==================== design 1
===== src/rtl/wb_arbiter.sv =====
// rtl/wb_arbiter.sv - writeback arbiter merging ALU results and buffered load returns onto the regfile port
// Optional operand forwarding ports are enabled by defining WB_FWD_EN.
module wb_arbiter #(
  parameter int LD_DEPTH = 4,
  parameter int CNT_W    = 3
) (
  input  logic              clk,
  input  logic              reset,
  input  logic              alu_valid,
  output logic              alu_ready,
  input  logic [4:0]        alu_rd,
  input  logic [31:0]       alu_data,
  input  logic              ld_valid,
  input  logic [4:0]        ld_rd,
  input  logic [31:0]       ld_data,
  output logic              ld_full,
  output logic [CNT_W-1:0]  ld_count,
  output logic              rf_rw,
  output logic [4:0]        rf_rd,
`ifdef WB_FWD_EN
  input  logic [4:0]        rs1,
  input  logic [4:0]        rs2,
  output logic              fwd1_hit,
  output logic              fwd2_hit,
  output logic [31:0]       fwd1_data,
  output logic [31:0]       fwd2_data,
`endif
  output logic [31:0]       rf_din
);

  localparam int PW = $clog2(LD_DEPTH);

  logic [4:0]       fifo_rd_q  [LD_DEPTH];
  logic [31:0]      fifo_dat_q [LD_DEPTH];
  logic [PW-1:0]    wr_ptr_q, wr_ptr_d;
  logic [PW-1:0]    rd_ptr_q, rd_ptr_d;
  logic [CNT_W-1:0] count_q, count_d;
  logic             rf_rw_q, rf_rw_d;
  logic [4:0]       rf_rd_q, rf_rd_d;
  logic [31:0]      rf_din_q, rf_din_d;

  logic             full, waw, force_drain, alu_take, pop, bypass, push;
  logic [PW-1:0]    offs;

  // WAW guard: an ALU write must not overtake an older buffered load to the same rd.
  always_comb begin
    waw  = 1'b0;
    offs = '0;
    for (int i = 0; i < LD_DEPTH; i++) begin
      offs = PW'(i) - rd_ptr_q;
      if ((CNT_W'(offs) < count_q) && (fifo_rd_q[i] == alu_rd)) waw = 1'b1;
    end
    waw = waw & alu_valid & (alu_rd != 5'd0);
  end

  always_comb begin
    full        = (count_q == CNT_W'(LD_DEPTH));
    force_drain = full | waw;
    alu_take    = ~force_drain & alu_valid;
    pop         = force_drain | (~alu_valid & (count_q != '0));
    bypass      = ~force_drain & ~alu_valid & (count_q == '0) & ld_valid & (ld_rd != 5'd0);
    push        = ld_valid & (ld_rd != 5'd0) & ~bypass;

    rf_rw_d  = 1'b0;
    rf_rd_d  = rf_rd_q;
    rf_din_d = rf_din_q;
    if (pop) begin
      rf_rw_d  = 1'b1;
      rf_rd_d  = fifo_rd_q[rd_ptr_q];
      rf_din_d = fifo_dat_q[rd_ptr_q];
    end else if (alu_take) begin
      if (alu_rd != 5'd0) begin
        rf_rw_d  = 1'b1;
        rf_rd_d  = alu_rd;
        rf_din_d = alu_data;
      end
    end else if (bypass) begin
      rf_rw_d  = 1'b1;
      rf_rd_d  = ld_rd;
      rf_din_d = ld_data;
    end

    wr_ptr_d = push ? wr_ptr_q + PW'(1) : wr_ptr_q;
    rd_ptr_d = pop  ? rd_ptr_q + PW'(1) : rd_ptr_q;
    case ({push, pop})
      2'b10:   count_d = count_q + CNT_W'(1);
      2'b01:   count_d = count_q - CNT_W'(1);
      default: count_d = count_q;
    endcase
  end

  always_ff @(posedge clk or negedge reset) begin
    if (!reset) begin
      wr_ptr_q <= '0;
      rd_ptr_q <= '0;
      count_q  <= '0;
      rf_rw_q  <= 1'b0;
      rf_rd_q  <= 5'd0;
      rf_din_q <= 32'd0;
    end else begin
      wr_ptr_q <= wr_ptr_d;
      rd_ptr_q <= rd_ptr_d;
      count_q  <= count_d;
      rf_rw_q  <= rf_rw_d;
      rf_rd_q  <= rf_rd_d;
      rf_din_q <= rf_din_d;
    end
  end

  // At full, push and pop share a slot; the head is read combinationally before it is overwritten.
  always_ff @(posedge clk) begin
    if (push) begin
      fifo_rd_q[wr_ptr_q]  <= ld_rd;
      fifo_dat_q[wr_ptr_q] <= ld_data;
    end
  end

  assign alu_ready = ~force_drain;
  assign ld_full   = full;
  assign ld_count  = count_q;
  assign rf_rw     = rf_rw_q;
  assign rf_rd     = rf_rd_q;
  assign rf_din    = rf_din_q;

`ifdef WB_FWD_EN
  assign fwd1_hit  = rf_rw_q & (rf_rd_q == rs1) & (rs1 != 5'd0);
  assign fwd2_hit  = rf_rw_q & (rf_rd_q == rs2) & (rs2 != 5'd0);
  assign fwd1_data = fwd1_hit ? rf_din_q : 32'd0;
  assign fwd2_data = fwd2_hit ? rf_din_q : 32'd0;
`endif

endmodule


===== config.mk =====
export PLATFORM = sky130hd
export DESIGN_NAME = wb_arbiter
export DESIGN_NICKNAME = d
export VERILOG_FILES = /design/src/rtl/wb_arbiter.sv
export SDC_FILE = /design/constraint.sdc
export NUM_CORES = 1
export LEC_CHECK = 0
export CORE_UTILIZATION = 50
export DETAILED_ROUTE_END_ITERATION = 10
export HOLD_SLACK_MARGIN = 0.08
export PLACE_DENSITY = 0.84
export SYNTH_ARGS = -nofsm -noshare
export SYNTH_HDL_FRONTEND = slang
export SYNTH_SLANG_ARGS = --single-unit

===== constraint.sdc =====
create_clock -name clk -period 3.2 [get_ports clk]
set_clock_uncertainty 0.1 [all_clocks]
set_input_delay 0.64 -clock clk [delete_from_list [all_inputs] [get_ports clk]]
set_output_delay 0.64 -clock clk [all_outputs]
set_load 0.1 [all_outputs]

Figure 1. Cells coloured by class (design 1).
Bar = 50 um.
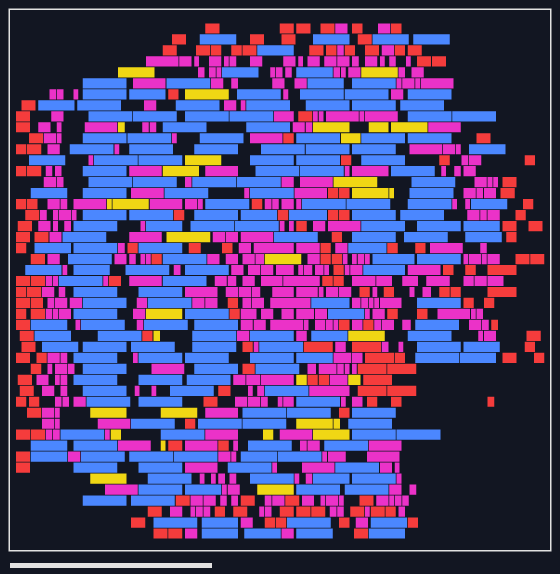
Key: remaining logic cells = magenta [cells 356, share of their area 28%]; remaining buffers and delay cells = red [cells 165, share of their area 14%]; sequential cells = blue [cells 193, share of their area 52%]; clock drivers and dummy loads = yellow [cells 32, share of their area 5.6%]
core area: 16800 um2
post-route core utilization: 65.9%

==> metrics.log <==
[flow] summary of implementation run
[metrics] violations in the final reports: negative setup slack
[metrics] yosys stat cell total: ~600
[metrics] CP endpoint kind: flip-flop
[metrics] leading post-synthesis cells by instance count: 148 x sky130_fd_sc_hd__edfxtp_1, 50 x sky130_fd_sc_hd__inv_1, 45 x sky130_fd_sc_hd__dfrtp_1, 41 x sky130_fd_sc_hd__nand2_1
[metrics] area share of and-or/or-and cells after synthesis: a little under an eighth
[metrics] post-route clock period utilization: 102%
[metrics] clock-pin slew reported for the worst setup and hold paths after clock tree synthesis: approximately 0.070 ns
[metrics] leading register cell type out of synthesis: sky130_fd_sc_hd__edfxtp_1
[metrics] sum of negative setup slack: -0.0831 ns
[metrics] status: finished, violations left
[metrics] worst setup slack after layout: -0.0702 ns
[metrics] Tmin final: 3.27 ns
[metrics] starting utilization of the core area: between 50% and 60%
[metrics] syn avg cell area: between 10 and 15 um2
[metrics] number of buffers on the longest clock path: 2
[metrics] leakage power: ~4.0 nW
[metrics] count of synthesis-stage warnings from yosys: 0
[metrics] most frequent logic cells in the routed design: 148 x sky130_fd_sc_hd__edfxtp_1, 78 x sky130_fd_sc_hd__buf_4, 70 x sky130_fd_sc_hd__clkdlybuf4s50_1
[metrics] # setup viols final: 2
[worst paths after layout]
path / start / to / slack [ns] / depth (start not counted)
worst min-delay path: reset / rf_din[23] / 0.27 / 1
max in group asynchronous: reset / rf_din[4] / 1.97 / 2
worst min register to register: rf_din[17] / rf_din[17] / 0.41 / 2
worst max-delay path: alu_rd[3] / ld_count[2] / -0.07 / 15
worst max register to register: rd_ptr_q[1] / ld_count[2] / -0.05 / 15
min in group clk: rf_din[17] / rf_din[17] / 0.41 / 2
[cells by family after synthesis]
| logic type | after synthesis |
|---|---|
| fa+ha+maj | 10 |
| xor+xnor | 26 |
| flops | 193 |
| mux | 38 |
| compound gates | 127 |
| simple gates | 105 |
| buf+inv | 96 |
[registers in the layout, indices dropped and copies added (netlist names)]
signal,count
rf_rw,1
rf_rd,5
fifo_rd_q,20
ld_count,3
fifo_dat_q,128
wr_ptr_q,2
rd_ptr_q,2
rf_din,32
[final cells by class]
class	instances	area, um2
Sequential cell	193	5580
Clock inverter	10	136
Fill cell	1083	5710
Inverter	50	199
Multi-Input combinational cell	306	2850
Antenna cell	2	5.00
Timing Repair Buffer	165	1540
Clock buffer	22	464
Tap cell	220	275

==================== design 2
Figure 2. Power grid (design 2).
Bar = 50 um. Pins as bars on the die edge. Tap cells in grey.
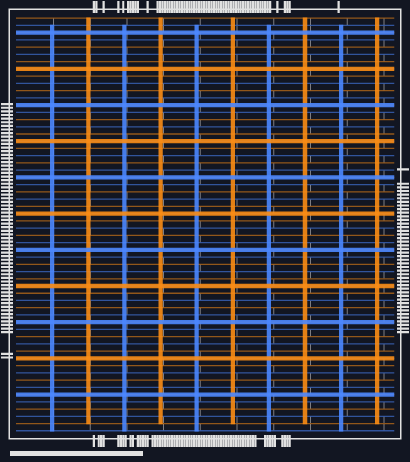
[src/rtl/riscv_pkg.sv]
// Shared RISC-V core definitions: FP exception flags, FPU sub-unit indices
// and the state type of the FP result collector.
package riscv_pkg;

    typedef struct packed {
        logic nv;
        logic dz;
        logic of;
        logic uf;
        logic nx;
    } fp_flags_t;

    localparam int FpNumUnits = 4;
    localparam int FpUnitCmp  = 0;
    localparam int FpUnitAdd  = 1;
    localparam int FpUnitMul  = 2;
    localparam int FpUnitDiv  = 3;

    // ARB picks a new winner every cycle; HOLD freezes it under backpressure.
    typedef enum logic {
        COLL_ARB  = 1'b0,
        COLL_HOLD = 1'b1
    } coll_state_e;

endpackage

[src/rtl/rr_arbiter.sv]
// Combinational N-way round-robin pick: first asserted request at or above
// base, searching upward with wrap-around.
module rr_arbiter #(
    parameter int N = 4
) (
    input  logic [N-1:0]         req,
    input  logic [$clog2(N)-1:0] base,
    output logic                 gnt_valid,
    output logic [$clog2(N)-1:0] gnt_idx
);
    localparam int IW = $clog2(N);

    // One spare bit so base+i can be wrapped for non-power-of-two N.
    logic [IW:0] cand;

    always_comb begin
        gnt_valid = 1'b0;
        gnt_idx   = '0;
        cand      = '0;
        for (int i = 0; i < N; i++) begin
            cand = {1'b0, base} + (IW+1)'(i);
            if (cand >= (IW+1)'(N)) cand = cand - (IW+1)'(N);
            if (!gnt_valid && req[cand[IW-1:0]]) begin
                gnt_valid = 1'b1;
                gnt_idx   = cand[IW-1:0];
            end
        end
    end

endmodule

[src/rtl/fp_result_collector.sv]
// Funnels one-cycle completion pulses from the non-stallable FP sub-units into
// a single backpressured writeback port, accumulating fflags on retirement.
module fp_result_collector
    import riscv_pkg::*;
#(
    parameter int NUM_UNITS = FpNumUnits,
    parameter int RD_W      = 5
) (
    input  logic                      i_clk,
    input  logic                      i_rst_n,
    input  logic [NUM_UNITS-1:0]      i_unit_valid,
    input  logic [NUM_UNITS*32-1:0]   i_unit_result,
    input  logic [NUM_UNITS-1:0]      i_unit_is_int,
    input  logic [NUM_UNITS*5-1:0]    i_unit_flags,
    input  logic [NUM_UNITS*RD_W-1:0] i_unit_rd,
    output logic [NUM_UNITS-1:0]      o_slot_full,
    output logic                      o_wb_valid,
    input  logic                      i_wb_ready,
    output logic [31:0]               o_wb_data,
    output logic                      o_wb_is_int,
    output logic [RD_W-1:0]           o_wb_rd,
    output logic [4:0]                o_wb_flags,
    input  logic                      i_fflags_wr,
    input  logic [4:0]                i_fflags_wdata,
    output logic [4:0]                o_fflags,
    output logic                      o_overflow
);
    localparam int IW = $clog2(NUM_UNITS);

    logic [NUM_UNITS-1:0] slot_full;
    logic [NUM_UNITS-1:0] slot_is_int;
    logic [31:0]          slot_data  [NUM_UNITS];
    fp_flags_t            slot_flags [NUM_UNITS];
    logic [RD_W-1:0]      slot_rd    [NUM_UNITS];

    coll_state_e          state, state_nxt;
    logic [IW-1:0]        hold_idx, hold_idx_nxt;
    logic [IW-1:0]        rr_ptr;
    logic [IW-1:0]        arb_idx, grant;
    logic                 arb_valid, wb_valid, handshake;
    logic [NUM_UNITS-1:0] retire;
    logic [4:0]           fflags, retire_flags;
    logic                 overflow, drop;

    rr_arbiter #(.N(NUM_UNITS)) u_arb (
        .req       (slot_full),
        .base      (rr_ptr),
        .gnt_valid (arb_valid),
        .gnt_idx   (arb_idx)
    );

    always_comb begin
        state_nxt    = state;
        hold_idx_nxt = hold_idx;
        grant        = arb_idx;
        wb_valid     = arb_valid;
        unique case (state)
            COLL_ARB: begin
                if (arb_valid && !i_wb_ready) begin
                    state_nxt    = COLL_HOLD;
                    hold_idx_nxt = arb_idx;
                end
            end
            COLL_HOLD: begin
                grant    = hold_idx;
                wb_valid = slot_full[hold_idx];
                if (i_wb_ready) state_nxt = COLL_ARB;
            end
            default: state_nxt = COLL_ARB;
        endcase
        handshake = wb_valid && i_wb_ready;
        for (int k = 0; k < NUM_UNITS; k++) begin
            retire[k] = handshake && (grant == IW'(k));
        end
    end

    assign drop         = |(i_unit_valid & slot_full & ~retire);
    assign retire_flags = handshake ? slot_flags[grant] : 5'b0;

    // A retiring slot may be refilled in the same cycle; retirement clears first.
    always_ff @(posedge i_clk) begin
        if (!i_rst_n) begin
            slot_full   <= '0;
            slot_is_int <= '0;
            for (int k = 0; k < NUM_UNITS; k++) begin
                slot_data[k]  <= '0;
                slot_flags[k] <= '0;
                slot_rd[k]    <= '0;
            end
        end else begin
            for (int k = 0; k < NUM_UNITS; k++) begin
                if (i_unit_valid[k] && (!slot_full[k] || retire[k])) begin
                    slot_full[k]   <= 1'b1;
                    slot_is_int[k] <= i_unit_is_int[k];
                    slot_data[k]   <= i_unit_result[32*k +: 32];
                    slot_flags[k]  <= fp_flags_t'(i_unit_flags[5*k +: 5]);
                    slot_rd[k]     <= i_unit_rd[RD_W*k +: RD_W];
                end else if (retire[k]) begin
                    slot_full[k] <= 1'b0;
                end
            end
        end
    end

    always_ff @(posedge i_clk) begin
        if (!i_rst_n) begin
            state    <= COLL_ARB;
            hold_idx <= '0;
            rr_ptr   <= '0;
            fflags   <= '0;
            overflow <= 1'b0;
        end else begin
            state    <= state_nxt;
            hold_idx <= hold_idx_nxt;
            if (handshake) begin
                rr_ptr <= (grant == IW'(NUM_UNITS-1)) ? '0 : grant + 1'b1;
            end
            // CSR write lands first, so a same-cycle retirement still ORs in.
            fflags   <= (i_fflags_wr ? i_fflags_wdata : fflags) | retire_flags;
            if (drop) overflow <= 1'b1;
        end
    end

    assign o_slot_full = slot_full;
    assign o_wb_valid  = wb_valid;
    assign o_wb_data   = wb_valid ? slot_data[grant]   : 32'b0;
    assign o_wb_is_int = wb_valid ? slot_is_int[grant] : 1'b0;
    assign o_wb_rd     = wb_valid ? slot_rd[grant]     : '0;
    assign o_wb_flags  = wb_valid ? slot_flags[grant]  : 5'b0;
    assign o_fflags    = fflags;
    assign o_overflow  = overflow;

endmodule

[config.mk]
export PLATFORM = sky130hd
export DESIGN_NAME = fp_result_collector
export DESIGN_NICKNAME = d
export VERILOG_FILES = /design/src/rtl/riscv_pkg.sv /design/src/rtl/rr_arbiter.sv /design/src/rtl/fp_result_collector.sv
export SDC_FILE = /design/constraint.sdc
export NUM_CORES = 1
export LEC_CHECK = 0
export CAP_MARGIN = 25
export CORE_ASPECT_RATIO = 1.1
export CORE_MARGIN = 2
export CORE_UTILIZATION = 40
export CTS_CLUSTER_DIAMETER = 100
export DETAILED_ROUTE_END_ITERATION = 8
export MAX_ROUTING_LAYER = met4
export PLACE_DENSITY = 0.76
export SYNTH_ARGS = -nofsm -noshare
export SYNTH_HDL_FRONTEND = slang
export SYNTH_SLANG_ARGS = --single-unit
[constraint.sdc]
create_clock -name i_clk -period 4.2 [get_ports i_clk]
set_input_delay 0.84 -clock i_clk [delete_from_list [all_inputs] [get_ports i_clk]]
set_output_delay 0.84 -clock i_clk [all_outputs]
set_load 0.02 [all_outputs]
==> metrics.log <==
[flow] summary of implementation run
[metrics] worst slew pin tran: between 0.7 and 0.8 ns
[metrics] fraction of layout instances using a drive strength above 1: under 10%
[metrics] flip-flop and latch count after synthesis: about 190
[metrics] DRT antenna net count: 0
[metrics] status: finished, final reports clean
[metrics] count of placed standard cells including taps: around 1200
[metrics] area share, top type: 56.4%
[metrics] master cell of the clock root buffer: sky130_fd_sc_hd__clkbuf_16
[metrics] path type of the worst setup path: flip-flop to output pin
[metrics] max-cap violation count: 0
[metrics] RSZ-0062 raised after global routing: no
[metrics] family of cells with the greatest summed delay on the critical path: buffers and inverters
[metrics] io pins: 239
[metrics] most frequent logic cells in the routed design: 223 x sky130_fd_sc_hd__clkdlybuf4s50_1, 168 x sky130_fd_sc_hd__and2_1, 168 x sky130_fd_sc_hd__edfxtp_1
[metrics] die footprint: 23600 um2
[metrics] startpoint of the most critical register-to-register path: o_slot_full[0]
[metrics] total global routing overflow: 0
[metrics] longest individual stage delay on the worst path: between 0.6 and 0.7 ns
[metrics] Met1 Routed Length: approximately 10000 um
[metrics] clk ins delay skew pair: 0.42 ns
[metrics] design area: ~12000 um2
[metrics] Filler Cells Inserted: roughly 1800
[metrics] cell depth of the worst min-delay path: 2
[metrics] fraction of area in registers: 43.6%
About Figure 2:
Key: VDD = orange; VSS = blue
58 met1 rails follow the rows. 10 straps on met4.
Peak VDD IR: 0.000259 V
Die H: 161 um
horizontal die size: 147 um
core area: 22000 um2

-- worst register-to-register path, cell delays in order, from the launching register on --
cell                       delay (ns)
sky130_fd_sc_hd__dfxtp_1         0.43
sky130_fd_sc_hd__nor2b_1         0.21
sky130_fd_sc_hd__o21a_2          0.21
sky130_fd_sc_hd__or3_2           0.46
sky130_fd_sc_hd__clkinv_2        0.10
sky130_fd_sc_hd__buf_12          0.25
sky130_fd_sc_hd__ha_1            0.25
sky130_fd_sc_hd__o211ai_1        0.21
sky130_fd_sc_hd__a21oi_1         0.31
sky130_fd_sc_hd__nand2b_2        0.16
sky130_fd_sc_hd__buf_4           0.48
-- power by group --
group | internal (W) | leakage (nW) | total (W) | switching (W)
clock | 0.000782 | 0.272 | 0.00152 | 0.000737
combinational | 0.000646 | 2.44 | 0.00137 | 0.000728
sequential | 0.00220 | 1.97 | 0.00226 | 0.0000581
-- cells by family after synthesis --
kind of cell,share of synthesized area [%]
DFF,60.7
and+or+nand+nor,18.6
adders and majority gates,0.560
buffers and inverters,3.26
AOI/OAI and AO/OA,10.8
muxes,6.17
-- metal layers --
metal	track usage, %	vias up
li1	-	3096
met1	26.6	3238
met2	36.0	225
met3	4.49	43
met4	8.08	0
met5	-	-

==================== design 3
File: src/rtl/hamming_pkg.sv
// hamming_pkg: code-size derivation and position-mapping helpers shared with createGeneratorMatrix
package hamming_pkg;
   localparam int M_DEF = 4;
   function automatic int calc_n(input int m);
      return (1 << m) - 1;
   endfunction
   function automatic int calc_k(input int m);
      return calc_n(m) - m;
   endfunction
   function automatic logic is_pow2(input int x);
      return x > 0 && (x & (x - 1)) == 0;
   endfunction
   // Hamming position of data bit r: the r-th non-power-of-2 position, ascending from 3
   function automatic int data_pos(input int r);
      int c = 0;
      int pos = 0;
      for (int p = 3; p < 64; p++)
         if (!is_pow2(p)) begin
            if (c == r && pos == 0) pos = p;
            c++;
         end
      return pos;
   endfunction
   // inverse of data_pos for a non-power-of-2 position (subtract the parity slots at or below p)
   function automatic int pos_to_data_idx(input int p);
      return p - $clog2(p + 1) - 1;
   endfunction
   // data bits whose Hamming position has bit b set
   function automatic int data_mask(input int m, input int b);
      int mask = 0;
      for (int r = 0; r < calc_k(m); r++)
         if (((data_pos(r) >> b) & 1) == 1) mask = mask | (32'sd1 << r);
      return mask;
   endfunction
endpackage

File: src/rtl/hamming_syndrome.sv
// hamming_syndrome: combinational syndrome S and overall parity P of an extended Hamming codeword
//   cw  in   codeword ([K-1:0] data, [K+M-1:K] parity p0..p(M-1), [K+M] overall parity)
//   s   out  syndrome, value 1..N names the flipped Hamming position
//   p   out  XOR of every codeword bit
module hamming_syndrome import hamming_pkg::*; #(
   parameter int M = M_DEF
) (
   input  logic [calc_n(M):0] cw,
   output logic [M-1:0]       s,
   output logic               p
);
   localparam int K = calc_k(M);
   // syndrome bit b is checked by parity p(M-1-b), which covers Hamming position 2**b
   for (genvar b = 0; b < M; b++) begin : g_s
      localparam int MASK = data_mask(M, b);
      assign s[b] = cw[K + M - 1 - b] ^ ^(cw[K-1:0] & MASK[K-1:0]);
   end
   assign p = ^cw;
endmodule

File: src/rtl/extended_hamming_decoder.sv
// extended_hamming_decoder: 2-stage SECDED decoder with valid/ready handshake and error counters
//   clk, reset            clock and asynchronous active-high reset
//   cw_in/valid/ready     codeword input handshake
//   data_out/out_valid/ready  corrected data output handshake
//   err_single/double/pos flags and syndrome travelling with data_out
//   count_clr             synchronous clear of corr_count and dbl_count
//   corr_count/dbl_count  saturating counts of accepted single/double error outputs
module extended_hamming_decoder import hamming_pkg::*; #(
   parameter int M = M_DEF
) (
   input  logic                 clk,
   input  logic                 reset,
   input  logic [calc_n(M):0]   cw_in,
   input  logic                 cw_valid,
   output logic                 cw_ready,
   output logic [calc_k(M)-1:0] data_out,
   output logic                 out_valid,
   input  logic                 out_ready,
   output logic                 err_single,
   output logic                 err_double,
   output logic [M-1:0]         err_pos,
   input  logic                 count_clr,
   output logic [15:0]          corr_count,
   output logic [15:0]          dbl_count
);
   localparam int K = calc_k(M);
   logic [M-1:0] syn_s, s1_s;
   logic         syn_p, s1_p, s1_valid;
   logic [K-1:0] s1_data, flip;
   logic         s2_adv, s1_adv, out_xfer;
   assign s2_adv   = !out_valid || out_ready;
   assign s1_adv   = !s1_valid || s2_adv;
   assign cw_ready = s1_adv;
   assign out_xfer = out_valid && out_ready;
   hamming_syndrome #(.M(M)) u_syn (.cw(cw_in), .s(syn_s), .p(syn_p));
   // a power-of-2 syndrome names a parity bit, which matches no data position and so flips nothing
   for (genvar r = 0; r < K; r++) begin : g_fix
      localparam int POS = data_pos(r);
      assign flip[r] = s1_p && s1_s == POS[M-1:0];
   end
   always_ff @(posedge clk or posedge reset)
      if (reset) begin
         s1_valid <= 1'b0;
         s1_data  <= '0;
         s1_s     <= '0;
         s1_p     <= 1'b0;
      end else if (s1_adv) begin
         s1_valid <= cw_valid;
         s1_data  <= cw_in[K-1:0];
         s1_s     <= syn_s;
         s1_p     <= syn_p;
      end
   always_ff @(posedge clk or posedge reset)
      if (reset) begin
         out_valid  <= 1'b0;
         data_out   <= '0;
         err_single <= 1'b0;
         err_double <= 1'b0;
         err_pos    <= '0;
      end else if (s2_adv) begin
         out_valid  <= s1_valid;
         data_out   <= s1_data ^ flip;
         err_single <= s1_p;
         err_double <= !s1_p && s1_s != '0;
         err_pos    <= s1_s;
      end
   always_ff @(posedge clk or posedge reset)
      if (reset) begin
         corr_count <= '0;
         dbl_count  <= '0;
      end else begin
         corr_count <= count_clr ? '0 : corr_count + 16'(out_xfer && err_single && corr_count != 16'hFFFF);
         dbl_count  <= count_clr ? '0 : dbl_count + 16'(out_xfer && err_double && dbl_count != 16'hFFFF);
      end
endmodule

File: config.mk
export PLATFORM = sky130hd
export DESIGN_NAME = extended_hamming_decoder
export DESIGN_NICKNAME = d
export VERILOG_FILES = /design/src/rtl/hamming_pkg.sv /design/src/rtl/hamming_syndrome.sv /design/src/rtl/extended_hamming_decoder.sv
export SDC_FILE = /design/constraint.sdc
export NUM_CORES = 1
export LEC_CHECK = 0
export ABC_AREA = 1
export CAP_MARGIN = 30
export CORE_UTILIZATION = 47
export CTS_CLUSTER_SIZE = 25
export DETAILED_ROUTE_END_ITERATION = 10
export PLACE_DENSITY = 0.77
export SLEW_MARGIN = 20
export SYNTH_ARGS = -nofsm -noshare
export SYNTH_HDL_FRONTEND = slang
export SYNTH_SLANG_ARGS = --single-unit
File: constraint.sdc
create_clock -name clk -period 2.2 [get_ports clk]
set_clock_uncertainty 0.2 [all_clocks]
set_input_delay 0.33 -clock clk [delete_from_list [all_inputs] [get_ports clk]]
set_output_delay 0.33 -clock clk [all_outputs]
set_load 0.02 [all_outputs]
Figure 3. Power grid (design 3).
Bar = 20 um. Pins as bars on the die edge. Tap cells in grey.
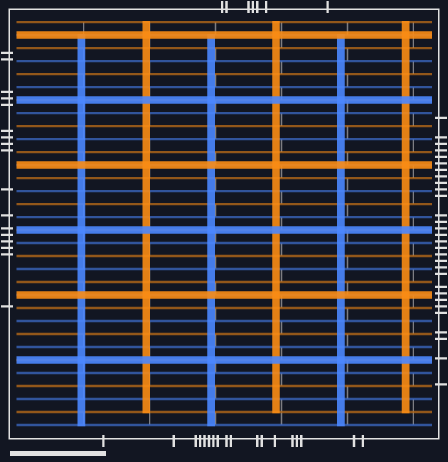
Key: VDD = orange; VSS = blue
99 tap cells. 32 met1 rails follow the rows. The core has 31 rows. 72 signal pins sit on the boundary. 6 straps on met5.
Peak VDD IR: 0.000278 V
horizontal die size: 89.6 um

Figure 4. Cells coloured by class (design 3).
Bar = 20 um.
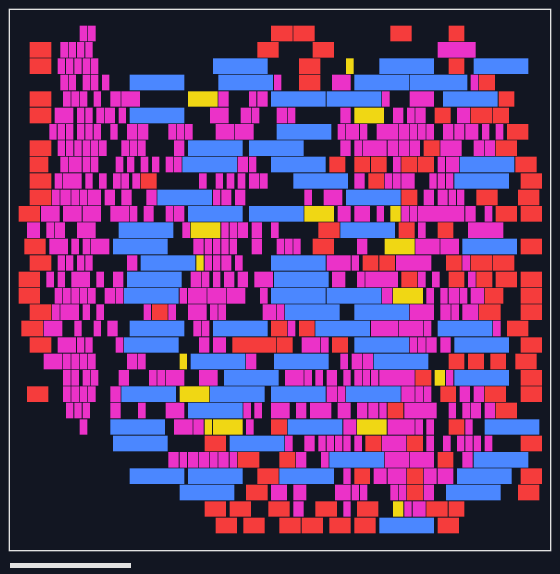
Key: remaining logic cells = magenta [cells 389, share of their area 41%]; clock drivers and dummy loads = yellow [cells 16, share of their area 3.1%]; sequential cells = blue [cells 67, share of their area 34%]; remaining buffers and delay cells = red [cells 116, share of their area 22%]
core area: 7330 um2
Rows: 31

Figure 5. Clock network drawn from the DEF (design 3).
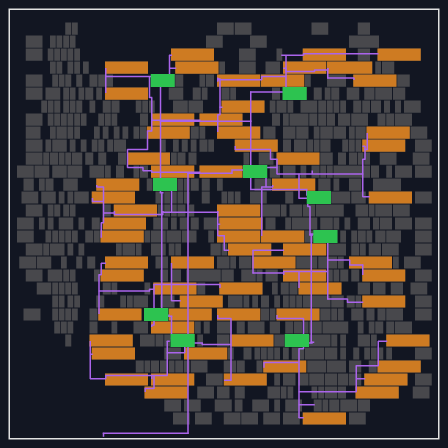
Key: clock-net drivers = green [count 9]; flip-flops = orange [count 67]; clock wires = purple [length 813 um]
Position of the flops: all over the die. There are 10 routed clock nets.
clk ins delay skew pair: 0.33 ns
Clock power frac: 27.3%

==> metrics.log <==
[flow] summary of implementation run
[metrics] status: finished, violations left
[metrics] violations in the final reports: negative setup slack
[metrics] warning total across the stage logs: 30
[metrics] sum of negative setup slack: -0.0176 ns
[metrics] # setup viols final: 1
[metrics] number of cells in the finished layout apart from fillers: approximately 700
[metrics] Met1 Routed Length: 3540 um
[metrics] met1 routing resource usage after global routing: a little over a quarter
[metrics] final net count: approximately 610
[metrics] top-count cell post-synth: sky130_fd_sc_hd__nand2_1
[metrics] power of the combinational group: between 0.0007 and 0.0008 W
[metrics] worst slew pin tran: between 0.5 and 0.6 ns
[metrics] yosys stat area: around 3600 um2
[metrics] fraction of layout instances using a drive strength above 1: a little under a fifth
[metrics] Max Fanout on Critical Path: 3
[metrics] Post-Synthesis Net Count: between 400 and 500
[metrics] post-route clock period utilization: 101%
[metrics] global routing usage on met2: around two fifths
[metrics] post-synthesis cell area: 3600 um2
[metrics] total global routing overflow: 0
[metrics] Most Crowded Layer GR: met2
[metrics] worst setup slack after layout: -0.0176 ns
[metrics] count of synthesis-stage warnings from yosys: 0
[metrics] number of buffers on the longest clock path: 2
[metrics] Pre-antenna DRT Iters: 4
## state kept, by name, summed over array words and instances (netlist names), 4 cells and up
signal,cells
err_pos,4
corr_count,16
dbl_count,16
data_out,11
s1_s,4
s1_data,11
## area by class of cell
| cell class | count | area, um2 | area share [%] |
|---|---|---|---|
| timing repair buffer | 116 | 1060 | 21.1 |
| tap | 99 | 124 | 2.47 |
| clock buffer | 13 | 139 | 2.77 |
| clock inverter | 3 | 15.0 | 0.300 |
| sequential | 67 | 1680 | 33.5 |
| multi-input combinational | 332 | 1780 | 35.5 |
| inverter | 57 | 218 | 4.35 |
## worst max-delay path, delay by kind of cell (launching register included)
family	cells	cell delay (ns)
adders and majority gates	1	0.21
DFF	1	0.41
xor gates and xnor gates	1	0.18
and+or+nand+nor	8	0.89
buffers and inverters	1	0.06
AOI/OAI and AO/OA	1	0.16
## kinds of logic after synthesis
| group | Yosys count | share of synthesized area [%] |
|---|---|---|
| fa+ha+maj | 4 | 1.39 |
| buf+inv | 66 | 7.01 |
| compound gates | 62 | 9.24 |
| xor+xnor | 30 | 7.29 |
| flops | 67 | 46.5 |
| simple gates | 236 | 28.5 |

==================== design 4
Figure 6. Power grid (design 4).
Bar = 20 um. Pins as bars on the die edge. Tap cells in grey.
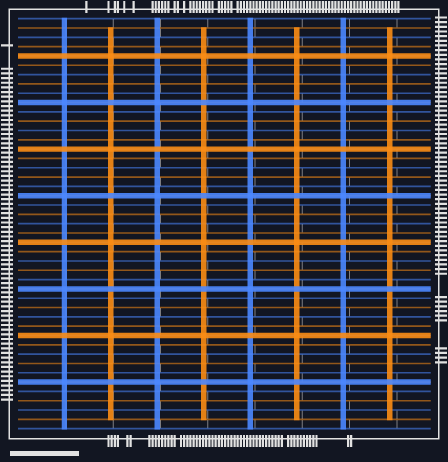
Figure 7. Cells coloured by class (design 4).
Bar = 20 um.
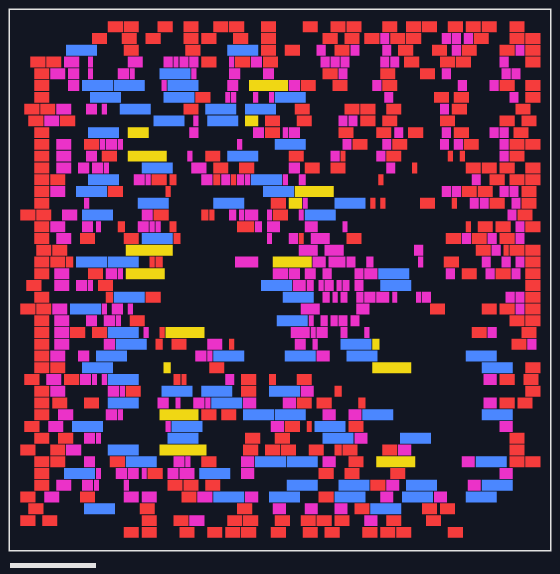
[config.mk]
export PLATFORM = sky130hd
export DESIGN_NAME = mem_port_arbiter
export DESIGN_NICKNAME = d
export VERILOG_FILES = /design/src/rtl/mem_arb_pkg.sv /design/src/rtl/mem_arb_timeout.sv /design/src/rtl/mem_port_arbiter.sv
export SDC_FILE = /design/constraint.sdc
export NUM_CORES = 1
export LEC_CHECK = 0
export ABC_CLOCK_PERIOD_IN_PS = 5300
export CAP_MARGIN = 15
export CELL_PAD_IN_SITES_DETAIL_PLACEMENT = 0
export CELL_PAD_IN_SITES_GLOBAL_PLACEMENT = 1
export CORE_MARGIN = 2
export CORE_UTILIZATION = 25
export CTS_CLUSTER_DIAMETER = 40
export DETAILED_ROUTE_END_ITERATION = 16
export GPL_TIMING_DRIVEN = 0
export PLACE_DENSITY_LB_ADDON = 0.12
export SLEW_MARGIN = 20
export SYNTH_ARGS = -nofsm -noshare
export SYNTH_HDL_FRONTEND = slang
export SYNTH_SLANG_ARGS = --single-unit
[constraint.sdc]
create_clock -name i_clk -period 5.3 [get_ports i_clk]
set_input_delay 1.06 -clock i_clk [delete_from_list [all_inputs] [get_ports i_clk]]
set_output_delay 1.06 -clock i_clk [all_outputs]
set_load 0.01 [all_outputs]
[src/rtl/mem_arb_pkg.sv]
// rtl/mem_arb_pkg.sv - shared types and defaults for the memory port arbiter
package mem_arb_pkg;

    typedef enum logic [1:0] {
        ST_IDLE = 2'd0,
        ST_REQ  = 2'd1,
        ST_WAIT = 2'd2
    } state_t;

    typedef enum logic {
        OWNER_IF = 1'b0,
        OWNER_DM = 1'b1
    } owner_t;

    localparam int DEFAULT_TIMEOUT_CYCLES = 255;

endpackage

[src/rtl/mem_arb_timeout.sv]
// rtl/mem_arb_timeout.sv - saturating wait counter flagging the final allowed wait cycle
module mem_arb_timeout #(
    parameter int MAX_COUNT = 255
) (
    input  logic i_clk,
    input  logic i_rst,
    input  logic i_clr,
    input  logic i_en,
    output logic o_expired
);

    localparam int CW = $clog2(MAX_COUNT + 1);

    logic [CW-1:0] r_count;

    // Count enabled wait cycles; clear restarts, and the value holds at MAX_COUNT instead of wrapping
    always_ff @(posedge i_clk) begin
        if (i_rst || i_clr) begin
            r_count <= '0;
        end else if (i_en && (r_count != CW'(MAX_COUNT))) begin
            r_count <= r_count + CW'(1);
        end
    end

    // Expired means the current enabled cycle is the MAX_COUNT-th one, so the abort lands on that cycle
    assign o_expired = (r_count >= CW'(MAX_COUNT - 1));

endmodule

[src/rtl/mem_port_arbiter.sv]
// rtl/mem_port_arbiter.sv - fetch/data port arbiter onto one memory port; MEM_ARB_ROUND_ROBIN_EN selects round-robin ties
module mem_port_arbiter
    import mem_arb_pkg::*;
#(
    parameter int ADDR_WIDTH     = 32,
    parameter int DATA_WIDTH     = 32,
    parameter int TIMEOUT_CYCLES = DEFAULT_TIMEOUT_CYCLES
) (
    input  logic                    i_clk,
    input  logic                    i_rst,
    input  logic                    i_if_req,
    input  logic [ADDR_WIDTH-1:0]   i_if_addr,
    output logic                    o_if_gnt,
    output logic                    o_if_rvalid,
    output logic [DATA_WIDTH-1:0]   o_if_rdata,
    output logic                    o_if_err,
    input  logic                    i_dm_req,
    input  logic                    i_dm_we,
    input  logic [DATA_WIDTH/8-1:0] i_dm_be,
    input  logic [ADDR_WIDTH-1:0]   i_dm_addr,
    input  logic [DATA_WIDTH-1:0]   i_dm_wdata,
    output logic                    o_dm_gnt,
    output logic                    o_dm_rvalid,
    output logic [DATA_WIDTH-1:0]   o_dm_rdata,
    output logic                    o_dm_err,
    output logic                    o_mem_req,
    output logic                    o_mem_we,
    output logic [DATA_WIDTH/8-1:0] o_mem_be,
    output logic [ADDR_WIDTH-1:0]   o_mem_addr,
    output logic [DATA_WIDTH-1:0]   o_mem_wdata,
    input  logic                    i_mem_gnt,
    input  logic                    i_mem_rvalid,
    input  logic [DATA_WIDTH-1:0]   i_mem_rdata
);

    state_t r_state;
    owner_t r_owner;
    logic   w_tie_dm;
    logic   w_pick_dm;
    logic   w_any_req;
    logic   w_in_idle;
    logic   w_in_wait;
    logic   w_expired;
    logic   w_done_ok;
    logic   w_done_to;
    logic   w_done;

`ifdef MEM_ARB_ROUND_ROBIN_EN
    owner_t r_last;

    // Remember who won the most recent grant so the next tie goes to the other port
    always_ff @(posedge i_clk) begin
        if (i_rst) begin
            r_last <= OWNER_IF;
        end else if (w_in_idle && w_any_req) begin
            r_last <= w_pick_dm ? OWNER_DM : OWNER_IF;
        end
    end

    assign w_tie_dm = (r_last == OWNER_IF);
`else
    assign w_tie_dm = 1'b1;
`endif

    assign w_any_req = i_if_req | i_dm_req;
    assign w_pick_dm = i_dm_req & (~i_if_req | w_tie_dm);

    // Grants and responses are combinational but suppressed while reset is held
    assign w_in_idle = (r_state == ST_IDLE) && !i_rst;
    assign w_in_wait = (r_state == ST_WAIT) && !i_rst;
    assign w_done_ok = w_in_wait && i_mem_rvalid;
    assign w_done_to = w_in_wait && !i_mem_rvalid && w_expired;
    assign w_done    = w_done_ok | w_done_to;

    assign o_if_gnt    = w_in_idle && w_any_req && !w_pick_dm;
    assign o_dm_gnt    = w_in_idle && w_pick_dm;
    assign o_if_rvalid = w_done && (r_owner == OWNER_IF);
    assign o_dm_rvalid = w_done && (r_owner == OWNER_DM);
    assign o_if_err    = w_done_to && (r_owner == OWNER_IF);
    assign o_dm_err    = w_done_to && (r_owner == OWNER_DM);
    assign o_if_rdata  = (w_done_ok && (r_owner == OWNER_IF)) ? i_mem_rdata : '0;
    assign o_dm_rdata  = (w_done_ok && (r_owner == OWNER_DM)) ? i_mem_rdata : '0;

    mem_arb_timeout #(
        .MAX_COUNT (TIMEOUT_CYCLES)
    ) u_timeout (
        .i_clk     (i_clk),
        .i_rst     (i_rst),
        .i_clr     ((r_state == ST_REQ) && i_mem_gnt),
        .i_en      ((r_state == ST_WAIT) && !i_mem_rvalid),
        .o_expired (w_expired)
    );

    // Transaction sequencer: latch winner, hold request until accepted, wait for response or abort
    always_ff @(posedge i_clk) begin
        if (i_rst) begin
            r_state     <= ST_IDLE;
            r_owner     <= OWNER_IF;
            o_mem_req   <= 1'b0;
            o_mem_we    <= 1'b0;
            o_mem_be    <= '0;
            o_mem_addr  <= '0;
            o_mem_wdata <= '0;
        end else begin
            case (r_state)
                ST_IDLE: begin
                    if (w_any_req) begin
                        r_state     <= ST_REQ;
                        r_owner     <= w_pick_dm ? OWNER_DM : OWNER_IF;
                        o_mem_req   <= 1'b1;
                        o_mem_we    <= w_pick_dm ? i_dm_we : 1'b0;
                        o_mem_be    <= w_pick_dm ? i_dm_be : '1;
                        o_mem_addr  <= w_pick_dm ? i_dm_addr : i_if_addr;
                        o_mem_wdata <= w_pick_dm ? i_dm_wdata : '0;
                    end
                end
                ST_REQ: begin
                    if (i_mem_gnt) begin
                        r_state   <= ST_WAIT;
                        o_mem_req <= 1'b0;
                    end
                end
                ST_WAIT: begin
                    if (w_done) begin
                        r_state <= ST_IDLE;
                    end
                end
                default: begin
                    r_state <= ST_IDLE;
                end
            endcase
        end
    end

endmodule
==> metrics.log <==
[flow] summary of implementation run
[metrics] leading register cell type out of synthesis: sky130_fd_sc_hd__dfxtp_1
[metrics] count of flip-flops with a built-in enable after synthesis: 0
[metrics] status: finished, final reports clean
[metrics] max-cap violation count: 0
[metrics] worst slew pin tran: 0.733 ns
[metrics] total area of multi-input combinational cells: about 1900 um2
[metrics] CP Buf/Inv Count: 4
[metrics] type of the tightest min-delay check: flip-flop to flip-flop
[metrics] post-route clock period utilization: 83.7%
[metrics] sum of net half-perimeters after detailed placement: between 10000 and 15000 um
[metrics] logic gate share of total power: 22.9%
[metrics] Synth Seq Share: 44.4%
[metrics] first-pass GRT wire length: roughly 21000 um
[metrics] post-synthesis cell area: about 3700 um2
[metrics] Post-Synthesis Net Count: ~530
[metrics] number of buffers other than clock buffers in the final layout: approximately 310
[metrics] flip-flop and latch count after synthesis: about 80
[metrics] met2 wire length: roughly 6700 um
[metrics] internal power summed over all cells: 0.00133 W
[metrics] Seq pwr share: roughly two fifths
[metrics] number of cells produced by synthesis: about 390
[metrics] Non-clk invs: 1
[metrics] clock-pin slew reported for the worst setup and hold paths after clock tree synthesis: 0.06 ns
[metrics] RSZ-0062 raised after global routing: no
[metrics] total vias in the final route: about 4000
## Picture notes: Figure 6
Key: VSS = blue; VDD = orange
8 straps on met5. The core has 44 rows.
Die H: 125 um
horizontal die size: 125 um

## Picture notes: Figure 7
Key: remaining logic cells = magenta [cells 277, share of their area 28%]; remaining buffers and delay cells = red [cells 312, share of their area 43%]; sequential cells = blue [cells 81, share of their area 24%]; clock drivers and dummy loads = yellow [cells 16, share of their area 4.8%]
Rows: 44
post-route core utilization: 48.4%
fraction of area in registers: 23.2%
design area: 6990 um2

state kept, by name, indices dropped and copies added, names as in the netlist:
| name | count |
|---|---|
| o_mem_addr | 32 |
| o_mem_wdata | 32 |
| u_timeout.r_count | 8 |
| o_mem_be | 4 |
| r_state | 2 |
| o_mem_req | 1 |
| o_mem_we | 1 |
| r_owner | 1 |
worst min-delay path by stage:
stage | startpoint | end | slack, ns | cells past startpoint
final | o_mem_wdata[2] | o_mem_wdata[2] | 0.47 | 1
after global routing | o_mem_wdata[3] | o_mem_wdata[3] | 0.49 | 1
after CTS | o_mem_wdata[0] | o_mem_wdata[0] | 0.48 | 1
after detailed placement | o_mem_wdata[4] | o_mem_wdata[4] | 0.46 | 1
after global placement | o_mem_req | o_mem_req | 0.44 | 2
after floorplan | u_timeout.r_count[3] | u_timeout.r_count[3] | 0.48 | 2
power by group through the flow:
stage / Sequential (W) / Combinational (W) / Clock [W]
final: 0.000690 / 0.000408 / 0.000686
after detailed placement: 0.000703 / 0.000414 / 0
after global routing: 0.000697 / 0.000442 / 0.000725
after global placement: 0.000701 / 0.000412 / 0
after floorplan: 0.000725 / 0.000136 / 0
after CTS: 0.000690 / 0.000416 / 0.000706

==================== design 5
Figure 8. Power grid (design 5).
Bar = 20 um. Pins as bars on the die edge. Tap cells in grey.
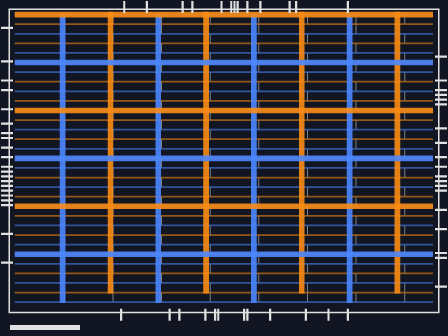
Figure 9. Cells coloured by class (design 5).
Bar = 20 um.
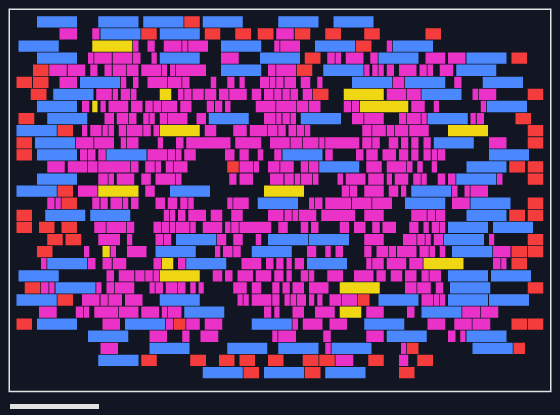
Figure 10. Clock network drawn from the DEF (design 5).
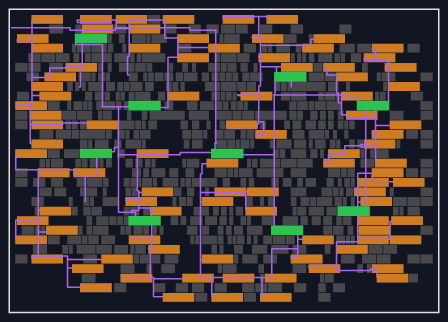
`src/rtl/chrono_pkg.sv`:
```
// Shared packing, digit limits and zero-time constants for the chrono counter.
// The time word packs BCD digits {hd,hu,md,mu,sd,su,ds,cs} from MSB to LSB.
package chrono_pkg;
   localparam int TIME_W = 28;

   localparam int CS_LSB = 0;
   localparam int CS_W   = 4;
   localparam int DS_LSB = 4;
   localparam int DS_W   = 4;
   localparam int SU_LSB = 8;
   localparam int SU_W   = 4;
   localparam int SD_LSB = 12;
   localparam int SD_W   = 3;
   localparam int MU_LSB = 15;
   localparam int MU_W   = 4;
   localparam int MD_LSB = 19;
   localparam int MD_W   = 3;
   localparam int HU_LSB = 22;
   localparam int HU_W   = 4;
   localparam int HD_LSB = 26;
   localparam int HD_W   = 2;

   localparam int DEC_MAX = 9;
   localparam int SEX_MAX = 5;

   typedef struct packed {
      logic [HD_W-1:0] hd;
      logic [HU_W-1:0] hu;
      logic [MD_W-1:0] md;
      logic [MU_W-1:0] mu;
      logic [SD_W-1:0] sd;
      logic [SU_W-1:0] su;
      logic [DS_W-1:0] ds;
      logic [CS_W-1:0] cs;
   } chrono_time_t;

   // Hours limits kept as packed BCD {hd,hu}.
   localparam logic [5:0] HR_MAX_24 = 6'h23;
   localparam logic [5:0] HR_MIN_24 = 6'h00;
   localparam logic [5:0] HR_MAX_12 = 6'h12;
   localparam logic [5:0] HR_MIN_12 = 6'h01;

   localparam chrono_time_t ZERO_24H = chrono_time_t'({2'd0, 4'd0, 22'd0});
   localparam chrono_time_t ZERO_12H = chrono_time_t'({2'd1, 4'd2, 22'd0});

   function automatic chrono_time_t zero_time(input logic mode_24h);
      return mode_24h ? ZERO_24H : ZERO_12H;
   endfunction
endpackage

```
`src/rtl/chrono_counter_bcd_digit.sv`:
```
// One BCD digit counting 0..MAX with combinational carry/borrow for chaining.
// Load has priority over inc, inc over dec; the new value appears one edge later.
module bcd_digit #(
   parameter int MAX = 9,
   parameter int W   = 4
) (
   input  logic         clk,
   input  logic         rst_n,
   input  logic         inc,
   input  logic         dec,
   input  logic         ld,
   input  logic [W-1:0] ld_val,
   output logic [W-1:0] q,
   output logic         carry,
   output logic         borrow
);
   localparam logic [W-1:0] MAX_V = W'(MAX);

   logic [W-1:0] q_d, q_q;

   assign carry  = inc && (q_q == MAX_V);
   assign borrow = dec && (q_q == '0);
   assign q      = q_q;

   always_comb begin
      q_d = q_q;
      if (ld) begin
         q_d = ld_val;
      end else if (inc) begin
         q_d = carry ? '0 : q_q + 1'b1;
      end else if (dec) begin
         q_d = borrow ? MAX_V : q_q - 1'b1;
      end
   end

   always_ff @(posedge clk or negedge rst_n) begin
      if (!rst_n) begin
         q_q <= '0;
      end else begin
         q_q <= q_d;
      end
   end
endmodule

```
`src/rtl/chrono_counter.sv`:
```
// BCD up/down chronometer (hh:mm:ss.cc) with preset load, lap freeze and event pulses.
// time_q shows a tick or load one cycle after its edge; wrap/done/load_err align with it.
module chrono_counter
   import chrono_pkg::*;
#(
   parameter int TICK_DIV = 1,
   parameter int MODE_24H = 1
) (
   input  logic        clk,
   input  logic        rst_n,
   input  logic        run,
   input  logic        dir,
   input  logic        load,
   input  logic [27:0] preset,
   input  logic        lap_hold,
   output logic [27:0] time_q,
   output logic        wrap,
   output logic        done,
   output logic        load_err
);
   localparam int              PW        = (TICK_DIV > 1) ? $clog2(TICK_DIV) : 1;
   localparam logic [PW-1:0]   PRESC_MAX = PW'(TICK_DIV - 1);
   localparam chrono_time_t    ZERO      = zero_time(MODE_24H != 0);
   localparam chrono_time_t    ZERO_P1   = chrono_time_t'(TIME_W'(ZERO) + TIME_W'(1));
   localparam logic [5:0]      HR_MAX    = (MODE_24H != 0) ? HR_MAX_24 : HR_MAX_12;
   localparam logic [5:0]      HR_MIN    = (MODE_24H != 0) ? HR_MIN_24 : HR_MIN_12;

   chrono_time_t    pre, cur, lap_d, lap_q, time_d, time_q_q;
   logic [PW-1:0]   presc_d, presc_q;
   logic [5:0]      pre_hrs;
   logic            legal, ld, tick, tick_up, tick_dn, at_zero;
   logic [HD_W-1:0] hd_d, hd_q;
   logic [HU_W-1:0] hu_d, hu_q;
   logic            hr_inc, hr_dec, wrap_ev, done_ev, err_ev;
   logic [2:0]      ev_q;
   logic            wrap_q, done_q, load_err_q, lap_hold_q, lap_rise;
   logic [CS_W-1:0] cs_q;
   logic [DS_W-1:0] ds_q;
   logic [SU_W-1:0] su_q;
   logic [SD_W-1:0] sd_q;
   logic [MU_W-1:0] mu_q;
   logic [MD_W-1:0] md_q;
   logic            cs_c, cs_b, ds_c, ds_b, su_c, su_b, sd_c, sd_b, mu_c, mu_b;

   assign pre = '{hd: preset[HD_LSB +: HD_W], hu: preset[HU_LSB +: HU_W],
                  md: preset[MD_LSB +: MD_W], mu: preset[MU_LSB +: MU_W],
                  sd: preset[SD_LSB +: SD_W], su: preset[SU_LSB +: SU_W],
                  ds: preset[DS_LSB +: DS_W], cs: preset[CS_LSB +: CS_W]};
   assign pre_hrs = 6'(pre.hd) * 6'd10 + 6'(pre.hu);

   always_comb begin
      legal = (pre.cs <= CS_W'(DEC_MAX)) && (pre.ds <= DS_W'(DEC_MAX)) &&
              (pre.su <= SU_W'(DEC_MAX)) && (pre.sd <= SD_W'(SEX_MAX)) &&
              (pre.mu <= MU_W'(DEC_MAX)) && (pre.md <= MD_W'(SEX_MAX)) &&
              (pre.hu <= HU_W'(DEC_MAX));
      if (MODE_24H != 0) begin
         legal = legal && (pre_hrs <= 6'd23);
      end else begin
         legal = legal && (pre_hrs >= 6'd1) && (pre_hrs <= 6'd12);
      end
   end

   // Any load, legal or not, swallows a coincident tick.
   assign ld      = load && legal;
   assign err_ev  = load && !legal;
   assign tick    = run && !load && (presc_q == PRESC_MAX);
   assign at_zero = (cur == ZERO);
   assign tick_up = tick && !dir;
   assign tick_dn = tick && dir && !at_zero;
   assign done_ev = tick_dn && (cur == ZERO_P1);

   always_comb begin
      presc_d = presc_q;
      if (load || tick) begin
         presc_d = '0;
      end else if (run) begin
         presc_d = presc_q + 1'b1;
      end
   end

   bcd_digit #(.MAX(DEC_MAX), .W(CS_W)) u_cs (.clk(clk), .rst_n(rst_n), .inc(tick_up), .dec(tick_dn),
      .ld(ld), .ld_val(pre.cs), .q(cs_q), .carry(cs_c), .borrow(cs_b));
   bcd_digit #(.MAX(DEC_MAX), .W(DS_W)) u_ds (.clk(clk), .rst_n(rst_n), .inc(cs_c), .dec(cs_b),
      .ld(ld), .ld_val(pre.ds), .q(ds_q), .carry(ds_c), .borrow(ds_b));
   bcd_digit #(.MAX(DEC_MAX), .W(SU_W)) u_su (.clk(clk), .rst_n(rst_n), .inc(ds_c), .dec(ds_b),
      .ld(ld), .ld_val(pre.su), .q(su_q), .carry(su_c), .borrow(su_b));
   bcd_digit #(.MAX(SEX_MAX), .W(SD_W)) u_sd (.clk(clk), .rst_n(rst_n), .inc(su_c), .dec(su_b),
      .ld(ld), .ld_val(pre.sd), .q(sd_q), .carry(sd_c), .borrow(sd_b));
   bcd_digit #(.MAX(DEC_MAX), .W(MU_W)) u_mu (.clk(clk), .rst_n(rst_n), .inc(sd_c), .dec(sd_b),
      .ld(ld), .ld_val(pre.mu), .q(mu_q), .carry(mu_c), .borrow(mu_b));
   bcd_digit #(.MAX(SEX_MAX), .W(MD_W)) u_md (.clk(clk), .rst_n(rst_n), .inc(mu_c), .dec(mu_b),
      .ld(ld), .ld_val(pre.md), .q(md_q), .carry(hr_inc), .borrow(hr_dec));

   assign cur = '{hd: hd_q, hu: hu_q, md: md_q, mu: mu_q, sd: sd_q, su: su_q, ds: ds_q, cs: cs_q};

   // Hours wrap between HR_MAX and HR_MIN; a carry out of HR_MAX is the full-time rollover.
   always_comb begin
      hd_d    = hd_q;
      hu_d    = hu_q;
      wrap_ev = 1'b0;
      if (ld) begin
         hd_d = pre.hd;
         hu_d = pre.hu;
      end else if (hr_inc) begin
         if ({hd_q, hu_q} == HR_MAX) begin
            {hd_d, hu_d} = HR_MIN;
            wrap_ev      = 1'b1;
         end else if (hu_q == HU_W'(DEC_MAX)) begin
            hd_d = hd_q + 1'b1;
            hu_d = '0;
         end else begin
            hu_d = hu_q + 1'b1;
         end
      end else if (hr_dec) begin
         if ({hd_q, hu_q} == HR_MIN) begin
            {hd_d, hu_d} = HR_MAX;
         end else if (hu_q == '0) begin
            hd_d = hd_q - 1'b1;
            hu_d = HU_W'(DEC_MAX);
         end else begin
            hu_d = hu_q - 1'b1;
         end
      end
   end

   assign lap_rise = lap_hold && !lap_hold_q;
   assign lap_d    = lap_rise ? cur : lap_q;
   assign time_d   = (lap_hold && !lap_rise) ? lap_q : cur;

   always_ff @(posedge clk or negedge rst_n) begin
      if (!rst_n) begin
         presc_q    <= '0;
         hd_q       <= ZERO.hd;
         hu_q       <= ZERO.hu;
         lap_q      <= ZERO;
         lap_hold_q <= 1'b0;
         time_q_q   <= ZERO;
         ev_q       <= '0;
         wrap_q     <= 1'b0;
         done_q     <= 1'b0;
         load_err_q <= 1'b0;
      end else begin
         presc_q    <= presc_d;
         hd_q       <= hd_d;
         hu_q       <= hu_d;
         lap_q      <= lap_d;
         lap_hold_q <= lap_hold;
         time_q_q   <= time_d;
         ev_q       <= {wrap_ev, done_ev, err_ev};
         wrap_q     <= ev_q[2];
         done_q     <= ev_q[1];
         load_err_q <= ev_q[0];
      end
   end

   assign time_q   = time_q_q;
   assign wrap     = wrap_q;
   assign done     = done_q;
   assign load_err = load_err_q;
endmodule

```
`config.mk`:
```
export PLATFORM = sky130hd
export DESIGN_NAME = chrono_counter
export DESIGN_NICKNAME = d
export VERILOG_FILES = /design/src/rtl/chrono_pkg.sv /design/src/rtl/chrono_counter_bcd_digit.sv /design/src/rtl/chrono_counter.sv
export SDC_FILE = /design/constraint.sdc
export NUM_CORES = 1
export LEC_CHECK = 0
export CORE_ASPECT_RATIO = 0.7
export CORE_UTILIZATION = 55
export CTS_CLUSTER_DIAMETER = 50
export CTS_CLUSTER_SIZE = 16
export DETAILED_ROUTE_END_ITERATION = 8
export PLACE_DENSITY_LB_ADDON = 0.25
export SETUP_SLACK_MARGIN = 0.4
export SLEW_MARGIN = 20
export SYNTH_ARGS = -nofsm -noshare
export SYNTH_HDL_FRONTEND = slang
export SYNTH_SLANG_ARGS = --single-unit
export TNS_END_PERCENT = 30
```
`constraint.sdc`:
```
create_clock -name clk -period 5.1 [get_ports clk]
set_input_delay 0.51 -clock clk [delete_from_list [all_inputs] [get_ports clk]]
set_output_delay 0.51 -clock clk [all_outputs]
set_load 0.02 [all_outputs]
```
==> metrics.log <==
[flow] summary of implementation run
[metrics] count of flip-flops with a built-in enable after synthesis: 0
[metrics] path type of the worst setup path: input pin to flip-flop
[metrics] RSZ-0062 raised after global routing: no
[metrics] switch share: around 37%
[metrics] routability congestion estimate from global placement: roughly 0.91
[metrics] Seq Cell Count: 92
[metrics] number of antenna violations at the first check in global routing: 0
[metrics] Pre-antenna DRT Iters: 5
[metrics] cells traversed along the worst timing path: clkdlybuf4s50_1 > ha_1 > inv_1 > fa_1 > o2111a_1 > nand4_1 > or2_2 > nand3_1 > a32o_1
[metrics] design area: around 6500 um2
[metrics] share of synthesized cell area in and, or, nand and nor gates: 20.0%
[metrics] most frequent logic cells in the routed design: 92 x sky130_fd_sc_hd__dfrtp_1, 63 x sky130_fd_sc_hd__clkdlybuf4s50_1, 56 x sky130_fd_sc_hd__nand2_1
[metrics] starting utilization of the core area: between 50% and 60%
[metrics] power of the combinational group: 0.00121 W
[metrics] library cell with the largest summed area after synthesis: sky130_fd_sc_hd__dfrtp_1
[metrics] power density normalized to cell area: 481 nW/um2
[metrics] share of cell area taken by multi-input logic gates: between 40% and 50%
[metrics] status: finished, final reports clean
[metrics] TritonCTS clock tree: yes
[metrics] startpoint of the most critical register-to-register path: u_su.q[0]
[metrics] post-route clock period utilization: 62.8%
[metrics] count of final hold-check violations: 0
[metrics] number of DRC markers after the initial detailed-route iteration: 375
## Picture notes: Figure 8
Key: VDD = orange; VSS = blue
65 signal pins sit on the boundary. 31 met1 rails follow the rows.
Peak VDD IR: 0.000242 V
core area: 9680 um2

## Picture notes: Figure 9
Key: clock drivers and dummy loads = yellow [cells 15, share of their area 4.6%]; sequential cells = blue [cells 92, share of their area 36%]; remaining logic cells = magenta [cells 435, share of their area 48%]; remaining buffers and delay cells = red [cells 68, share of their area 11%]
fraction of area in registers: 35.5%
post-route core utilization: 66.9%
Rows: 30

## Picture notes: Figure 10
Key: clock wires = purple [length 1140 um]; clock-net drivers = green [count 9]; flip-flops = orange [count 92]
Position of the flops: all over the die. There are 10 routed clock nets.
P_clk: 0.000666 W
worst clock skew on the final layout: 0.00551 ns
Clock power frac: 21.4%

-- synth_stat cells (all sizes together) (6+ instances only) --
master	n
nor4	7
o211ai	6
nor3b	8
buf	10
nand3b	8
o31ai	7
inv	24
clkbuf	20
nand4	8
nand3	18
dfrtp	92
nand2	56
a31oi	10
nor2	33
o21ai	52
mux2	40
mux2i	9
ha	34
a21oi	22
nor3	21
-- sequential cells by signal, indices dropped and copies added, names as in the netlist --
signal and cells:
time_q 28, presc_q 1, load_err 1, lap_q 28, lap_hold_q 1, u_md.q 3
ev_q 3, done 1, hu_q 4, u_su.q 4, u_ds.q 4, u_cs.q 4
hd_q 2, u_sd.q 3, wrap 1, u_mu.q 4
-- how the worst max path moves through the flow --
| stage | start | end | slack, ns | cells after the start |
|---|---|---|---|---|
| floorplan | preset[23] | u_ds.q[3] | 2.54 | 10 |
| global placement | preset[26] | u_ds.q[3] | 1.76 | 9 |
| detailed placement | preset[26] | hd_q[0] | 1.63 | 10 |
| CTS | preset[26] | hd_q[0] | 1.97 | 10 |
| global route | preset[26] | u_ds.q[3] | 1.77 | 9 |
| finish | preset[26] | u_ds.q[3] | 1.90 | 9 |

==================== design 6
==> config.mk <==
export PLATFORM = sky130hd
export DESIGN_NAME = cap_sense_array_flat
export DESIGN_NICKNAME = d
export VERILOG_FILES = /design/src/rtl/cap_sense_pkg.sv /design/src/rtl/cap_sense_array_if.sv /design/src/rtl/cap_sense_channel.sv /design/src/rtl/cap_sense_array.sv /design/src/flat_wrapper.sv
export SDC_FILE = /design/constraint.sdc
export NUM_CORES = 1
export LEC_CHECK = 0
export CAP_MARGIN = 20
export CELL_PAD_IN_SITES_DETAIL_PLACEMENT = 1
export CELL_PAD_IN_SITES_GLOBAL_PLACEMENT = 1
export CORE_ASPECT_RATIO = 0.5
export CORE_MARGIN = 3
export CORE_UTILIZATION = 40
export DETAILED_ROUTE_END_ITERATION = 6
export PLACE_DENSITY_LB_ADDON = 0.12
export SYNTH_ARGS = -nofsm -noshare
export SYNTH_HDL_FRONTEND = slang
export SYNTH_SLANG_ARGS = --single-unit
==> constraint.sdc <==
create_clock -name clock -period 2.4 [get_ports clock]
set_clock_uncertainty 0.2 [all_clocks]
set_input_delay 0.6 -clock clock [delete_from_list [all_inputs] [get_ports clock]]
set_output_delay 0.6 -clock clock [all_outputs]
set_load 0.05 [all_outputs]
==> src/rtl/cap_sense_pkg.sv <==
// Shared types for the capacitive sense front end: channel and scan state
// encodings plus the saturation value helper.
package cap_sense_pkg;

    typedef enum logic [1:0] {
        CH_IDLE,
        CH_CHARGE,
        CH_MEASURE,
        CH_FIN
    } ch_state_t;

    typedef enum logic {
        IDLE,
        SCAN
    } top_state_t;

    // All-ones value of a w-bit counter; the discharge counter saturates here.
    function automatic int count_max(input int w);
        return (1 << w) - 1;
    endfunction

endpackage

==> src/rtl/cap_sense_array_if.sv <==
// Control/status bundle between the game logic and the sense array.
// master = game logic side, slave = cap_sense_array.
interface cap_sense_array_if #(
    parameter int NUM_CH  = 4,
    parameter int COUNT_W = 16
);
    logic                        start;
    logic [COUNT_W-1:0]          threshold;
    logic                        busy;
    logic                        done;
    logic [NUM_CH*COUNT_W-1:0]   final_count;
    logic [NUM_CH-1:0]           valid;
    logic [NUM_CH-1:0]           touched;
    logic [NUM_CH-1:0]           timeout;

    modport master (
        output start, threshold,
        input  busy, done, final_count, valid, touched, timeout
    );

    modport slave (
        input  start, threshold,
        output busy, done, final_count, valid, touched, timeout
    );
endinterface

==> src/rtl/cap_sense_channel.sv <==
// One sense channel: input synchroniser, charge timer, discharge counter,
// result latch and touch decision.
// Optional baseline tracking is built when CAP_SENSE_BASELINE_EN is defined.
//
// state      | meaning
// CH_IDLE    | waiting for a scan launch
// CH_CHARGE  | charge_out high, timer counting down CHARGE_CYCLES
// CH_MEASURE | counting cycles while the synchronised sensor is high
// CH_FIN     | result latched, waiting for the scan to close
module cap_sense_channel
    import cap_sense_pkg::*;
#(
    parameter int COUNT_W       = 16,
    parameter int CHARGE_CYCLES = 1000,
    parameter int SYNC_STAGES   = 2,
    parameter int BASE_SHIFT    = 3
) (
    input  logic               clock,
    input  logic               reset,
    input  logic               launch,
    input  logic               scan_active,
    input  logic               sensor_in,
    input  logic [COUNT_W-1:0] threshold,
    output logic               charge_out,
    output logic               fin,
    output logic [COUNT_W-1:0] final_count,
    output logic               valid,
    output logic               touched,
    output logic               timeout
);

    localparam int TMR_W = (CHARGE_CYCLES > 1) ? $clog2(CHARGE_CYCLES) : 1;
    localparam logic [TMR_W-1:0]   TMR_LOAD  = TMR_W'(CHARGE_CYCLES - 1);
    localparam logic [COUNT_W-1:0] COUNT_MAX = COUNT_W'(count_max(COUNT_W));

    if (SYNC_STAGES < 2 || CHARGE_CYCLES < 1 || BASE_SHIFT < 0 || BASE_SHIFT > COUNT_W) begin : g_bad_param
        $error("cap_sense_channel: illegal parameter value");
    end

    ch_state_t              state;
    logic [TMR_W-1:0]       timer;
    logic [COUNT_W-1:0]     count;
    logic [SYNC_STAGES-1:0] sync_q;
    logic                   sync;
    logic [COUNT_W-1:0]     latch_val;
    logic                   new_touch;

    assign sync = sync_q[SYNC_STAGES-1];
    assign fin  = (state == CH_FIN);

    // A latch is either a natural end (count so far) or a saturation (all ones).
    assign latch_val = sync ? COUNT_MAX : count;

    // Shift-register synchroniser for the asynchronous sense pin.
    always_ff @(posedge clock) begin
        if (reset) sync_q <= '0;
        else       sync_q <= {sync_q[SYNC_STAGES-2:0], sensor_in};
    end

`ifdef CAP_SENSE_BASELINE_EN
    logic [COUNT_W-1:0]        baseline;
    logic                      base_loaded;
    logic [COUNT_W-1:0]        new_base;
    logic signed [COUNT_W:0]   delta;
    logic signed [COUNT_W:0]   step;

    // Touch decision relative to the tracked baseline; baseline only drifts
    // toward untouched readings so a held finger does not get absorbed.
    always_comb begin
        delta = $signed({1'b0, latch_val}) - $signed({1'b0, baseline});
        step  = delta >>> BASE_SHIFT;
        if (!base_loaded) begin
            new_touch = 1'b0;
            new_base  = latch_val;
        end else begin
            new_touch = (latch_val > baseline) && ((latch_val - baseline) > threshold);
            new_base  = new_touch ? baseline : COUNT_W'($signed({1'b0, baseline}) + step);
        end
    end

    // Baseline storage, updated only on accepted (non-zero) latches.
    always_ff @(posedge clock) begin
        if (reset) begin
            baseline    <= '0;
            base_loaded <= 1'b0;
        end else if (state == CH_MEASURE && (sync ? (count == COUNT_MAX - 1'b1) : (count != '0))) begin
            baseline    <= new_base;
            base_loaded <= 1'b1;
        end
    end
`else
    // Absolute threshold compare.
    always_comb new_touch = (latch_val > threshold);
`endif

    // Channel sequencing: charge, measure, latch, then park until the scan closes.
    always_ff @(posedge clock) begin
        if (reset) begin
            state       <= CH_IDLE;
            timer       <= '0;
            count       <= '0;
            charge_out  <= 1'b0;
            final_count <= '0;
            valid       <= 1'b0;
            touched     <= 1'b0;
            timeout     <= 1'b0;
        end else begin
            case (state)
                CH_IDLE, CH_FIN: begin
                    if (launch) begin
                        state      <= CH_CHARGE;
                        charge_out <= 1'b1;
                        timer      <= TMR_LOAD;
                        count      <= '0;
                    end else if (state == CH_FIN && !scan_active) begin
                        state <= CH_IDLE;
                    end
                end
                CH_CHARGE: begin
                    if (timer == '0) begin
                        state      <= CH_MEASURE;
                        charge_out <= 1'b0;
                    end else begin
                        timer <= timer - 1'b1;
                    end
                end
                CH_MEASURE: begin
                    if (!sync) begin
                        state   <= CH_FIN;
                        timeout <= 1'b0;
                        if (count != '0) begin
                            final_count <= latch_val;
                            valid       <= 1'b1;
                            touched     <= new_touch;
                        end
                    end else if (count == COUNT_MAX - 1'b1) begin
                        state       <= CH_FIN;
                        final_count <= latch_val;
                        valid       <= 1'b1;
                        timeout     <= 1'b1;
                        touched     <= new_touch;
                    end else begin
                        count <= count + 1'b1;
                    end
                end
                default: state <= CH_IDLE;
            endcase
        end
    end

endmodule

==> src/rtl/cap_sense_array.sv <==
// Multi-channel capacitive touch front end: one scan FSM launching NUM_CH
// lockstep sense channels and packing their results onto the status bus.
// Optional baseline tracking: define CAP_SENSE_BASELINE_EN.
//
// state | meaning
// IDLE  | no scan running, start accepted
// SCAN  | channels running, waiting for all to finish
module cap_sense_array
    import cap_sense_pkg::*;
#(
    parameter int NUM_CH        = 4,
    parameter int COUNT_W       = 16,
    parameter int CHARGE_CYCLES = 1000,
    parameter int SYNC_STAGES   = 2,
    parameter int BASE_SHIFT    = 3
) (
    input  logic                clock,
    input  logic                reset,
    cap_sense_array_if.slave    bus,
    input  logic [NUM_CH-1:0]   sensor_in,
    output logic [NUM_CH-1:0]   charge_out
);

    top_state_t                state;
    logic                      busy_q;
    logic                      done_q;
    logic                      launch;
    logic                      scan_active;
    logic [NUM_CH-1:0]         ch_fin;
    logic [NUM_CH*COUNT_W-1:0] ch_count;
    logic [NUM_CH-1:0]         ch_valid;
    logic [NUM_CH-1:0]         ch_touched;
    logic [NUM_CH-1:0]         ch_timeout;

    assign launch      = (state == IDLE) && bus.start;
    assign scan_active = (state == SCAN);

    // Scan FSM: accepts start only when idle, closes once every channel is parked.
    always_ff @(posedge clock) begin
        if (reset) begin
            state  <= IDLE;
            busy_q <= 1'b0;
            done_q <= 1'b0;
        end else begin
            done_q <= 1'b0;
            case (state)
                IDLE: begin
                    if (bus.start) begin
                        state  <= SCAN;
                        busy_q <= 1'b1;
                    end
                end
                SCAN: begin
                    if (&ch_fin) begin
                        state  <= IDLE;
                        busy_q <= 1'b0;
                        done_q <= 1'b1;
                    end
                end
                default: state <= IDLE;
            endcase
        end
    end

    for (genvar i = 0; i < NUM_CH; i++) begin : g_ch
        cap_sense_channel #(
            .COUNT_W       (COUNT_W),
            .CHARGE_CYCLES (CHARGE_CYCLES),
            .SYNC_STAGES   (SYNC_STAGES),
            .BASE_SHIFT    (BASE_SHIFT)
        ) u_ch (
            .clock       (clock),
            .reset       (reset),
            .launch      (launch),
            .scan_active (scan_active),
            .sensor_in   (sensor_in[i]),
            .threshold   (bus.threshold),
            .charge_out  (charge_out[i]),
            .fin         (ch_fin[i]),
            .final_count (ch_count[i*COUNT_W +: COUNT_W]),
            .valid       (ch_valid[i]),
            .touched     (ch_touched[i]),
            .timeout     (ch_timeout[i])
        );
    end

    assign bus.busy        = busy_q;
    assign bus.done        = done_q;
    assign bus.final_count = ch_count;
    assign bus.valid       = ch_valid;
    assign bus.touched     = ch_touched;
    assign bus.timeout     = ch_timeout;

endmodule

==> src/flat_wrapper.sv <==
// flat-port wrapper written by rule: the top's interface ports become plain ports
module cap_sense_array_flat import cap_sense_pkg::*;
#(
    parameter int NUM_CH        = 4,
    parameter int COUNT_W       = 16,
    parameter int CHARGE_CYCLES = 1000,
    parameter int SYNC_STAGES   = 2,
    parameter int BASE_SHIFT    = 3
)
  (clock, reset, sensor_in, charge_out, bus_start, bus_threshold, bus_busy, bus_done, bus_final_count, bus_valid, bus_touched, bus_timeout);
  cap_sense_array_if #(.NUM_CH(NUM_CH), .COUNT_W(COUNT_W)) bus_i ();
  input  logic clock;
  input  logic reset;
  input  logic [NUM_CH-1:0] sensor_in;
  output logic [NUM_CH-1:0] charge_out;
  input wire logic [$bits(bus_i.start)-1:0] bus_start;
  input wire logic [$bits(bus_i.threshold)-1:0] bus_threshold;
  output wire logic [$bits(bus_i.busy)-1:0] bus_busy;
  output wire logic [$bits(bus_i.done)-1:0] bus_done;
  output wire logic [$bits(bus_i.final_count)-1:0] bus_final_count;
  output wire logic [$bits(bus_i.valid)-1:0] bus_valid;
  output wire logic [$bits(bus_i.touched)-1:0] bus_touched;
  output wire logic [$bits(bus_i.timeout)-1:0] bus_timeout;
  assign bus_i.start = bus_start;
  assign bus_i.threshold = bus_threshold;
  assign bus_busy = bus_i.busy;
  assign bus_done = bus_i.done;
  assign bus_final_count = bus_i.final_count;
  assign bus_valid = bus_i.valid;
  assign bus_touched = bus_i.touched;
  assign bus_timeout = bus_i.timeout;
  cap_sense_array #(.NUM_CH(NUM_CH), .COUNT_W(COUNT_W), .CHARGE_CYCLES(CHARGE_CYCLES), .SYNC_STAGES(SYNC_STAGES), .BASE_SHIFT(BASE_SHIFT)) u_core (.clock(clock), .reset(reset), .bus(bus_i), .sensor_in(sensor_in), .charge_out(charge_out));
endmodule
Figure 11. Power grid (design 6).
Bar = 50 um. Pins as bars on the die edge. Tap cells in grey.
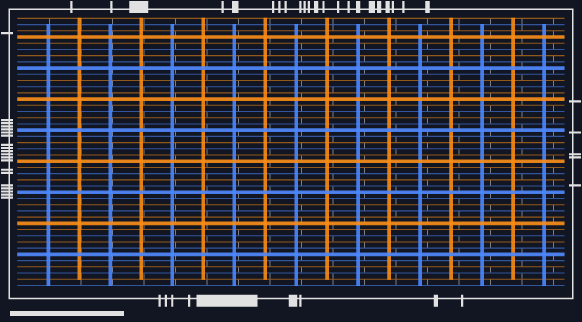
Key: VSS = blue; VDD = orange
17 straps on met4. 44 met1 rails follow the rows. 8 straps on met5. 382 tap cells.
Die H: 126 um
horizontal die size: 246 um
Peak VDD IR: 0.000412 V
core area: 28000 um2

Figure 12. Cells coloured by class (design 6).
Bar = 50 um.
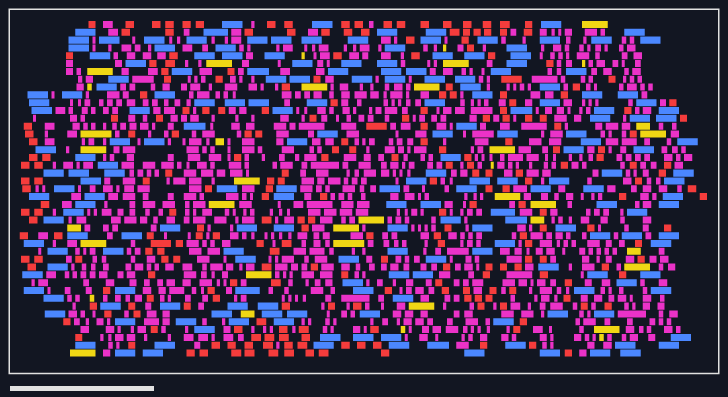
Key: remaining logic cells = magenta [cells 1086, share of their area 51%]; remaining buffers and delay cells = red [cells 256, share of their area 15%]; sequential cells = blue [cells 203, share of their area 29%]; clock drivers and dummy loads = yellow [cells 37, share of their area 4.9%]
design area: 14600 um2
post-route core utilization: 52.2%

==> area by class of cell <==
type | instances | area, um2
multi-input cells | 1019 | 7040
well taps | 382 | 478
clock inverters | 7 | 88.8
inverters | 67 | 251
repair buffers | 256 | 2090
fillers | 3332 | 13400
flip-flops and latches | 203 | 4080
clock buffers | 30 | 609
==> worst paths after layout <==
path	startpoint	end	slack, ns	depth (start not counted)
max reg2reg	u_core.g_ch[3].u_ch.count[0]	u_core.g_ch[3].u_ch.count[5]	0.03	8
min	u_core.g_ch[2].u_ch.sync_q[0]	u_core.g_ch[2].u_ch.sync_q[1]	0.23	1
min reg2reg	u_core.g_ch[2].u_ch.sync_q[0]	u_core.g_ch[2].u_ch.sync_q[1]	0.23	1
max	u_core.g_ch[3].u_ch.count[0]	u_core.g_ch[3].u_ch.count[5]	0.03	8
==> routing by layer <==
layer,global-route usage [%],share of wire (%)
met5,0,0
met3,3.81,4.0
met4,4.44,1.5
met2,41.6,47
met1,32.6,47
==> metrics.log <==
[flow] summary of implementation run
[metrics] final net count: ~1700
[metrics] yosys stat cell total: ~1400
[metrics] total power: approximately 0.013 W
[metrics] total of buffers placed on input and output ports: between 100 and 150
[metrics] largest registers in the final layout: u_core.g_ch.u_ch.count (64), u_core.g_ch.u_ch.final_count (64), u_core.g_ch.u_ch.timer (40)
[metrics] most frequent logic cells in the routed design: 195 x sky130_fd_sc_hd__dfxtp_1, 167 x sky130_fd_sc_hd__buf_4, 161 x sky130_fd_sc_hd__nor2_1
[metrics] hold buffer count at cts: 0
[metrics] clock-pin slew reported for the worst setup and hold paths after clock tree synthesis: approximately 0.07 ns
[metrics] number of antenna violations at the first check in global routing: 0
[metrics] via count of the first global-routing pass: between 10000 and 15000
[metrics] internal power summed over all cells: slightly below 0.008 W
[metrics] number of cells produced by synthesis: between 1000 and 1500
[metrics] path type of the worst setup path: flip-flop to flip-flop
[metrics] yosys xor share: under 10%
[metrics] total vias in the final route: 11000
[metrics] share of cell area taken by muxes after synthesis: under 10%
[metrics] number of design rule violations left after detail routing: 0
[metrics] status: finished, final reports clean
[metrics] starting utilization of the core area: between 40% and 50%
[metrics] count of flip-flops with a built-in enable after synthesis: 0
[metrics] power density normalized to cell area: 870 nW/um2
[metrics] placement-stage worst setup slack: -0.586 ns
[metrics] P_clk: 0.00343 W
[metrics] H-tree lvl count: 1

==================== design 7
==> src/rtl/qk_pkg.sv <==
// Shared types and constants for the key collector: record layout, FSM states,
// frame constants and the popcount helper used for A/B key grading.
package qk_pkg;

  localparam int NCH              = 3;
  localparam int KEY_W            = 32;
  localparam int ERR_W            = 8;
  localparam int CH_W             = 2;
  localparam int MM_W             = $clog2(KEY_W + 1);
  localparam int DEF_FIFO_DEPTH   = 4;
  localparam int DEF_MISMATCH_MAX = 4;

  localparam logic [7:0] SYNC_BYTE = 8'hA5;
  localparam int         FRAME_LEN = 8;

  typedef struct packed {
    logic [CH_W-1:0]  ch;
    logic [MM_W-1:0]  mm;
    logic [ERR_W-1:0] err;
    logic [KEY_W-1:0] key;
  } qk_rec_t;

  typedef enum logic [1:0] {
    S_IDLE,
    S_GRANT,
    S_CHECK,
    S_PUSH
  } qk_state_t;

  function automatic logic [MM_W-1:0] popcount(input logic [KEY_W-1:0] v);
    logic [MM_W-1:0] n;
    n = '0;
    for (int i = 0; i < KEY_W; i++) n = n + MM_W'(v[i]);
    return n;
  endfunction

endpackage

==> src/rtl/qk_key_collector_if.sv <==
// Key-channel handshakes plus the byte-wide frame stream of the key collector.
// The collector is the slave; the key sources and the byte sink sit on the master side.
interface qk_key_collector_if;
  import qk_pkg::*;

  logic [NCH-1:0]       qk_valid;
  logic [NCH-1:0]       qk_ready;
  logic [NCH*ERR_W-1:0] qk_error;
  logic [NCH*KEY_W-1:0] qk_akey;
  logic [NCH*KEY_W-1:0] qk_bkey;
  logic [7:0]           tx_data;
  logic                 tx_valid;
  logic                 tx_ready;

  modport master (
    output qk_valid, qk_error, qk_akey, qk_bkey, tx_ready,
    input  qk_ready, tx_data, tx_valid
  );

  modport slave (
    input  qk_valid, qk_error, qk_akey, qk_bkey, tx_ready,
    output qk_ready, tx_data, tx_valid
  );

endinterface

==> src/rtl/qk_rec_fifo.sv <==
// Synchronous record FIFO; push while full is accepted only when a pop retires
// the head in the same cycle, so a simultaneous push/pop keeps occupancy unchanged.
module qk_rec_fifo
  import qk_pkg::*;
#(
  parameter int DEPTH = DEF_FIFO_DEPTH
) (
  input  logic    clk,
  input  logic    rst,
  input  logic    push,
  input  logic    pop,
  input  qk_rec_t din,
  output qk_rec_t head,
  output logic    full,
  output logic    empty
);
  localparam int AW = $clog2(DEPTH);

  qk_rec_t        mem [DEPTH];
  logic [AW:0]    wr_ptr;
  logic [AW:0]    rd_ptr;
  logic           do_push;
  logic           do_pop;

  assign empty   = (wr_ptr == rd_ptr);
  assign full    = (wr_ptr[AW] != rd_ptr[AW]) && (wr_ptr[AW-1:0] == rd_ptr[AW-1:0]);
  assign do_pop  = pop & ~empty;
  assign do_push = push & (~full | do_pop);
  assign head    = mem[rd_ptr[AW-1:0]];

  always_ff @(posedge clk) begin
    if (!rst) begin
      wr_ptr <= '0;
      rd_ptr <= '0;
    end else begin
      if (do_push) wr_ptr <= wr_ptr + 1'b1;
      if (do_pop)  rd_ptr <= rd_ptr + 1'b1;
    end
  end

  always_ff @(posedge clk) begin
    if (do_push) mem[wr_ptr[AW-1:0]] <= din;
  end

endmodule

==> src/rtl/qk_key_collector.sv <==
// Collects key records from the key channels, grades A/B agreement and streams
// each buffered record as an 8-byte checksummed frame.
//  state   | meaning
//  S_IDLE  | wait for FIFO space and a valid channel, pick next round-robin
//  S_GRANT | ready to granted channel until its handshake
//  S_CHECK | mismatch popcount, build record
//  S_PUSH  | write record to FIFO, bump ok/abort counter
module qk_key_collector
  import qk_pkg::*;
#(
  parameter int FIFO_DEPTH   = DEF_FIFO_DEPTH,
  parameter int MISMATCH_MAX = DEF_MISMATCH_MAX
) (
  input  logic              clk,
  input  logic              rst,
  qk_key_collector_if.slave qk,
  output logic [15:0]       key_ok_cnt,
  output logic [15:0]       key_abort_cnt
);
  localparam logic [MM_W-1:0] MM_LIMIT = MM_W'(MISMATCH_MAX);
  localparam logic [2:0]      LAST_IDX = 3'(FRAME_LEN - 1);

  qk_state_t        state_q;
  qk_state_t        state_d;
  logic [CH_W-1:0]  last_grant;
  logic [CH_W-1:0]  grant_q;
  logic [CH_W-1:0]  arb_ch;
  logic             arb_found;
  logic [ERR_W-1:0] err_q;
  logic [KEY_W-1:0] akey_q;
  logic [KEY_W-1:0] bkey_q;
  logic [MM_W-1:0]  mm;
  logic             abort;
  qk_rec_t          rec_q;
  qk_rec_t          head;
  logic             fifo_push;
  logic             fifo_pop;
  logic             fifo_full;
  logic             fifo_empty;
  logic             push_ok;
  logic             handshake;
  logic [2:0]       byte_idx;
  logic [7:0]       tx_byte;

  // First valid channel strictly after the previous grant, wrapping around.
  always_comb begin
    logic [CH_W-1:0] cand;
    cand      = '0;
    arb_found = 1'b0;
    arb_ch    = '0;
    for (int i = 1; i <= NCH; i++) begin
      cand = CH_W'((int'(last_grant) + i) % NCH);
      if (!arb_found && qk.qk_valid[cand]) begin
        arb_found = 1'b1;
        arb_ch    = cand;
      end
    end
  end

  assign mm        = popcount(akey_q ^ bkey_q);
  assign abort     = (mm > MM_LIMIT);
  assign push_ok   = ~fifo_full | fifo_pop;
  assign handshake = (state_q == S_GRANT) && qk.qk_valid[grant_q];

  always_ff @(posedge clk) begin
    if (!rst) state_q <= S_IDLE;
    else      state_q <= state_d;
  end

  always_comb begin
    state_d = state_q;
    case (state_q)
      S_IDLE:  if (!fifo_full && arb_found) state_d = S_GRANT;
      S_GRANT: if (qk.qk_valid[grant_q])    state_d = S_CHECK;
      S_CHECK:                              state_d = S_PUSH;
      S_PUSH:  if (push_ok)                 state_d = S_IDLE;
      default:                              state_d = S_IDLE;
    endcase
  end

  always_comb begin
    qk.qk_ready = '0;
    fifo_push   = 1'b0;
    case (state_q)
      S_GRANT: qk.qk_ready[grant_q] = 1'b1;
      S_PUSH:  fifo_push = push_ok;
      default: ;
    endcase
  end

  always_ff @(posedge clk) begin
    if (!rst) begin
      last_grant    <= CH_W'(NCH - 1);
      grant_q       <= '0;
      err_q         <= '0;
      akey_q        <= '0;
      bkey_q        <= '0;
      rec_q         <= '0;
      key_ok_cnt    <= '0;
      key_abort_cnt <= '0;
    end else begin
      if (state_q == S_IDLE && state_d == S_GRANT) begin
        grant_q    <= arb_ch;
        last_grant <= arb_ch;
      end
      if (handshake) begin
        err_q  <= qk.qk_error[int'(grant_q)*ERR_W +: ERR_W];
        akey_q <= qk.qk_akey[int'(grant_q)*KEY_W +: KEY_W];
        bkey_q <= qk.qk_bkey[int'(grant_q)*KEY_W +: KEY_W];
      end
      if (state_q == S_CHECK) begin
        rec_q.ch  <= grant_q;
        rec_q.mm  <= mm;
        rec_q.err <= err_q;
        rec_q.key <= abort ? {KEY_W{1'b0}} : akey_q;
      end
      // Counters stick at all-ones rather than wrapping.
      if (fifo_push) begin
        if (rec_q.mm > MM_LIMIT) begin
          if (key_abort_cnt != 16'hFFFF) key_abort_cnt <= key_abort_cnt + 16'd1;
        end else begin
          if (key_ok_cnt != 16'hFFFF) key_ok_cnt <= key_ok_cnt + 16'd1;
        end
      end
    end
  end

  qk_rec_fifo #(.DEPTH(FIFO_DEPTH)) u_fifo (
    .clk   (clk),
    .rst   (rst),
    .push  (fifo_push),
    .pop   (fifo_pop),
    .din   (rec_q),
    .head  (head),
    .full  (fifo_full),
    .empty (fifo_empty)
  );

  always_comb begin
    logic [7:0] b1;
    b1 = {head.ch, head.mm};
    case (byte_idx)
      3'd0:    tx_byte = SYNC_BYTE;
      3'd1:    tx_byte = b1;
      3'd2:    tx_byte = head.err;
      3'd3:    tx_byte = head.key[31:24];
      3'd4:    tx_byte = head.key[23:16];
      3'd5:    tx_byte = head.key[15:8];
      3'd6:    tx_byte = head.key[7:0];
      default: tx_byte = b1 ^ head.err ^ head.key[31:24] ^ head.key[23:16]
                         ^ head.key[15:8] ^ head.key[7:0];
    endcase
  end

  assign qk.tx_valid = ~fifo_empty;
  assign qk.tx_data  = fifo_empty ? 8'h00 : tx_byte;
  assign fifo_pop    = qk.tx_valid & qk.tx_ready & (byte_idx == LAST_IDX);

  always_ff @(posedge clk) begin
    if (!rst) begin
      byte_idx <= '0;
    end else if (qk.tx_valid && qk.tx_ready) begin
      byte_idx <= (byte_idx == LAST_IDX) ? 3'd0 : byte_idx + 3'd1;
    end
  end

endmodule
==> src/flat_wrapper.sv <==
// flat-port wrapper written by rule: the top's interface ports become plain ports
module qk_key_collector_flat import qk_pkg::*;
#(
  parameter int FIFO_DEPTH   = DEF_FIFO_DEPTH,
  parameter int MISMATCH_MAX = DEF_MISMATCH_MAX
)
  (clk, rst, key_ok_cnt, key_abort_cnt, qk_qk_valid, qk_qk_error, qk_qk_akey, qk_qk_bkey, qk_tx_ready, qk_qk_ready, qk_tx_data, qk_tx_valid);
  qk_key_collector_if qk_i ();
  input  logic clk;
  input  logic rst;
  output logic [15:0] key_ok_cnt;
  output logic [15:0] key_abort_cnt;
  input wire logic [$bits(qk_i.qk_valid)-1:0] qk_qk_valid;
  input wire logic [$bits(qk_i.qk_error)-1:0] qk_qk_error;
  input wire logic [$bits(qk_i.qk_akey)-1:0] qk_qk_akey;
  input wire logic [$bits(qk_i.qk_bkey)-1:0] qk_qk_bkey;
  input wire logic [$bits(qk_i.tx_ready)-1:0] qk_tx_ready;
  output wire logic [$bits(qk_i.qk_ready)-1:0] qk_qk_ready;
  output wire logic [$bits(qk_i.tx_data)-1:0] qk_tx_data;
  output wire logic [$bits(qk_i.tx_valid)-1:0] qk_tx_valid;
  assign qk_i.qk_valid = qk_qk_valid;
  assign qk_i.qk_error = qk_qk_error;
  assign qk_i.qk_akey = qk_qk_akey;
  assign qk_i.qk_bkey = qk_qk_bkey;
  assign qk_i.tx_ready = qk_tx_ready;
  assign qk_qk_ready = qk_i.qk_ready;
  assign qk_tx_data = qk_i.tx_data;
  assign qk_tx_valid = qk_i.tx_valid;
  qk_key_collector #(.FIFO_DEPTH(FIFO_DEPTH), .MISMATCH_MAX(MISMATCH_MAX)) u_core (.clk(clk), .rst(rst), .qk(qk_i), .key_ok_cnt(key_ok_cnt), .key_abort_cnt(key_abort_cnt));
endmodule
==> config.mk <==
export PLATFORM = sky130hd
export DESIGN_NAME = qk_key_collector_flat
export DESIGN_NICKNAME = d
export VERILOG_FILES = /design/src/rtl/qk_pkg.sv /design/src/rtl/qk_key_collector_if.sv /design/src/rtl/qk_rec_fifo.sv /design/src/rtl/qk_key_collector.sv /design/src/flat_wrapper.sv
export SDC_FILE = /design/constraint.sdc
export NUM_CORES = 1
export LEC_CHECK = 0
export CORE_ASPECT_RATIO = 0.75
export CORE_MARGIN = 4
export CORE_UTILIZATION = 50
export DETAILED_ROUTE_END_ITERATION = 10
export GPL_TIMING_DRIVEN = 0
export PLACE_DENSITY = 0.83
export REMOVE_ABC_BUFFERS = 1
export SLEW_MARGIN = 20
export SYNTH_ARGS = -nofsm -noshare
export SYNTH_HDL_FRONTEND = slang
export SYNTH_HIERARCHICAL = 1
export SYNTH_SLANG_ARGS = --single-unit
==> constraint.sdc <==
create_clock -name clk -period 10.8 [get_ports clk]
set_clock_uncertainty 0.2 [all_clocks]
set_input_delay 2.16 -clock clk [delete_from_list [all_inputs] [get_ports clk]]
set_output_delay 2.16 -clock clk [all_outputs]
set_load 0.01 [all_outputs]
Figure 13. Power grid (design 7).
Bar = 50 um. Pins as bars on the die edge. Tap cells in grey.
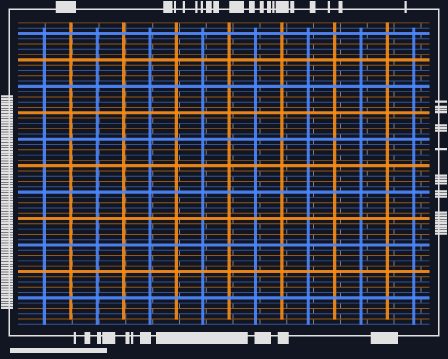
Key: VSS = blue; VDD = orange
11 straps on met5. 442 tap cells. The core has 57 rows. 266 signal pins sit on the boundary.
Die H: 167 um
core area: 32800 um2

Figure 14. Cells coloured by class (design 7).
Bar = 50 um.
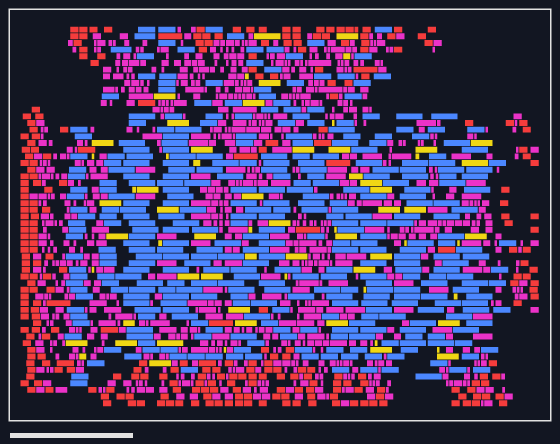
Key: clock drivers and dummy loads = yellow [cells 65, share of their area 5.7%]; remaining logic cells = magenta [cells 949, share of their area 36%]; sequential cells = blue [cells 360, share of their area 44%]; remaining buffers and delay cells = red [cells 282, share of their area 15%]
design area: 21300 um2
fraction of area in registers: 42.9%

==> metrics.log <==
[flow] summary of implementation run
[metrics] status: finished, final reports clean
[metrics] number of pins exceeding their max-slew limit in the final report: 0
[metrics] master cell of the clock root buffer: sky130_fd_sc_hd__clkbuf_16
[metrics] Cell area leaders: sky130_fd_sc_hd__edfxtp_1 34%, sky130_fd_sc_hd__dfxtp_1 20%, sky130_fd_sc_hd__mux4_2 6.4%
[metrics] count of placed standard cells including taps: roughly 2000
[metrics] count of synthesis-stage warnings from yosys: 6
[metrics] # setup viols final: 0
[metrics] Rows: 57
[metrics] Relative slew margins: between 40% and 50%
[metrics] hold path startpoint: u_core/err_q[2]
[metrics] routability congestion estimate from global placement: between 0.8 and 0.9
[metrics] hold slack final: around 0.27 ns
[metrics] CP Buf/Inv Count: 7
[metrics] area share, top type: approximately 34%
[metrics] warning total across the stage logs: 33
[metrics] CP most frequent cell: sky130_fd_sc_hd__fa_1
[metrics] hold buffer count at cts: 0
[metrics] number of design rule violations left after detail routing: 0
[metrics] CP endpoint kind: flip-flop
[metrics] yosys stat cell total: 1396
-- cell type report --
type | count | area, um2
clock buffer | 52 | 1020
timing repair buffer | 282 | 3020
multi-input combinational | 905 | 7230
inverter | 44 | 170
antenna | 1 | 2.50
clock inverter | 13 | 163
sequential | 360 | 9140
fill | 2377 | 11500
tap | 442 | 553
-- final timing paths --
check                                        end  slack, ns  cells after the start
worst max-delay path            u_core/rec_q[11]       4.34                     20
worst min-delay path            u_core/rec_q[34]       0.27                      2
worst max register to register  u_core/rec_q[11]       4.34                     20
worst min register to register  u_core/rec_q[34]       0.27                      2
-- report_power, final --
part	internal, W	switching [W]	total [W]
combinational	0.00126	0.00167	0.00293
clock	0.000738	0.000506	0.00124
sequential	0.00159	0.000136	0.00173
-- tightest hold or removal path, stage by stage (launching register included) --
cell,delay (ns)
sky130_fd_sc_hd__dfxtp_1,0.31
sky130_fd_sc_hd__nand2_1,0.05
sky130_fd_sc_hd__a21oi_1,0.06
-- layer usage --
layer	vias to the layer above	wire length [um]	part of all wire (%)
met5	-	0	0
li1	5599	-	-
met1	5723	17100	42
met4	0	742	1.8
met3	59	2880	7.0
met2	444	20100	49

==================== design 8
Figure 15. Power grid (design 8).
Bar = 20 um. Pins as bars on the die edge. Tap cells in grey.
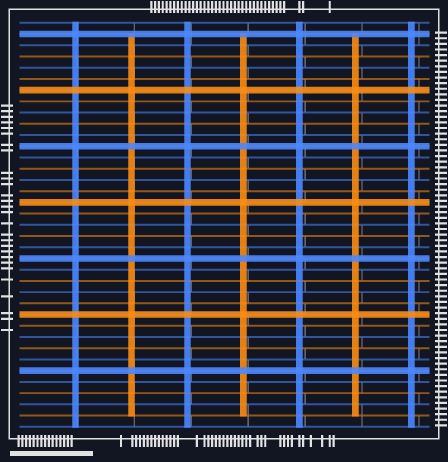
Figure 16. Cells coloured by class (design 8).
Bar = 20 um.
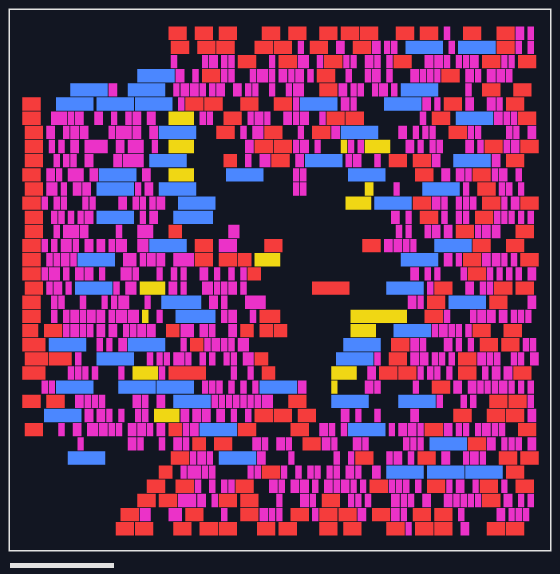
<file path="src/rtl/y_mc_if.sv">
// y_mc_if: control/status bundle between y_mc_ctrl and the yIF/yID/yEX/yDM/yWB datapath.
// run is a single-cycle start pulse, only honoured while the sequencer idles; there is no ready/valid back-pressure.
interface y_mc_if #(
    parameter int XLEN  = 32,
    parameter int CNT_W = 16
);
    logic             run;
    logic [XLEN-1:0]  ins;
    logic             zero;
    logic [XLEN-1:0]  pc_p4;
    logic [XLEN-1:0]  branch;
    logic [XLEN-1:0]  jTarget;
    logic [XLEN-1:0]  PCin;
    logic             RegWrite;
    logic             ALUSrc;
    logic [2:0]       op;
    logic             MemRead;
    logic             MemWrite;
    logic             Mem2Reg;
    logic             Link;
    logic             halt;
    logic             illegal;
    logic [CNT_W-1:0] icount;
    logic [2:0]       dbg_state;

    modport master (
        input  run, ins, zero, pc_p4, branch, jTarget,
        output PCin, RegWrite, ALUSrc, op, MemRead, MemWrite, Mem2Reg, Link,
               halt, illegal, icount, dbg_state
    );

    modport slave (
        output run, ins, zero, pc_p4, branch, jTarget,
        input  PCin, RegWrite, ALUSrc, op, MemRead, MemWrite, Mem2Reg, Link,
               halt, illegal, icount, dbg_state
    );
endinterface

</file>
<file path="src/rtl/y_mc_ctrl.sv">
// y_mc_ctrl: multi-cycle FETCH..WB sequencer owning the PC and retired-instruction count.
// Define YCTRL_BRANCH_EN to make beq (63h) a real branch; otherwise it runs as a 3-cycle NOP.
module y_mc_ctrl #(
    parameter int              XLEN     = 32,
    parameter logic [XLEN-1:0] RESET_PC = XLEN'('h28),
    parameter int              CNT_W    = 16,
    parameter int              MAX_INS  = 0
) (
    input logic    clk,
    input logic    rst_n,
    y_mc_if.master bus
);
    typedef enum logic [2:0] {
        S_IDLE = 3'd0, S_FETCH = 3'd1, S_DECODE = 3'd2,
        S_EXEC = 3'd3, S_MEM   = 3'd4, S_WB     = 3'd5
    } state_t;

    typedef enum logic [2:0] {
        K_ALU, K_LOAD, K_STORE, K_BEQ, K_JAL, K_NOP, K_ILL
    } kind_t;

    state_t           state, state_n;
    kind_t            dec_kind, kind_q;
    logic             dec_alusrc, alusrc_q;
    logic [2:0]       dec_op, op_q;
    logic [XLEN-1:0]  pc, pc_n;
    logic [CNT_W-1:0] icount, icount_n;
    logic             halt, halt_hit, retire;
    logic             unused_ins;

    assign unused_ins = ^{bus.ins[24:15], bus.ins[11:7]};

    function automatic logic [2:0] alu_op(input logic [2:0] f3);
        case (f3)
            3'b111:  alu_op = 3'b000;
            3'b110:  alu_op = 3'b001;
            3'b010:  alu_op = 3'b111;
            default: alu_op = 3'b010;
        endcase
    endfunction

    always_comb begin
        dec_kind   = K_ILL;
        dec_alusrc = 1'b0;
        dec_op     = 3'b000;
        case (bus.ins[6:0])
            7'h33: begin
                dec_kind = K_ALU;
                dec_op   = (bus.ins[14:12] == 3'b000 && bus.ins[31:25] == 7'h20)
                         ? 3'b110 : alu_op(bus.ins[14:12]);
            end
            7'h13: begin
                dec_kind   = K_ALU;
                dec_alusrc = 1'b1;
                dec_op     = alu_op(bus.ins[14:12]);
            end
            7'h03: begin
                dec_kind   = K_LOAD;
                dec_alusrc = 1'b1;
                dec_op     = 3'b010;
            end
            7'h23: begin
                dec_kind   = K_STORE;
                dec_alusrc = 1'b1;
                dec_op     = 3'b010;
            end
            7'h63: begin
`ifdef YCTRL_BRANCH_EN
                dec_kind = K_BEQ;
                dec_op   = 3'b110;
`else
                dec_kind = K_NOP;
`endif
            end
            7'h6F:   dec_kind = K_JAL;
            default: dec_kind = K_ILL;
        endcase
    end

    // Controls come from state plus the decode latched on leaving DECODE.
    always_comb begin
        state_n      = state;
        retire       = 1'b0;
        halt_hit     = 1'b0;
        pc_n         = bus.pc_p4;
        icount_n     = icount;
        bus.RegWrite = 1'b0;
        bus.ALUSrc   = 1'b0;
        bus.op       = 3'b000;
        bus.MemRead  = 1'b0;
        bus.MemWrite = 1'b0;
        bus.Mem2Reg  = 1'b0;
        bus.Link     = 1'b0;
        bus.illegal  = 1'b0;
        case (state)
            S_IDLE:  if (bus.run && !halt) state_n = S_FETCH;
            S_FETCH: state_n = S_DECODE;
            S_DECODE: begin
                if (dec_kind == K_ILL) begin
                    bus.illegal = 1'b1;
                    retire      = 1'b1;
                end else begin
                    state_n = S_EXEC;
                end
            end
            S_EXEC: begin
                bus.ALUSrc = alusrc_q;
                bus.op     = op_q;
                case (kind_q)
                    K_LOAD, K_STORE: state_n = S_MEM;
                    K_BEQ, K_NOP:    retire  = 1'b1;
                    default:         state_n = S_WB;
                endcase
                if (kind_q == K_BEQ && bus.zero) pc_n = bus.branch;
            end
            S_MEM: begin
                bus.ALUSrc   = alusrc_q;
                bus.op       = op_q;
                bus.MemRead  = (kind_q == K_LOAD);
                bus.MemWrite = (kind_q == K_STORE);
                if (kind_q == K_STORE) retire = 1'b1;
                else                   state_n = S_WB;
            end
            S_WB: begin
                bus.ALUSrc   = alusrc_q;
                bus.op       = op_q;
                bus.RegWrite = 1'b1;
                bus.Mem2Reg  = (kind_q == K_LOAD);
                bus.Link     = (kind_q == K_JAL);
                retire       = 1'b1;
                if (kind_q == K_JAL) pc_n = bus.jTarget;
            end
            default: state_n = S_IDLE;
        endcase
        if (retire) begin
            icount_n = (&icount) ? icount : icount + CNT_W'(1);
            halt_hit = (MAX_INS != 0) && (icount_n == CNT_W'(MAX_INS));
            state_n  = halt_hit ? S_IDLE : S_FETCH;
        end
    end

    always_ff @(posedge clk) begin
        if (!rst_n) begin
            state    <= S_IDLE;
            pc       <= RESET_PC;
            icount   <= '0;
            halt     <= 1'b0;
            kind_q   <= K_NOP;
            alusrc_q <= 1'b0;
            op_q     <= 3'b000;
        end else begin
            state  <= state_n;
            icount <= icount_n;
            if (state == S_IDLE && state_n == S_FETCH) pc <= RESET_PC;
            else if (retire)                           pc <= pc_n;
            if (halt_hit) halt <= 1'b1;
            if (state == S_DECODE) begin
                kind_q   <= dec_kind;
                alusrc_q <= dec_alusrc;
                op_q     <= dec_op;
            end
        end
    end

    assign bus.PCin      = pc;
    assign bus.halt      = halt;
    assign bus.icount    = icount;
    assign bus.dbg_state = state;
endmodule

</file>
<file path="src/flat_wrapper.sv">
// flat-port wrapper written by rule: the top's interface ports become plain ports
module y_mc_ctrl_flat 
#(
    parameter int              XLEN     = 32,
    parameter logic [XLEN-1:0] RESET_PC = XLEN'('h28),
    parameter int              CNT_W    = 16,
    parameter int              MAX_INS  = 0
)
  (clk, rst_n, bus_run, bus_ins, bus_zero, bus_pc_p4, bus_branch, bus_jTarget, bus_PCin, bus_RegWrite, bus_ALUSrc, bus_op, bus_MemRead, bus_MemWrite, bus_Mem2Reg, bus_Link, bus_halt, bus_illegal, bus_icount, bus_dbg_state);
  y_mc_if #(.XLEN(XLEN), .CNT_W(CNT_W)) bus_i ();
  input logic clk;
  input logic rst_n;
  input wire logic [$bits(bus_i.run)-1:0] bus_run;
  input wire logic [$bits(bus_i.ins)-1:0] bus_ins;
  input wire logic [$bits(bus_i.zero)-1:0] bus_zero;
  input wire logic [$bits(bus_i.pc_p4)-1:0] bus_pc_p4;
  input wire logic [$bits(bus_i.branch)-1:0] bus_branch;
  input wire logic [$bits(bus_i.jTarget)-1:0] bus_jTarget;
  output wire logic [$bits(bus_i.PCin)-1:0] bus_PCin;
  output wire logic [$bits(bus_i.RegWrite)-1:0] bus_RegWrite;
  output wire logic [$bits(bus_i.ALUSrc)-1:0] bus_ALUSrc;
  output wire logic [$bits(bus_i.op)-1:0] bus_op;
  output wire logic [$bits(bus_i.MemRead)-1:0] bus_MemRead;
  output wire logic [$bits(bus_i.MemWrite)-1:0] bus_MemWrite;
  output wire logic [$bits(bus_i.Mem2Reg)-1:0] bus_Mem2Reg;
  output wire logic [$bits(bus_i.Link)-1:0] bus_Link;
  output wire logic [$bits(bus_i.halt)-1:0] bus_halt;
  output wire logic [$bits(bus_i.illegal)-1:0] bus_illegal;
  output wire logic [$bits(bus_i.icount)-1:0] bus_icount;
  output wire logic [$bits(bus_i.dbg_state)-1:0] bus_dbg_state;
  assign bus_i.run = bus_run;
  assign bus_i.ins = bus_ins;
  assign bus_i.zero = bus_zero;
  assign bus_i.pc_p4 = bus_pc_p4;
  assign bus_i.branch = bus_branch;
  assign bus_i.jTarget = bus_jTarget;
  assign bus_PCin = bus_i.PCin;
  assign bus_RegWrite = bus_i.RegWrite;
  assign bus_ALUSrc = bus_i.ALUSrc;
  assign bus_op = bus_i.op;
  assign bus_MemRead = bus_i.MemRead;
  assign bus_MemWrite = bus_i.MemWrite;
  assign bus_Mem2Reg = bus_i.Mem2Reg;
  assign bus_Link = bus_i.Link;
  assign bus_halt = bus_i.halt;
  assign bus_illegal = bus_i.illegal;
  assign bus_icount = bus_i.icount;
  assign bus_dbg_state = bus_i.dbg_state;
  y_mc_ctrl #(.XLEN(XLEN), .RESET_PC(RESET_PC), .CNT_W(CNT_W), .MAX_INS(MAX_INS)) u_core (.clk(clk), .rst_n(rst_n), .bus(bus_i));
endmodule
</file>
<file path="config.mk">
export PLATFORM = sky130hd
export DESIGN_NAME = y_mc_ctrl_flat
export DESIGN_NICKNAME = d
export VERILOG_FILES = /design/src/rtl/y_mc_if.sv /design/src/rtl/y_mc_ctrl.sv /design/src/flat_wrapper.sv
export SDC_FILE = /design/constraint.sdc
export NUM_CORES = 1
export LEC_CHECK = 0
export ABC_AREA = 1
export CORE_MARGIN = 2
export CORE_UTILIZATION = 40
export DETAILED_ROUTE_END_ITERATION = 10
export PLACE_DENSITY = 0.88
export REMOVE_ABC_BUFFERS = 1
export SKIP_LAST_GASP = 1
export SYNTH_ARGS = -nofsm -noshare
export SYNTH_HDL_FRONTEND = slang
export SYNTH_SLANG_ARGS = --single-unit
</file>
<file path="constraint.sdc">
create_clock -name clk -period 2.4 [get_ports clk]
set_input_delay 0.48 -clock clk [delete_from_list [all_inputs] [get_ports clk]]
set_output_delay 0.48 -clock clk [all_outputs]
set_load 0.01 [all_outputs]
</file>
==> metrics.log <==
[flow] summary of implementation run
[metrics] cell depth of the worst min-delay path: 2
[metrics] # setup viols final: 0
[metrics] final net count: 1003
[metrics] startpoint of the most critical register-to-register path: u_core.bus.icount[0]
[metrics] fraction of the mapped netlist area in adder cells: less than 1%
[metrics] master cell of the clock root buffer: sky130_fd_sc_hd__clkbuf_8
[metrics] io pins: just under 200
[metrics] cells traversed along the worst timing path: clkdlybuf4s50_1 > inv_1 > nor3_2 > nand2_1 > nand3_1 > inv_1 > dlygate4sd2_1
[metrics] CP Data Arrival Time: between 1.5 and 2 ns
[metrics] library cell with the largest summed area after synthesis: sky130_fd_sc_hd__dfxtp_1
[metrics] end of the worst register-to-register path: u_core.bus.icount[5]
[metrics] placement-stage worst setup slack: -0.118 ns
[metrics] status: finished, final reports clean
[metrics] sum of negative setup slack: 0 ns
[metrics] worst clock skew on the final layout: about 0.0085 ns
[metrics] critical path launch point type: input pin
[metrics] register area: 1160 um2
[metrics] Filler Cells Inserted: 935
[metrics] Tmin final: between 2 and 2.5 ns
[metrics] max-cap violation count: 0
[metrics] yosys stat cell total: between 600 and 700
[metrics] total global routing track utilization: between 20% and 30%
[metrics] hold slack final: roughly 0.46 ns
[metrics] syn avg cell area: 5.69 um2
Notes on Figure 15 above:
Key: VDD = orange; VSS = blue
The core has 36 rows. 133 tap cells. 7 straps on met5.
horizontal die size: 104 um
Die H: 104 um
core area: 9730 um2
Peak VDD IR: 0.000337 V

Notes on Figure 16 above:
Key: sequential cells = blue [cells 58, share of their area 20%]; remaining buffers and delay cells = red [cells 194, share of their area 33%]; clock drivers and dummy loads = yellow [cells 16, share of their area 3.3%]; remaining logic cells = magenta [cells 607, share of their area 45%]
Rows: 36
fraction of area in registers: 19.0%
post-route core utilization: 62.9%
design area: 6120 um2

==> per-layer routing <==
layer	wire length, um	track usage [%]
met5	0	0
met4	192	9.17
met3	901	4.78
met2	6320	41.3
met1	5580	28.7
==> state kept, by name (all words and copies together), names as in the netlist <==
signal	cells
u_core.bus.PCin	32
u_core.bus.dbg_state	3
u_core.kind_q	3
u_core.op_q	3
u_core.alusrc_q	1
u_core.bus.icount	16
==> timing repair <==
action                     4_1_cts  5_1_grt
hold buffers                     0        0
setup buffers                    0        0
setup endpoints to repair        2        5
resized                          4        9
==> cells by family after synthesis <==
family          after synthesis
xor+xnor                      6
other cells                   1
fa+ha+maj                     1
compound gates              136
flops                        58
buf+inv                      96
simple gates                401
==> layout make-up <==
type | instances | area share [%]
clock buffers | 14 | 2.66
clock inverters | 2 | 0.572
inverters | 62 | 3.80
multi-input cells | 545 | 39.6
flip-flops and latches | 58 | 19.0
well taps | 133 | 2.72
repair buffers | 194 | 31.6
==> power by group <==
part	total (W)	switching [W]	internal (W)
Sequential	0.00112	0.0000739	0.00105
Combinational	0.00137	0.000788	0.000582
Clock	0.000907	0.000370	0.000536
Total	0.00340	0.00123	0.00217

==================== design 9
Figure 17. Cells coloured by class (design 9).
Bar = 20 um.
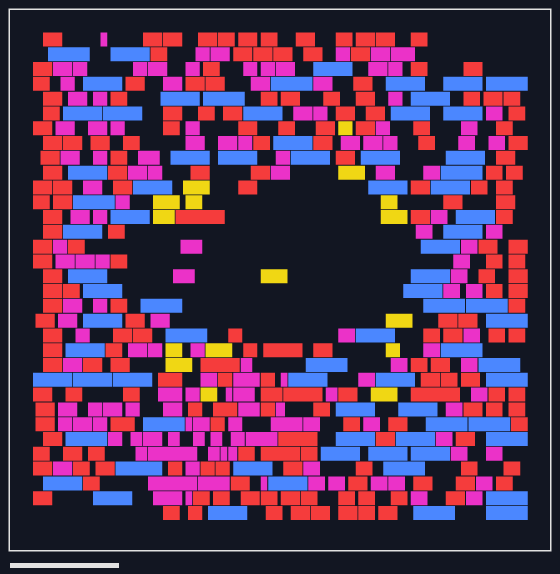
Figure 18. Wiring by layer (design 9).
Bar = 20 um. Two of the layers only.
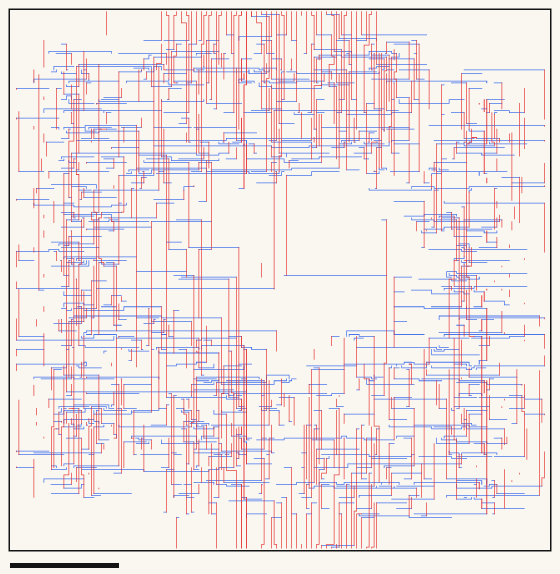
**src/rtl/mult_arbiter.sv**
```systemverilog
// Round-robin arbiter sharing one parity-checked multiplier between N_REQ requesters.
// Optional watchdog: define MULT_ARB_TIMEOUT_EN to abort a stalled transaction after TIMEOUT_CYC cycles.
module mult_arbiter #(
  parameter int N_REQ       = 2,
  parameter int DATA_W      = 16,
  parameter int TIMEOUT_CYC = 64
) (
  input  logic                      clk,
  input  logic                      rst,
  input  logic [N_REQ-1:0]          req_valid,
  output logic [N_REQ-1:0]          req_ready,
  input  logic [N_REQ*DATA_W-1:0]   req_arg_a,
  input  logic [N_REQ-1:0]          req_arg_a_parity,
  input  logic [N_REQ*DATA_W-1:0]   req_arg_b,
  input  logic [N_REQ-1:0]          req_arg_b_parity,
  output logic [N_REQ-1:0]          rsp_valid,
  output logic [2*DATA_W-1:0]       rsp_result,
  output logic                      rsp_result_parity,
  output logic                      rsp_parity_error,
  output logic                      rsp_timeout,
  output logic                      mult_req,
  output logic [DATA_W-1:0]         mult_arg_a,
  output logic [DATA_W-1:0]         mult_arg_b,
  output logic                      mult_arg_a_parity,
  output logic                      mult_arg_b_parity,
  input  logic                      mult_ack,
  input  logic [2*DATA_W-1:0]       mult_result,
  input  logic                      mult_result_parity,
  input  logic                      mult_arg_parity_error,
  input  logic                      mult_result_rdy,
  output logic [1:0]                dbg_state
);

  localparam int PW = $clog2(N_REQ);

  typedef enum logic [1:0] {
    ST_IDLE     = 2'd0,
    ST_ISSUE    = 2'd1,
    ST_WAIT_RDY = 2'd2,
    ST_RESP     = 2'd3
  } state_e;

  state_e              state_q, state_d;
  logic [PW-1:0]       ptr_q, ptr_d;
  logic [N_REQ-1:0]    req_ready_q, req_ready_d;
  logic [N_REQ-1:0]    rsp_valid_q, rsp_valid_d;
  logic                mult_req_q, mult_req_d;
  logic [DATA_W-1:0]   arg_a_q, arg_a_d;
  logic [DATA_W-1:0]   arg_b_q, arg_b_d;
  logic                arg_a_par_q, arg_a_par_d;
  logic                arg_b_par_q, arg_b_par_d;
  logic [2*DATA_W-1:0] result_q, result_d;
  logic                result_par_q, result_par_d;
  logic                par_err_q, par_err_d;
  logic                timeout_q, timeout_d;

  logic                grant_found;
  logic [PW-1:0]       grant_idx;
  logic [PW-1:0]       cand;
  logic                done;
  logic                timeout_hit;

  // Search starts one past the last winner so every requester is served within N_REQ-1 grants.
  always_comb begin
    grant_found = 1'b0;
    grant_idx   = '0;
    cand        = '0;
    for (int k = 1; k <= N_REQ; k++) begin
      cand = PW'((int'(ptr_q) + k) % N_REQ);
      if (!grant_found && req_valid[cand]) begin
        grant_found = 1'b1;
        grant_idx   = cand;
      end
    end
  end

`ifdef MULT_ARB_TIMEOUT_EN
  localparam int CW = $clog2(TIMEOUT_CYC) + 1;
  logic [CW-1:0] cnt_q, cnt_d;

  always_comb begin
    cnt_d = cnt_q;
    if (state_q == ST_IDLE) begin
      cnt_d = '0;
    end else if (state_q == ST_ISSUE || state_q == ST_WAIT_RDY) begin
      cnt_d = cnt_q + CW'(1);
    end
  end

  always_ff @(posedge clk) begin
    if (rst) cnt_q <= '0;
    else     cnt_q <= cnt_d;
  end

  assign timeout_hit = (state_q == ST_ISSUE || state_q == ST_WAIT_RDY) &&
                       (cnt_q == CW'(TIMEOUT_CYC - 1));
`else
  assign timeout_hit = 1'b0;
`endif

  // A real completion seen in the same cycle as the watchdog limit wins over the timeout.
  assign done = (state_q == ST_ISSUE && mult_ack && mult_result_rdy) ||
                (state_q == ST_WAIT_RDY && mult_result_rdy);

  // Requester side: req_valid is a level; req_ready[i] is a one-cycle pulse meaning the operands of
  // requester i were latched on that edge. Multiplier side: mult_req holds until the cycle mult_ack
  // is sampled; mult_result_rdy is a one-cycle pulse qualifying result, parity and error together.
  always_comb begin
    state_d      = state_q;
    ptr_d        = ptr_q;
    req_ready_d  = '0;
    rsp_valid_d  = '0;
    mult_req_d   = mult_req_q;
    arg_a_d      = arg_a_q;
    arg_b_d      = arg_b_q;
    arg_a_par_d  = arg_a_par_q;
    arg_b_par_d  = arg_b_par_q;
    result_d     = result_q;
    result_par_d = result_par_q;
    par_err_d    = par_err_q;
    timeout_d    = timeout_q;

    case (state_q)
      ST_IDLE: begin
        if (grant_found) begin
          ptr_d       = grant_idx;
          req_ready_d = N_REQ'(1) << grant_idx;
          arg_a_d     = req_arg_a[int'(grant_idx)*DATA_W +: DATA_W];
          arg_b_d     = req_arg_b[int'(grant_idx)*DATA_W +: DATA_W];
          arg_a_par_d = req_arg_a_parity[grant_idx];
          arg_b_par_d = req_arg_b_parity[grant_idx];
          mult_req_d  = 1'b1;
          state_d     = ST_ISSUE;
        end
      end
      ST_ISSUE: begin
        if (mult_ack) begin
          mult_req_d = 1'b0;
          state_d    = ST_WAIT_RDY;
        end
      end
      ST_WAIT_RDY: begin
        state_d = ST_WAIT_RDY;
      end
      ST_RESP: begin
        state_d = ST_IDLE;
      end
      default: begin
        state_d = ST_IDLE;
      end
    endcase

    if (done) begin
      result_d     = mult_result;
      result_par_d = mult_result_parity;
      par_err_d    = mult_arg_parity_error;
      timeout_d    = 1'b0;
      rsp_valid_d  = N_REQ'(1) << ptr_q;
      mult_req_d   = 1'b0;
      state_d      = ST_RESP;
    end else if (timeout_hit) begin
      result_d     = '0;
      result_par_d = 1'b0;
      par_err_d    = 1'b0;
      timeout_d    = 1'b1;
      rsp_valid_d  = N_REQ'(1) << ptr_q;
      mult_req_d   = 1'b0;
      state_d      = ST_RESP;
    end
  end

  always_ff @(posedge clk) begin
    if (rst) begin
      state_q      <= ST_IDLE;
      ptr_q        <= PW'(N_REQ - 1);
      req_ready_q  <= '0;
      rsp_valid_q  <= '0;
      mult_req_q   <= 1'b0;
      arg_a_q      <= '0;
      arg_b_q      <= '0;
      arg_a_par_q  <= 1'b0;
      arg_b_par_q  <= 1'b0;
      result_q     <= '0;
      result_par_q <= 1'b0;
      par_err_q    <= 1'b0;
      timeout_q    <= 1'b0;
    end else begin
      state_q      <= state_d;
      ptr_q        <= ptr_d;
      req_ready_q  <= req_ready_d;
      rsp_valid_q  <= rsp_valid_d;
      mult_req_q   <= mult_req_d;
      arg_a_q      <= arg_a_d;
      arg_b_q      <= arg_b_d;
      arg_a_par_q  <= arg_a_par_d;
      arg_b_par_q  <= arg_b_par_d;
      result_q     <= result_d;
      result_par_q <= result_par_d;
      par_err_q    <= par_err_d;
      timeout_q    <= timeout_d;
    end
  end

  assign req_ready         = req_ready_q;
  assign rsp_valid         = rsp_valid_q;
  assign rsp_result        = result_q;
  assign rsp_result_parity = result_par_q;
  assign rsp_parity_error  = par_err_q;
  assign rsp_timeout       = timeout_q;
  assign mult_req          = mult_req_q;
  assign mult_arg_a        = arg_a_q;
  assign mult_arg_b        = arg_b_q;
  assign mult_arg_a_parity = arg_a_par_q;
  assign mult_arg_b_parity = arg_b_par_q;
  assign dbg_state         = state_q;

endmodule

```
**config.mk**
```make
export PLATFORM = sky130hd
export DESIGN_NAME = mult_arbiter
export DESIGN_NICKNAME = d
export VERILOG_FILES = /design/src/rtl/mult_arbiter.sv
export SDC_FILE = /design/constraint.sdc
export NUM_CORES = 1
export LEC_CHECK = 0
export CAP_MARGIN = 20
export CORE_MARGIN = 4
export CORE_UTILIZATION = 34
export CTS_BUF_LIST = sky130_fd_sc_hd__clkbuf_4 sky130_fd_sc_hd__clkbuf_8
export DETAILED_ROUTE_END_ITERATION = 16
export PLACE_DENSITY = 0.86
export SYNTH_ARGS = -nofsm -noshare
export SYNTH_HDL_FRONTEND = slang
export SYNTH_SLANG_ARGS = --single-unit
export TNS_END_PERCENT = 30
```
**constraint.sdc**
```tcl
create_clock -name clk -period 1.5 [get_ports clk]
set_input_delay 0.375 -clock clk [delete_from_list [all_inputs] [get_ports clk]]
set_output_delay 0.375 -clock clk [all_outputs]
set_load 0.005 [all_outputs]
```
==> metrics.log <==
[flow] summary of implementation run
[metrics] status: finished, final reports clean
[metrics] number of buffers on the longest clock path: 2
[metrics] clock-pin slew reported for the worst setup and hold paths after clock tree synthesis: around 0.09 ns
[metrics] warning total across the stage logs: 32
[metrics] clock buffer count from CTS: 9
[metrics] sum of net half-perimeters after detailed placement: around 6400 um
[metrics] number of design rule violations left after detail routing: 0
[metrics] master cell of the clock root buffer: sky130_fd_sc_hd__clkbuf_8
[metrics] fraction of layout instances using a drive strength above 1: between 10% and 20%
[metrics] post-synthesis cell area: ~2800 um2
[metrics] post-CTS sizing: between 100 and 150
[metrics] placement-stage worst setup slack: -0.334 ns
[metrics] hold path startpoint: rsp_result[19]
[metrics] logic gate share of total power: roughly two fifths
[metrics] P_clk: approximately 0.0014 W
[metrics] number of pins exceeding their max-slew limit in the final report: 0
[metrics] max-cap violation count: 0
[metrics] die footprint: 9850 um2
[metrics] routability congestion estimate from global placement: ~0.78
[metrics] post-route clock period utilization: a little over nine tenths
[metrics] switching power total: 0.00213 W
[metrics] Met1 Routed Length: just under 4000 um
[metrics] share of synthesized cell area in and, or, nand and nor gates: 12.2%
About Figure 17:
Key: clock drivers and dummy loads = yellow [cells 16, share of their area 3.7%]; remaining logic cells = magenta [cells 140, share of their area 25%]; remaining buffers and delay cells = red [cells 201, share of their area 40%]; sequential cells = blue [cells 76, share of their area 31%]
Rows: 33
core area: 8180 um2

About Figure 18:
Key: M1 = blue [wire length 3920 um]; M2 = red [wire length 4410 um]
total global routing track utilization: 16.9%
WL per Instance: 17.6 um

## per-stage QoR
| step | hold slack, ns | instances |
|---|---|---|
| after floorplan | 0.456 | 238 |
| after global placement | 0.460 | 515 |
| after detailed placement | 0.466 | 515 |
| after CTS | 0.472 | 532 |
| after global routing | 0.481 | 538 |
| final | 0.469 | 538 |
## cells in the final DEF, fill, tap and decap left out, drive strengths merged
master	instances
mux2i	1
a221o	34
nor2	1
ha	4
dlygate4sd2	75
buf	17
nand2	1
o21bai	1
o21ai	1
clkinv	3
clkbuf	11
o22ai	1
clkinvlp	2
nor4	1
conb	1
nand2b	3
nor2b	2
and3	5
inv	7
nor3b	35
dlymetal6s2s	3
o21ba	2
a21oi	1
clkdlybuf4s50	104
nor3	2
dfxtp	76
a22o	34
o21a	2
a21boi	1
o32ai	1
and2	1
## flip-flops by register name, summed over array words and instances, names as in the netlist, 2 cells and up
name,cells
rsp_result,32
mult_arg_a,16
mult_arg_b,16
dbg_state,2
req_ready,2
rsp_valid,2
## cell type report
class | count | share of cell area, %
multi-input cells | 135 | 24.1
flip-flops and latches | 76 | 30.5
clock buffers | 9 | 2.43
inverters | 5 | 0.417
repair buffers | 201 | 38.8
well taps | 105 | 2.58
clock inverters | 7 | 1.20


==> notes/layouts.md <==
Pictures saved along the way, in no particular order.

Clock network drawn from the DEF.
(a)
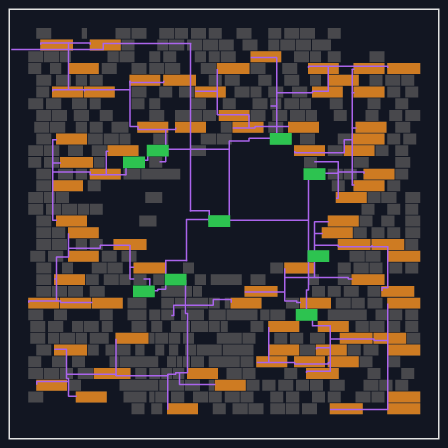
(b)
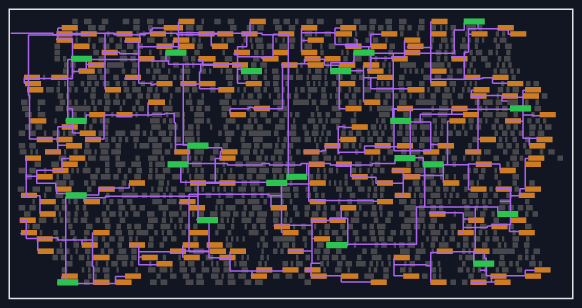
(c)
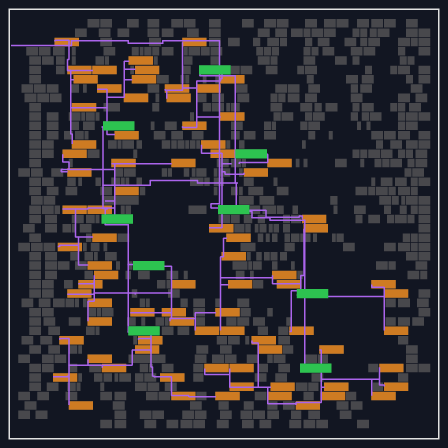
(d)
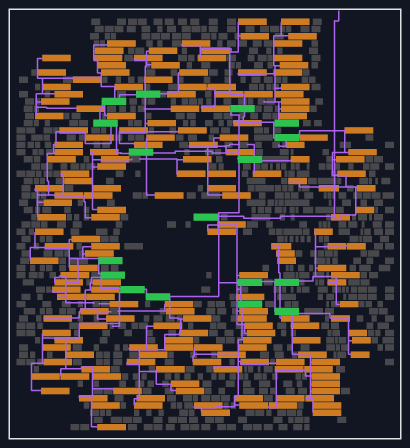
(e)
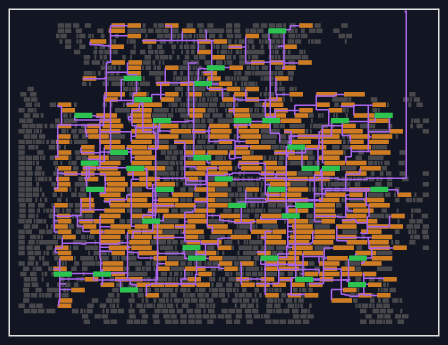
(f)
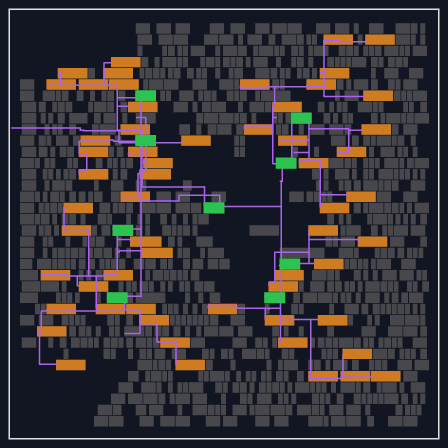
Design 4 is (c).
Design 7 is (e).
Design 9 is (a).
Design 6 is (b).
Design 8 is (f).
Design 2 is (d).
Of these, most sequential cells: (e)

Key to (d):
Key: clock wires = purple [length 2090 um]; flip-flops = orange [count 187]; clock-net drivers = green [count 17]
There are 18 routed clock nets. Position of the flops: all over the die.


==> gallery <==
Cell outlines without signal wires.
picture 1
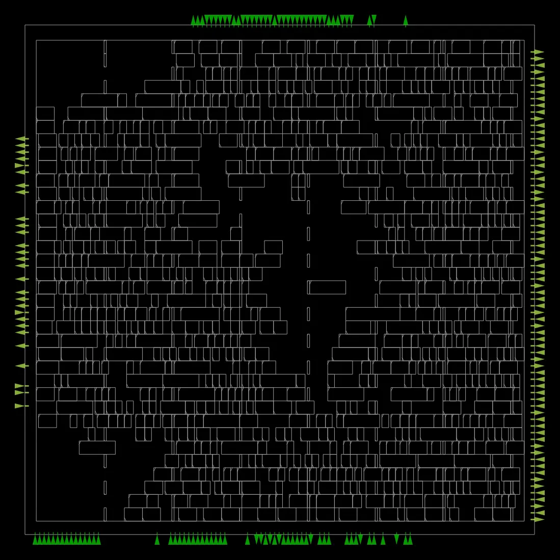
picture 2
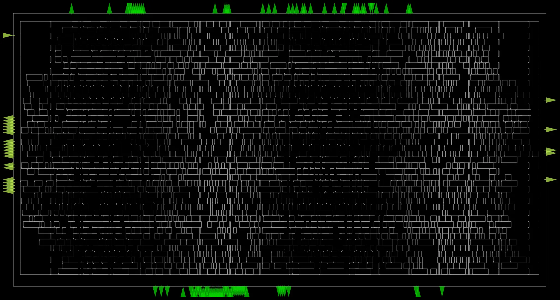
picture 3
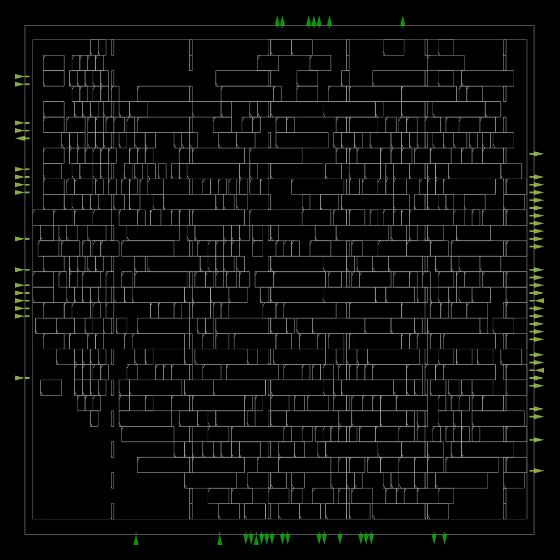
picture 4
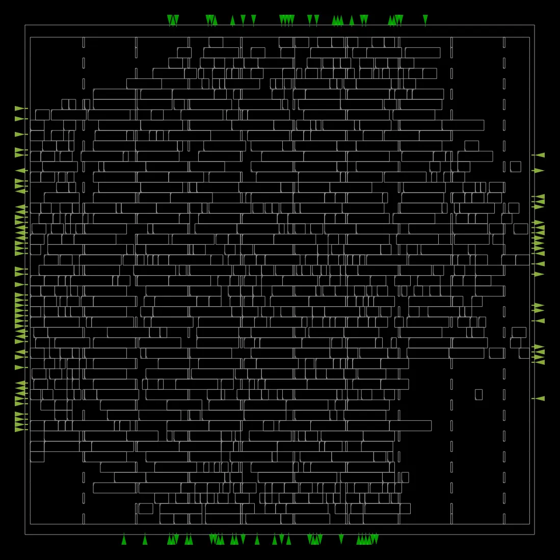
picture 5
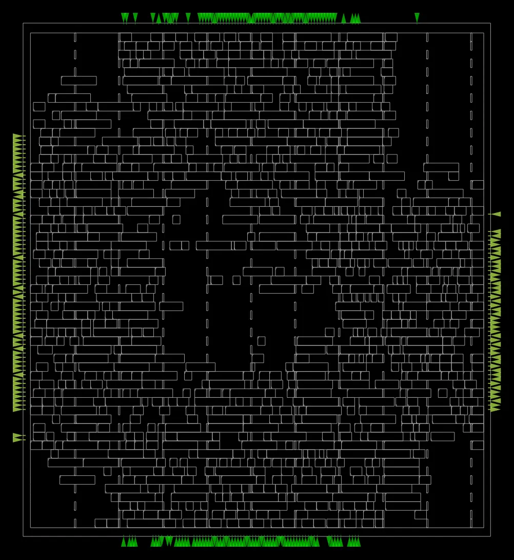
picture 6
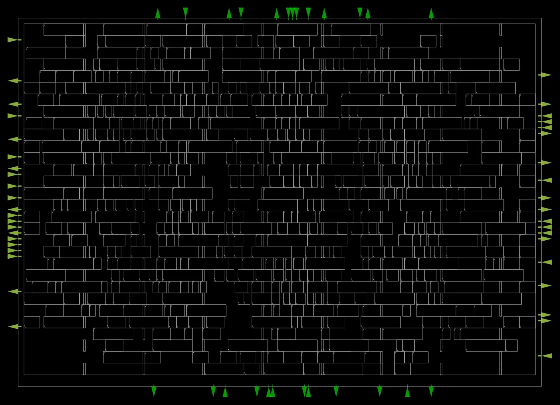
- design 8 = picture 1
- design 5 = picture 6
- design 1 = picture 4
- design 6 = picture 2
- design 2 = picture 5
- design 3 = picture 3
Of these, most cells: picture 2

Power is estimated from default activity; no workload was simulated.
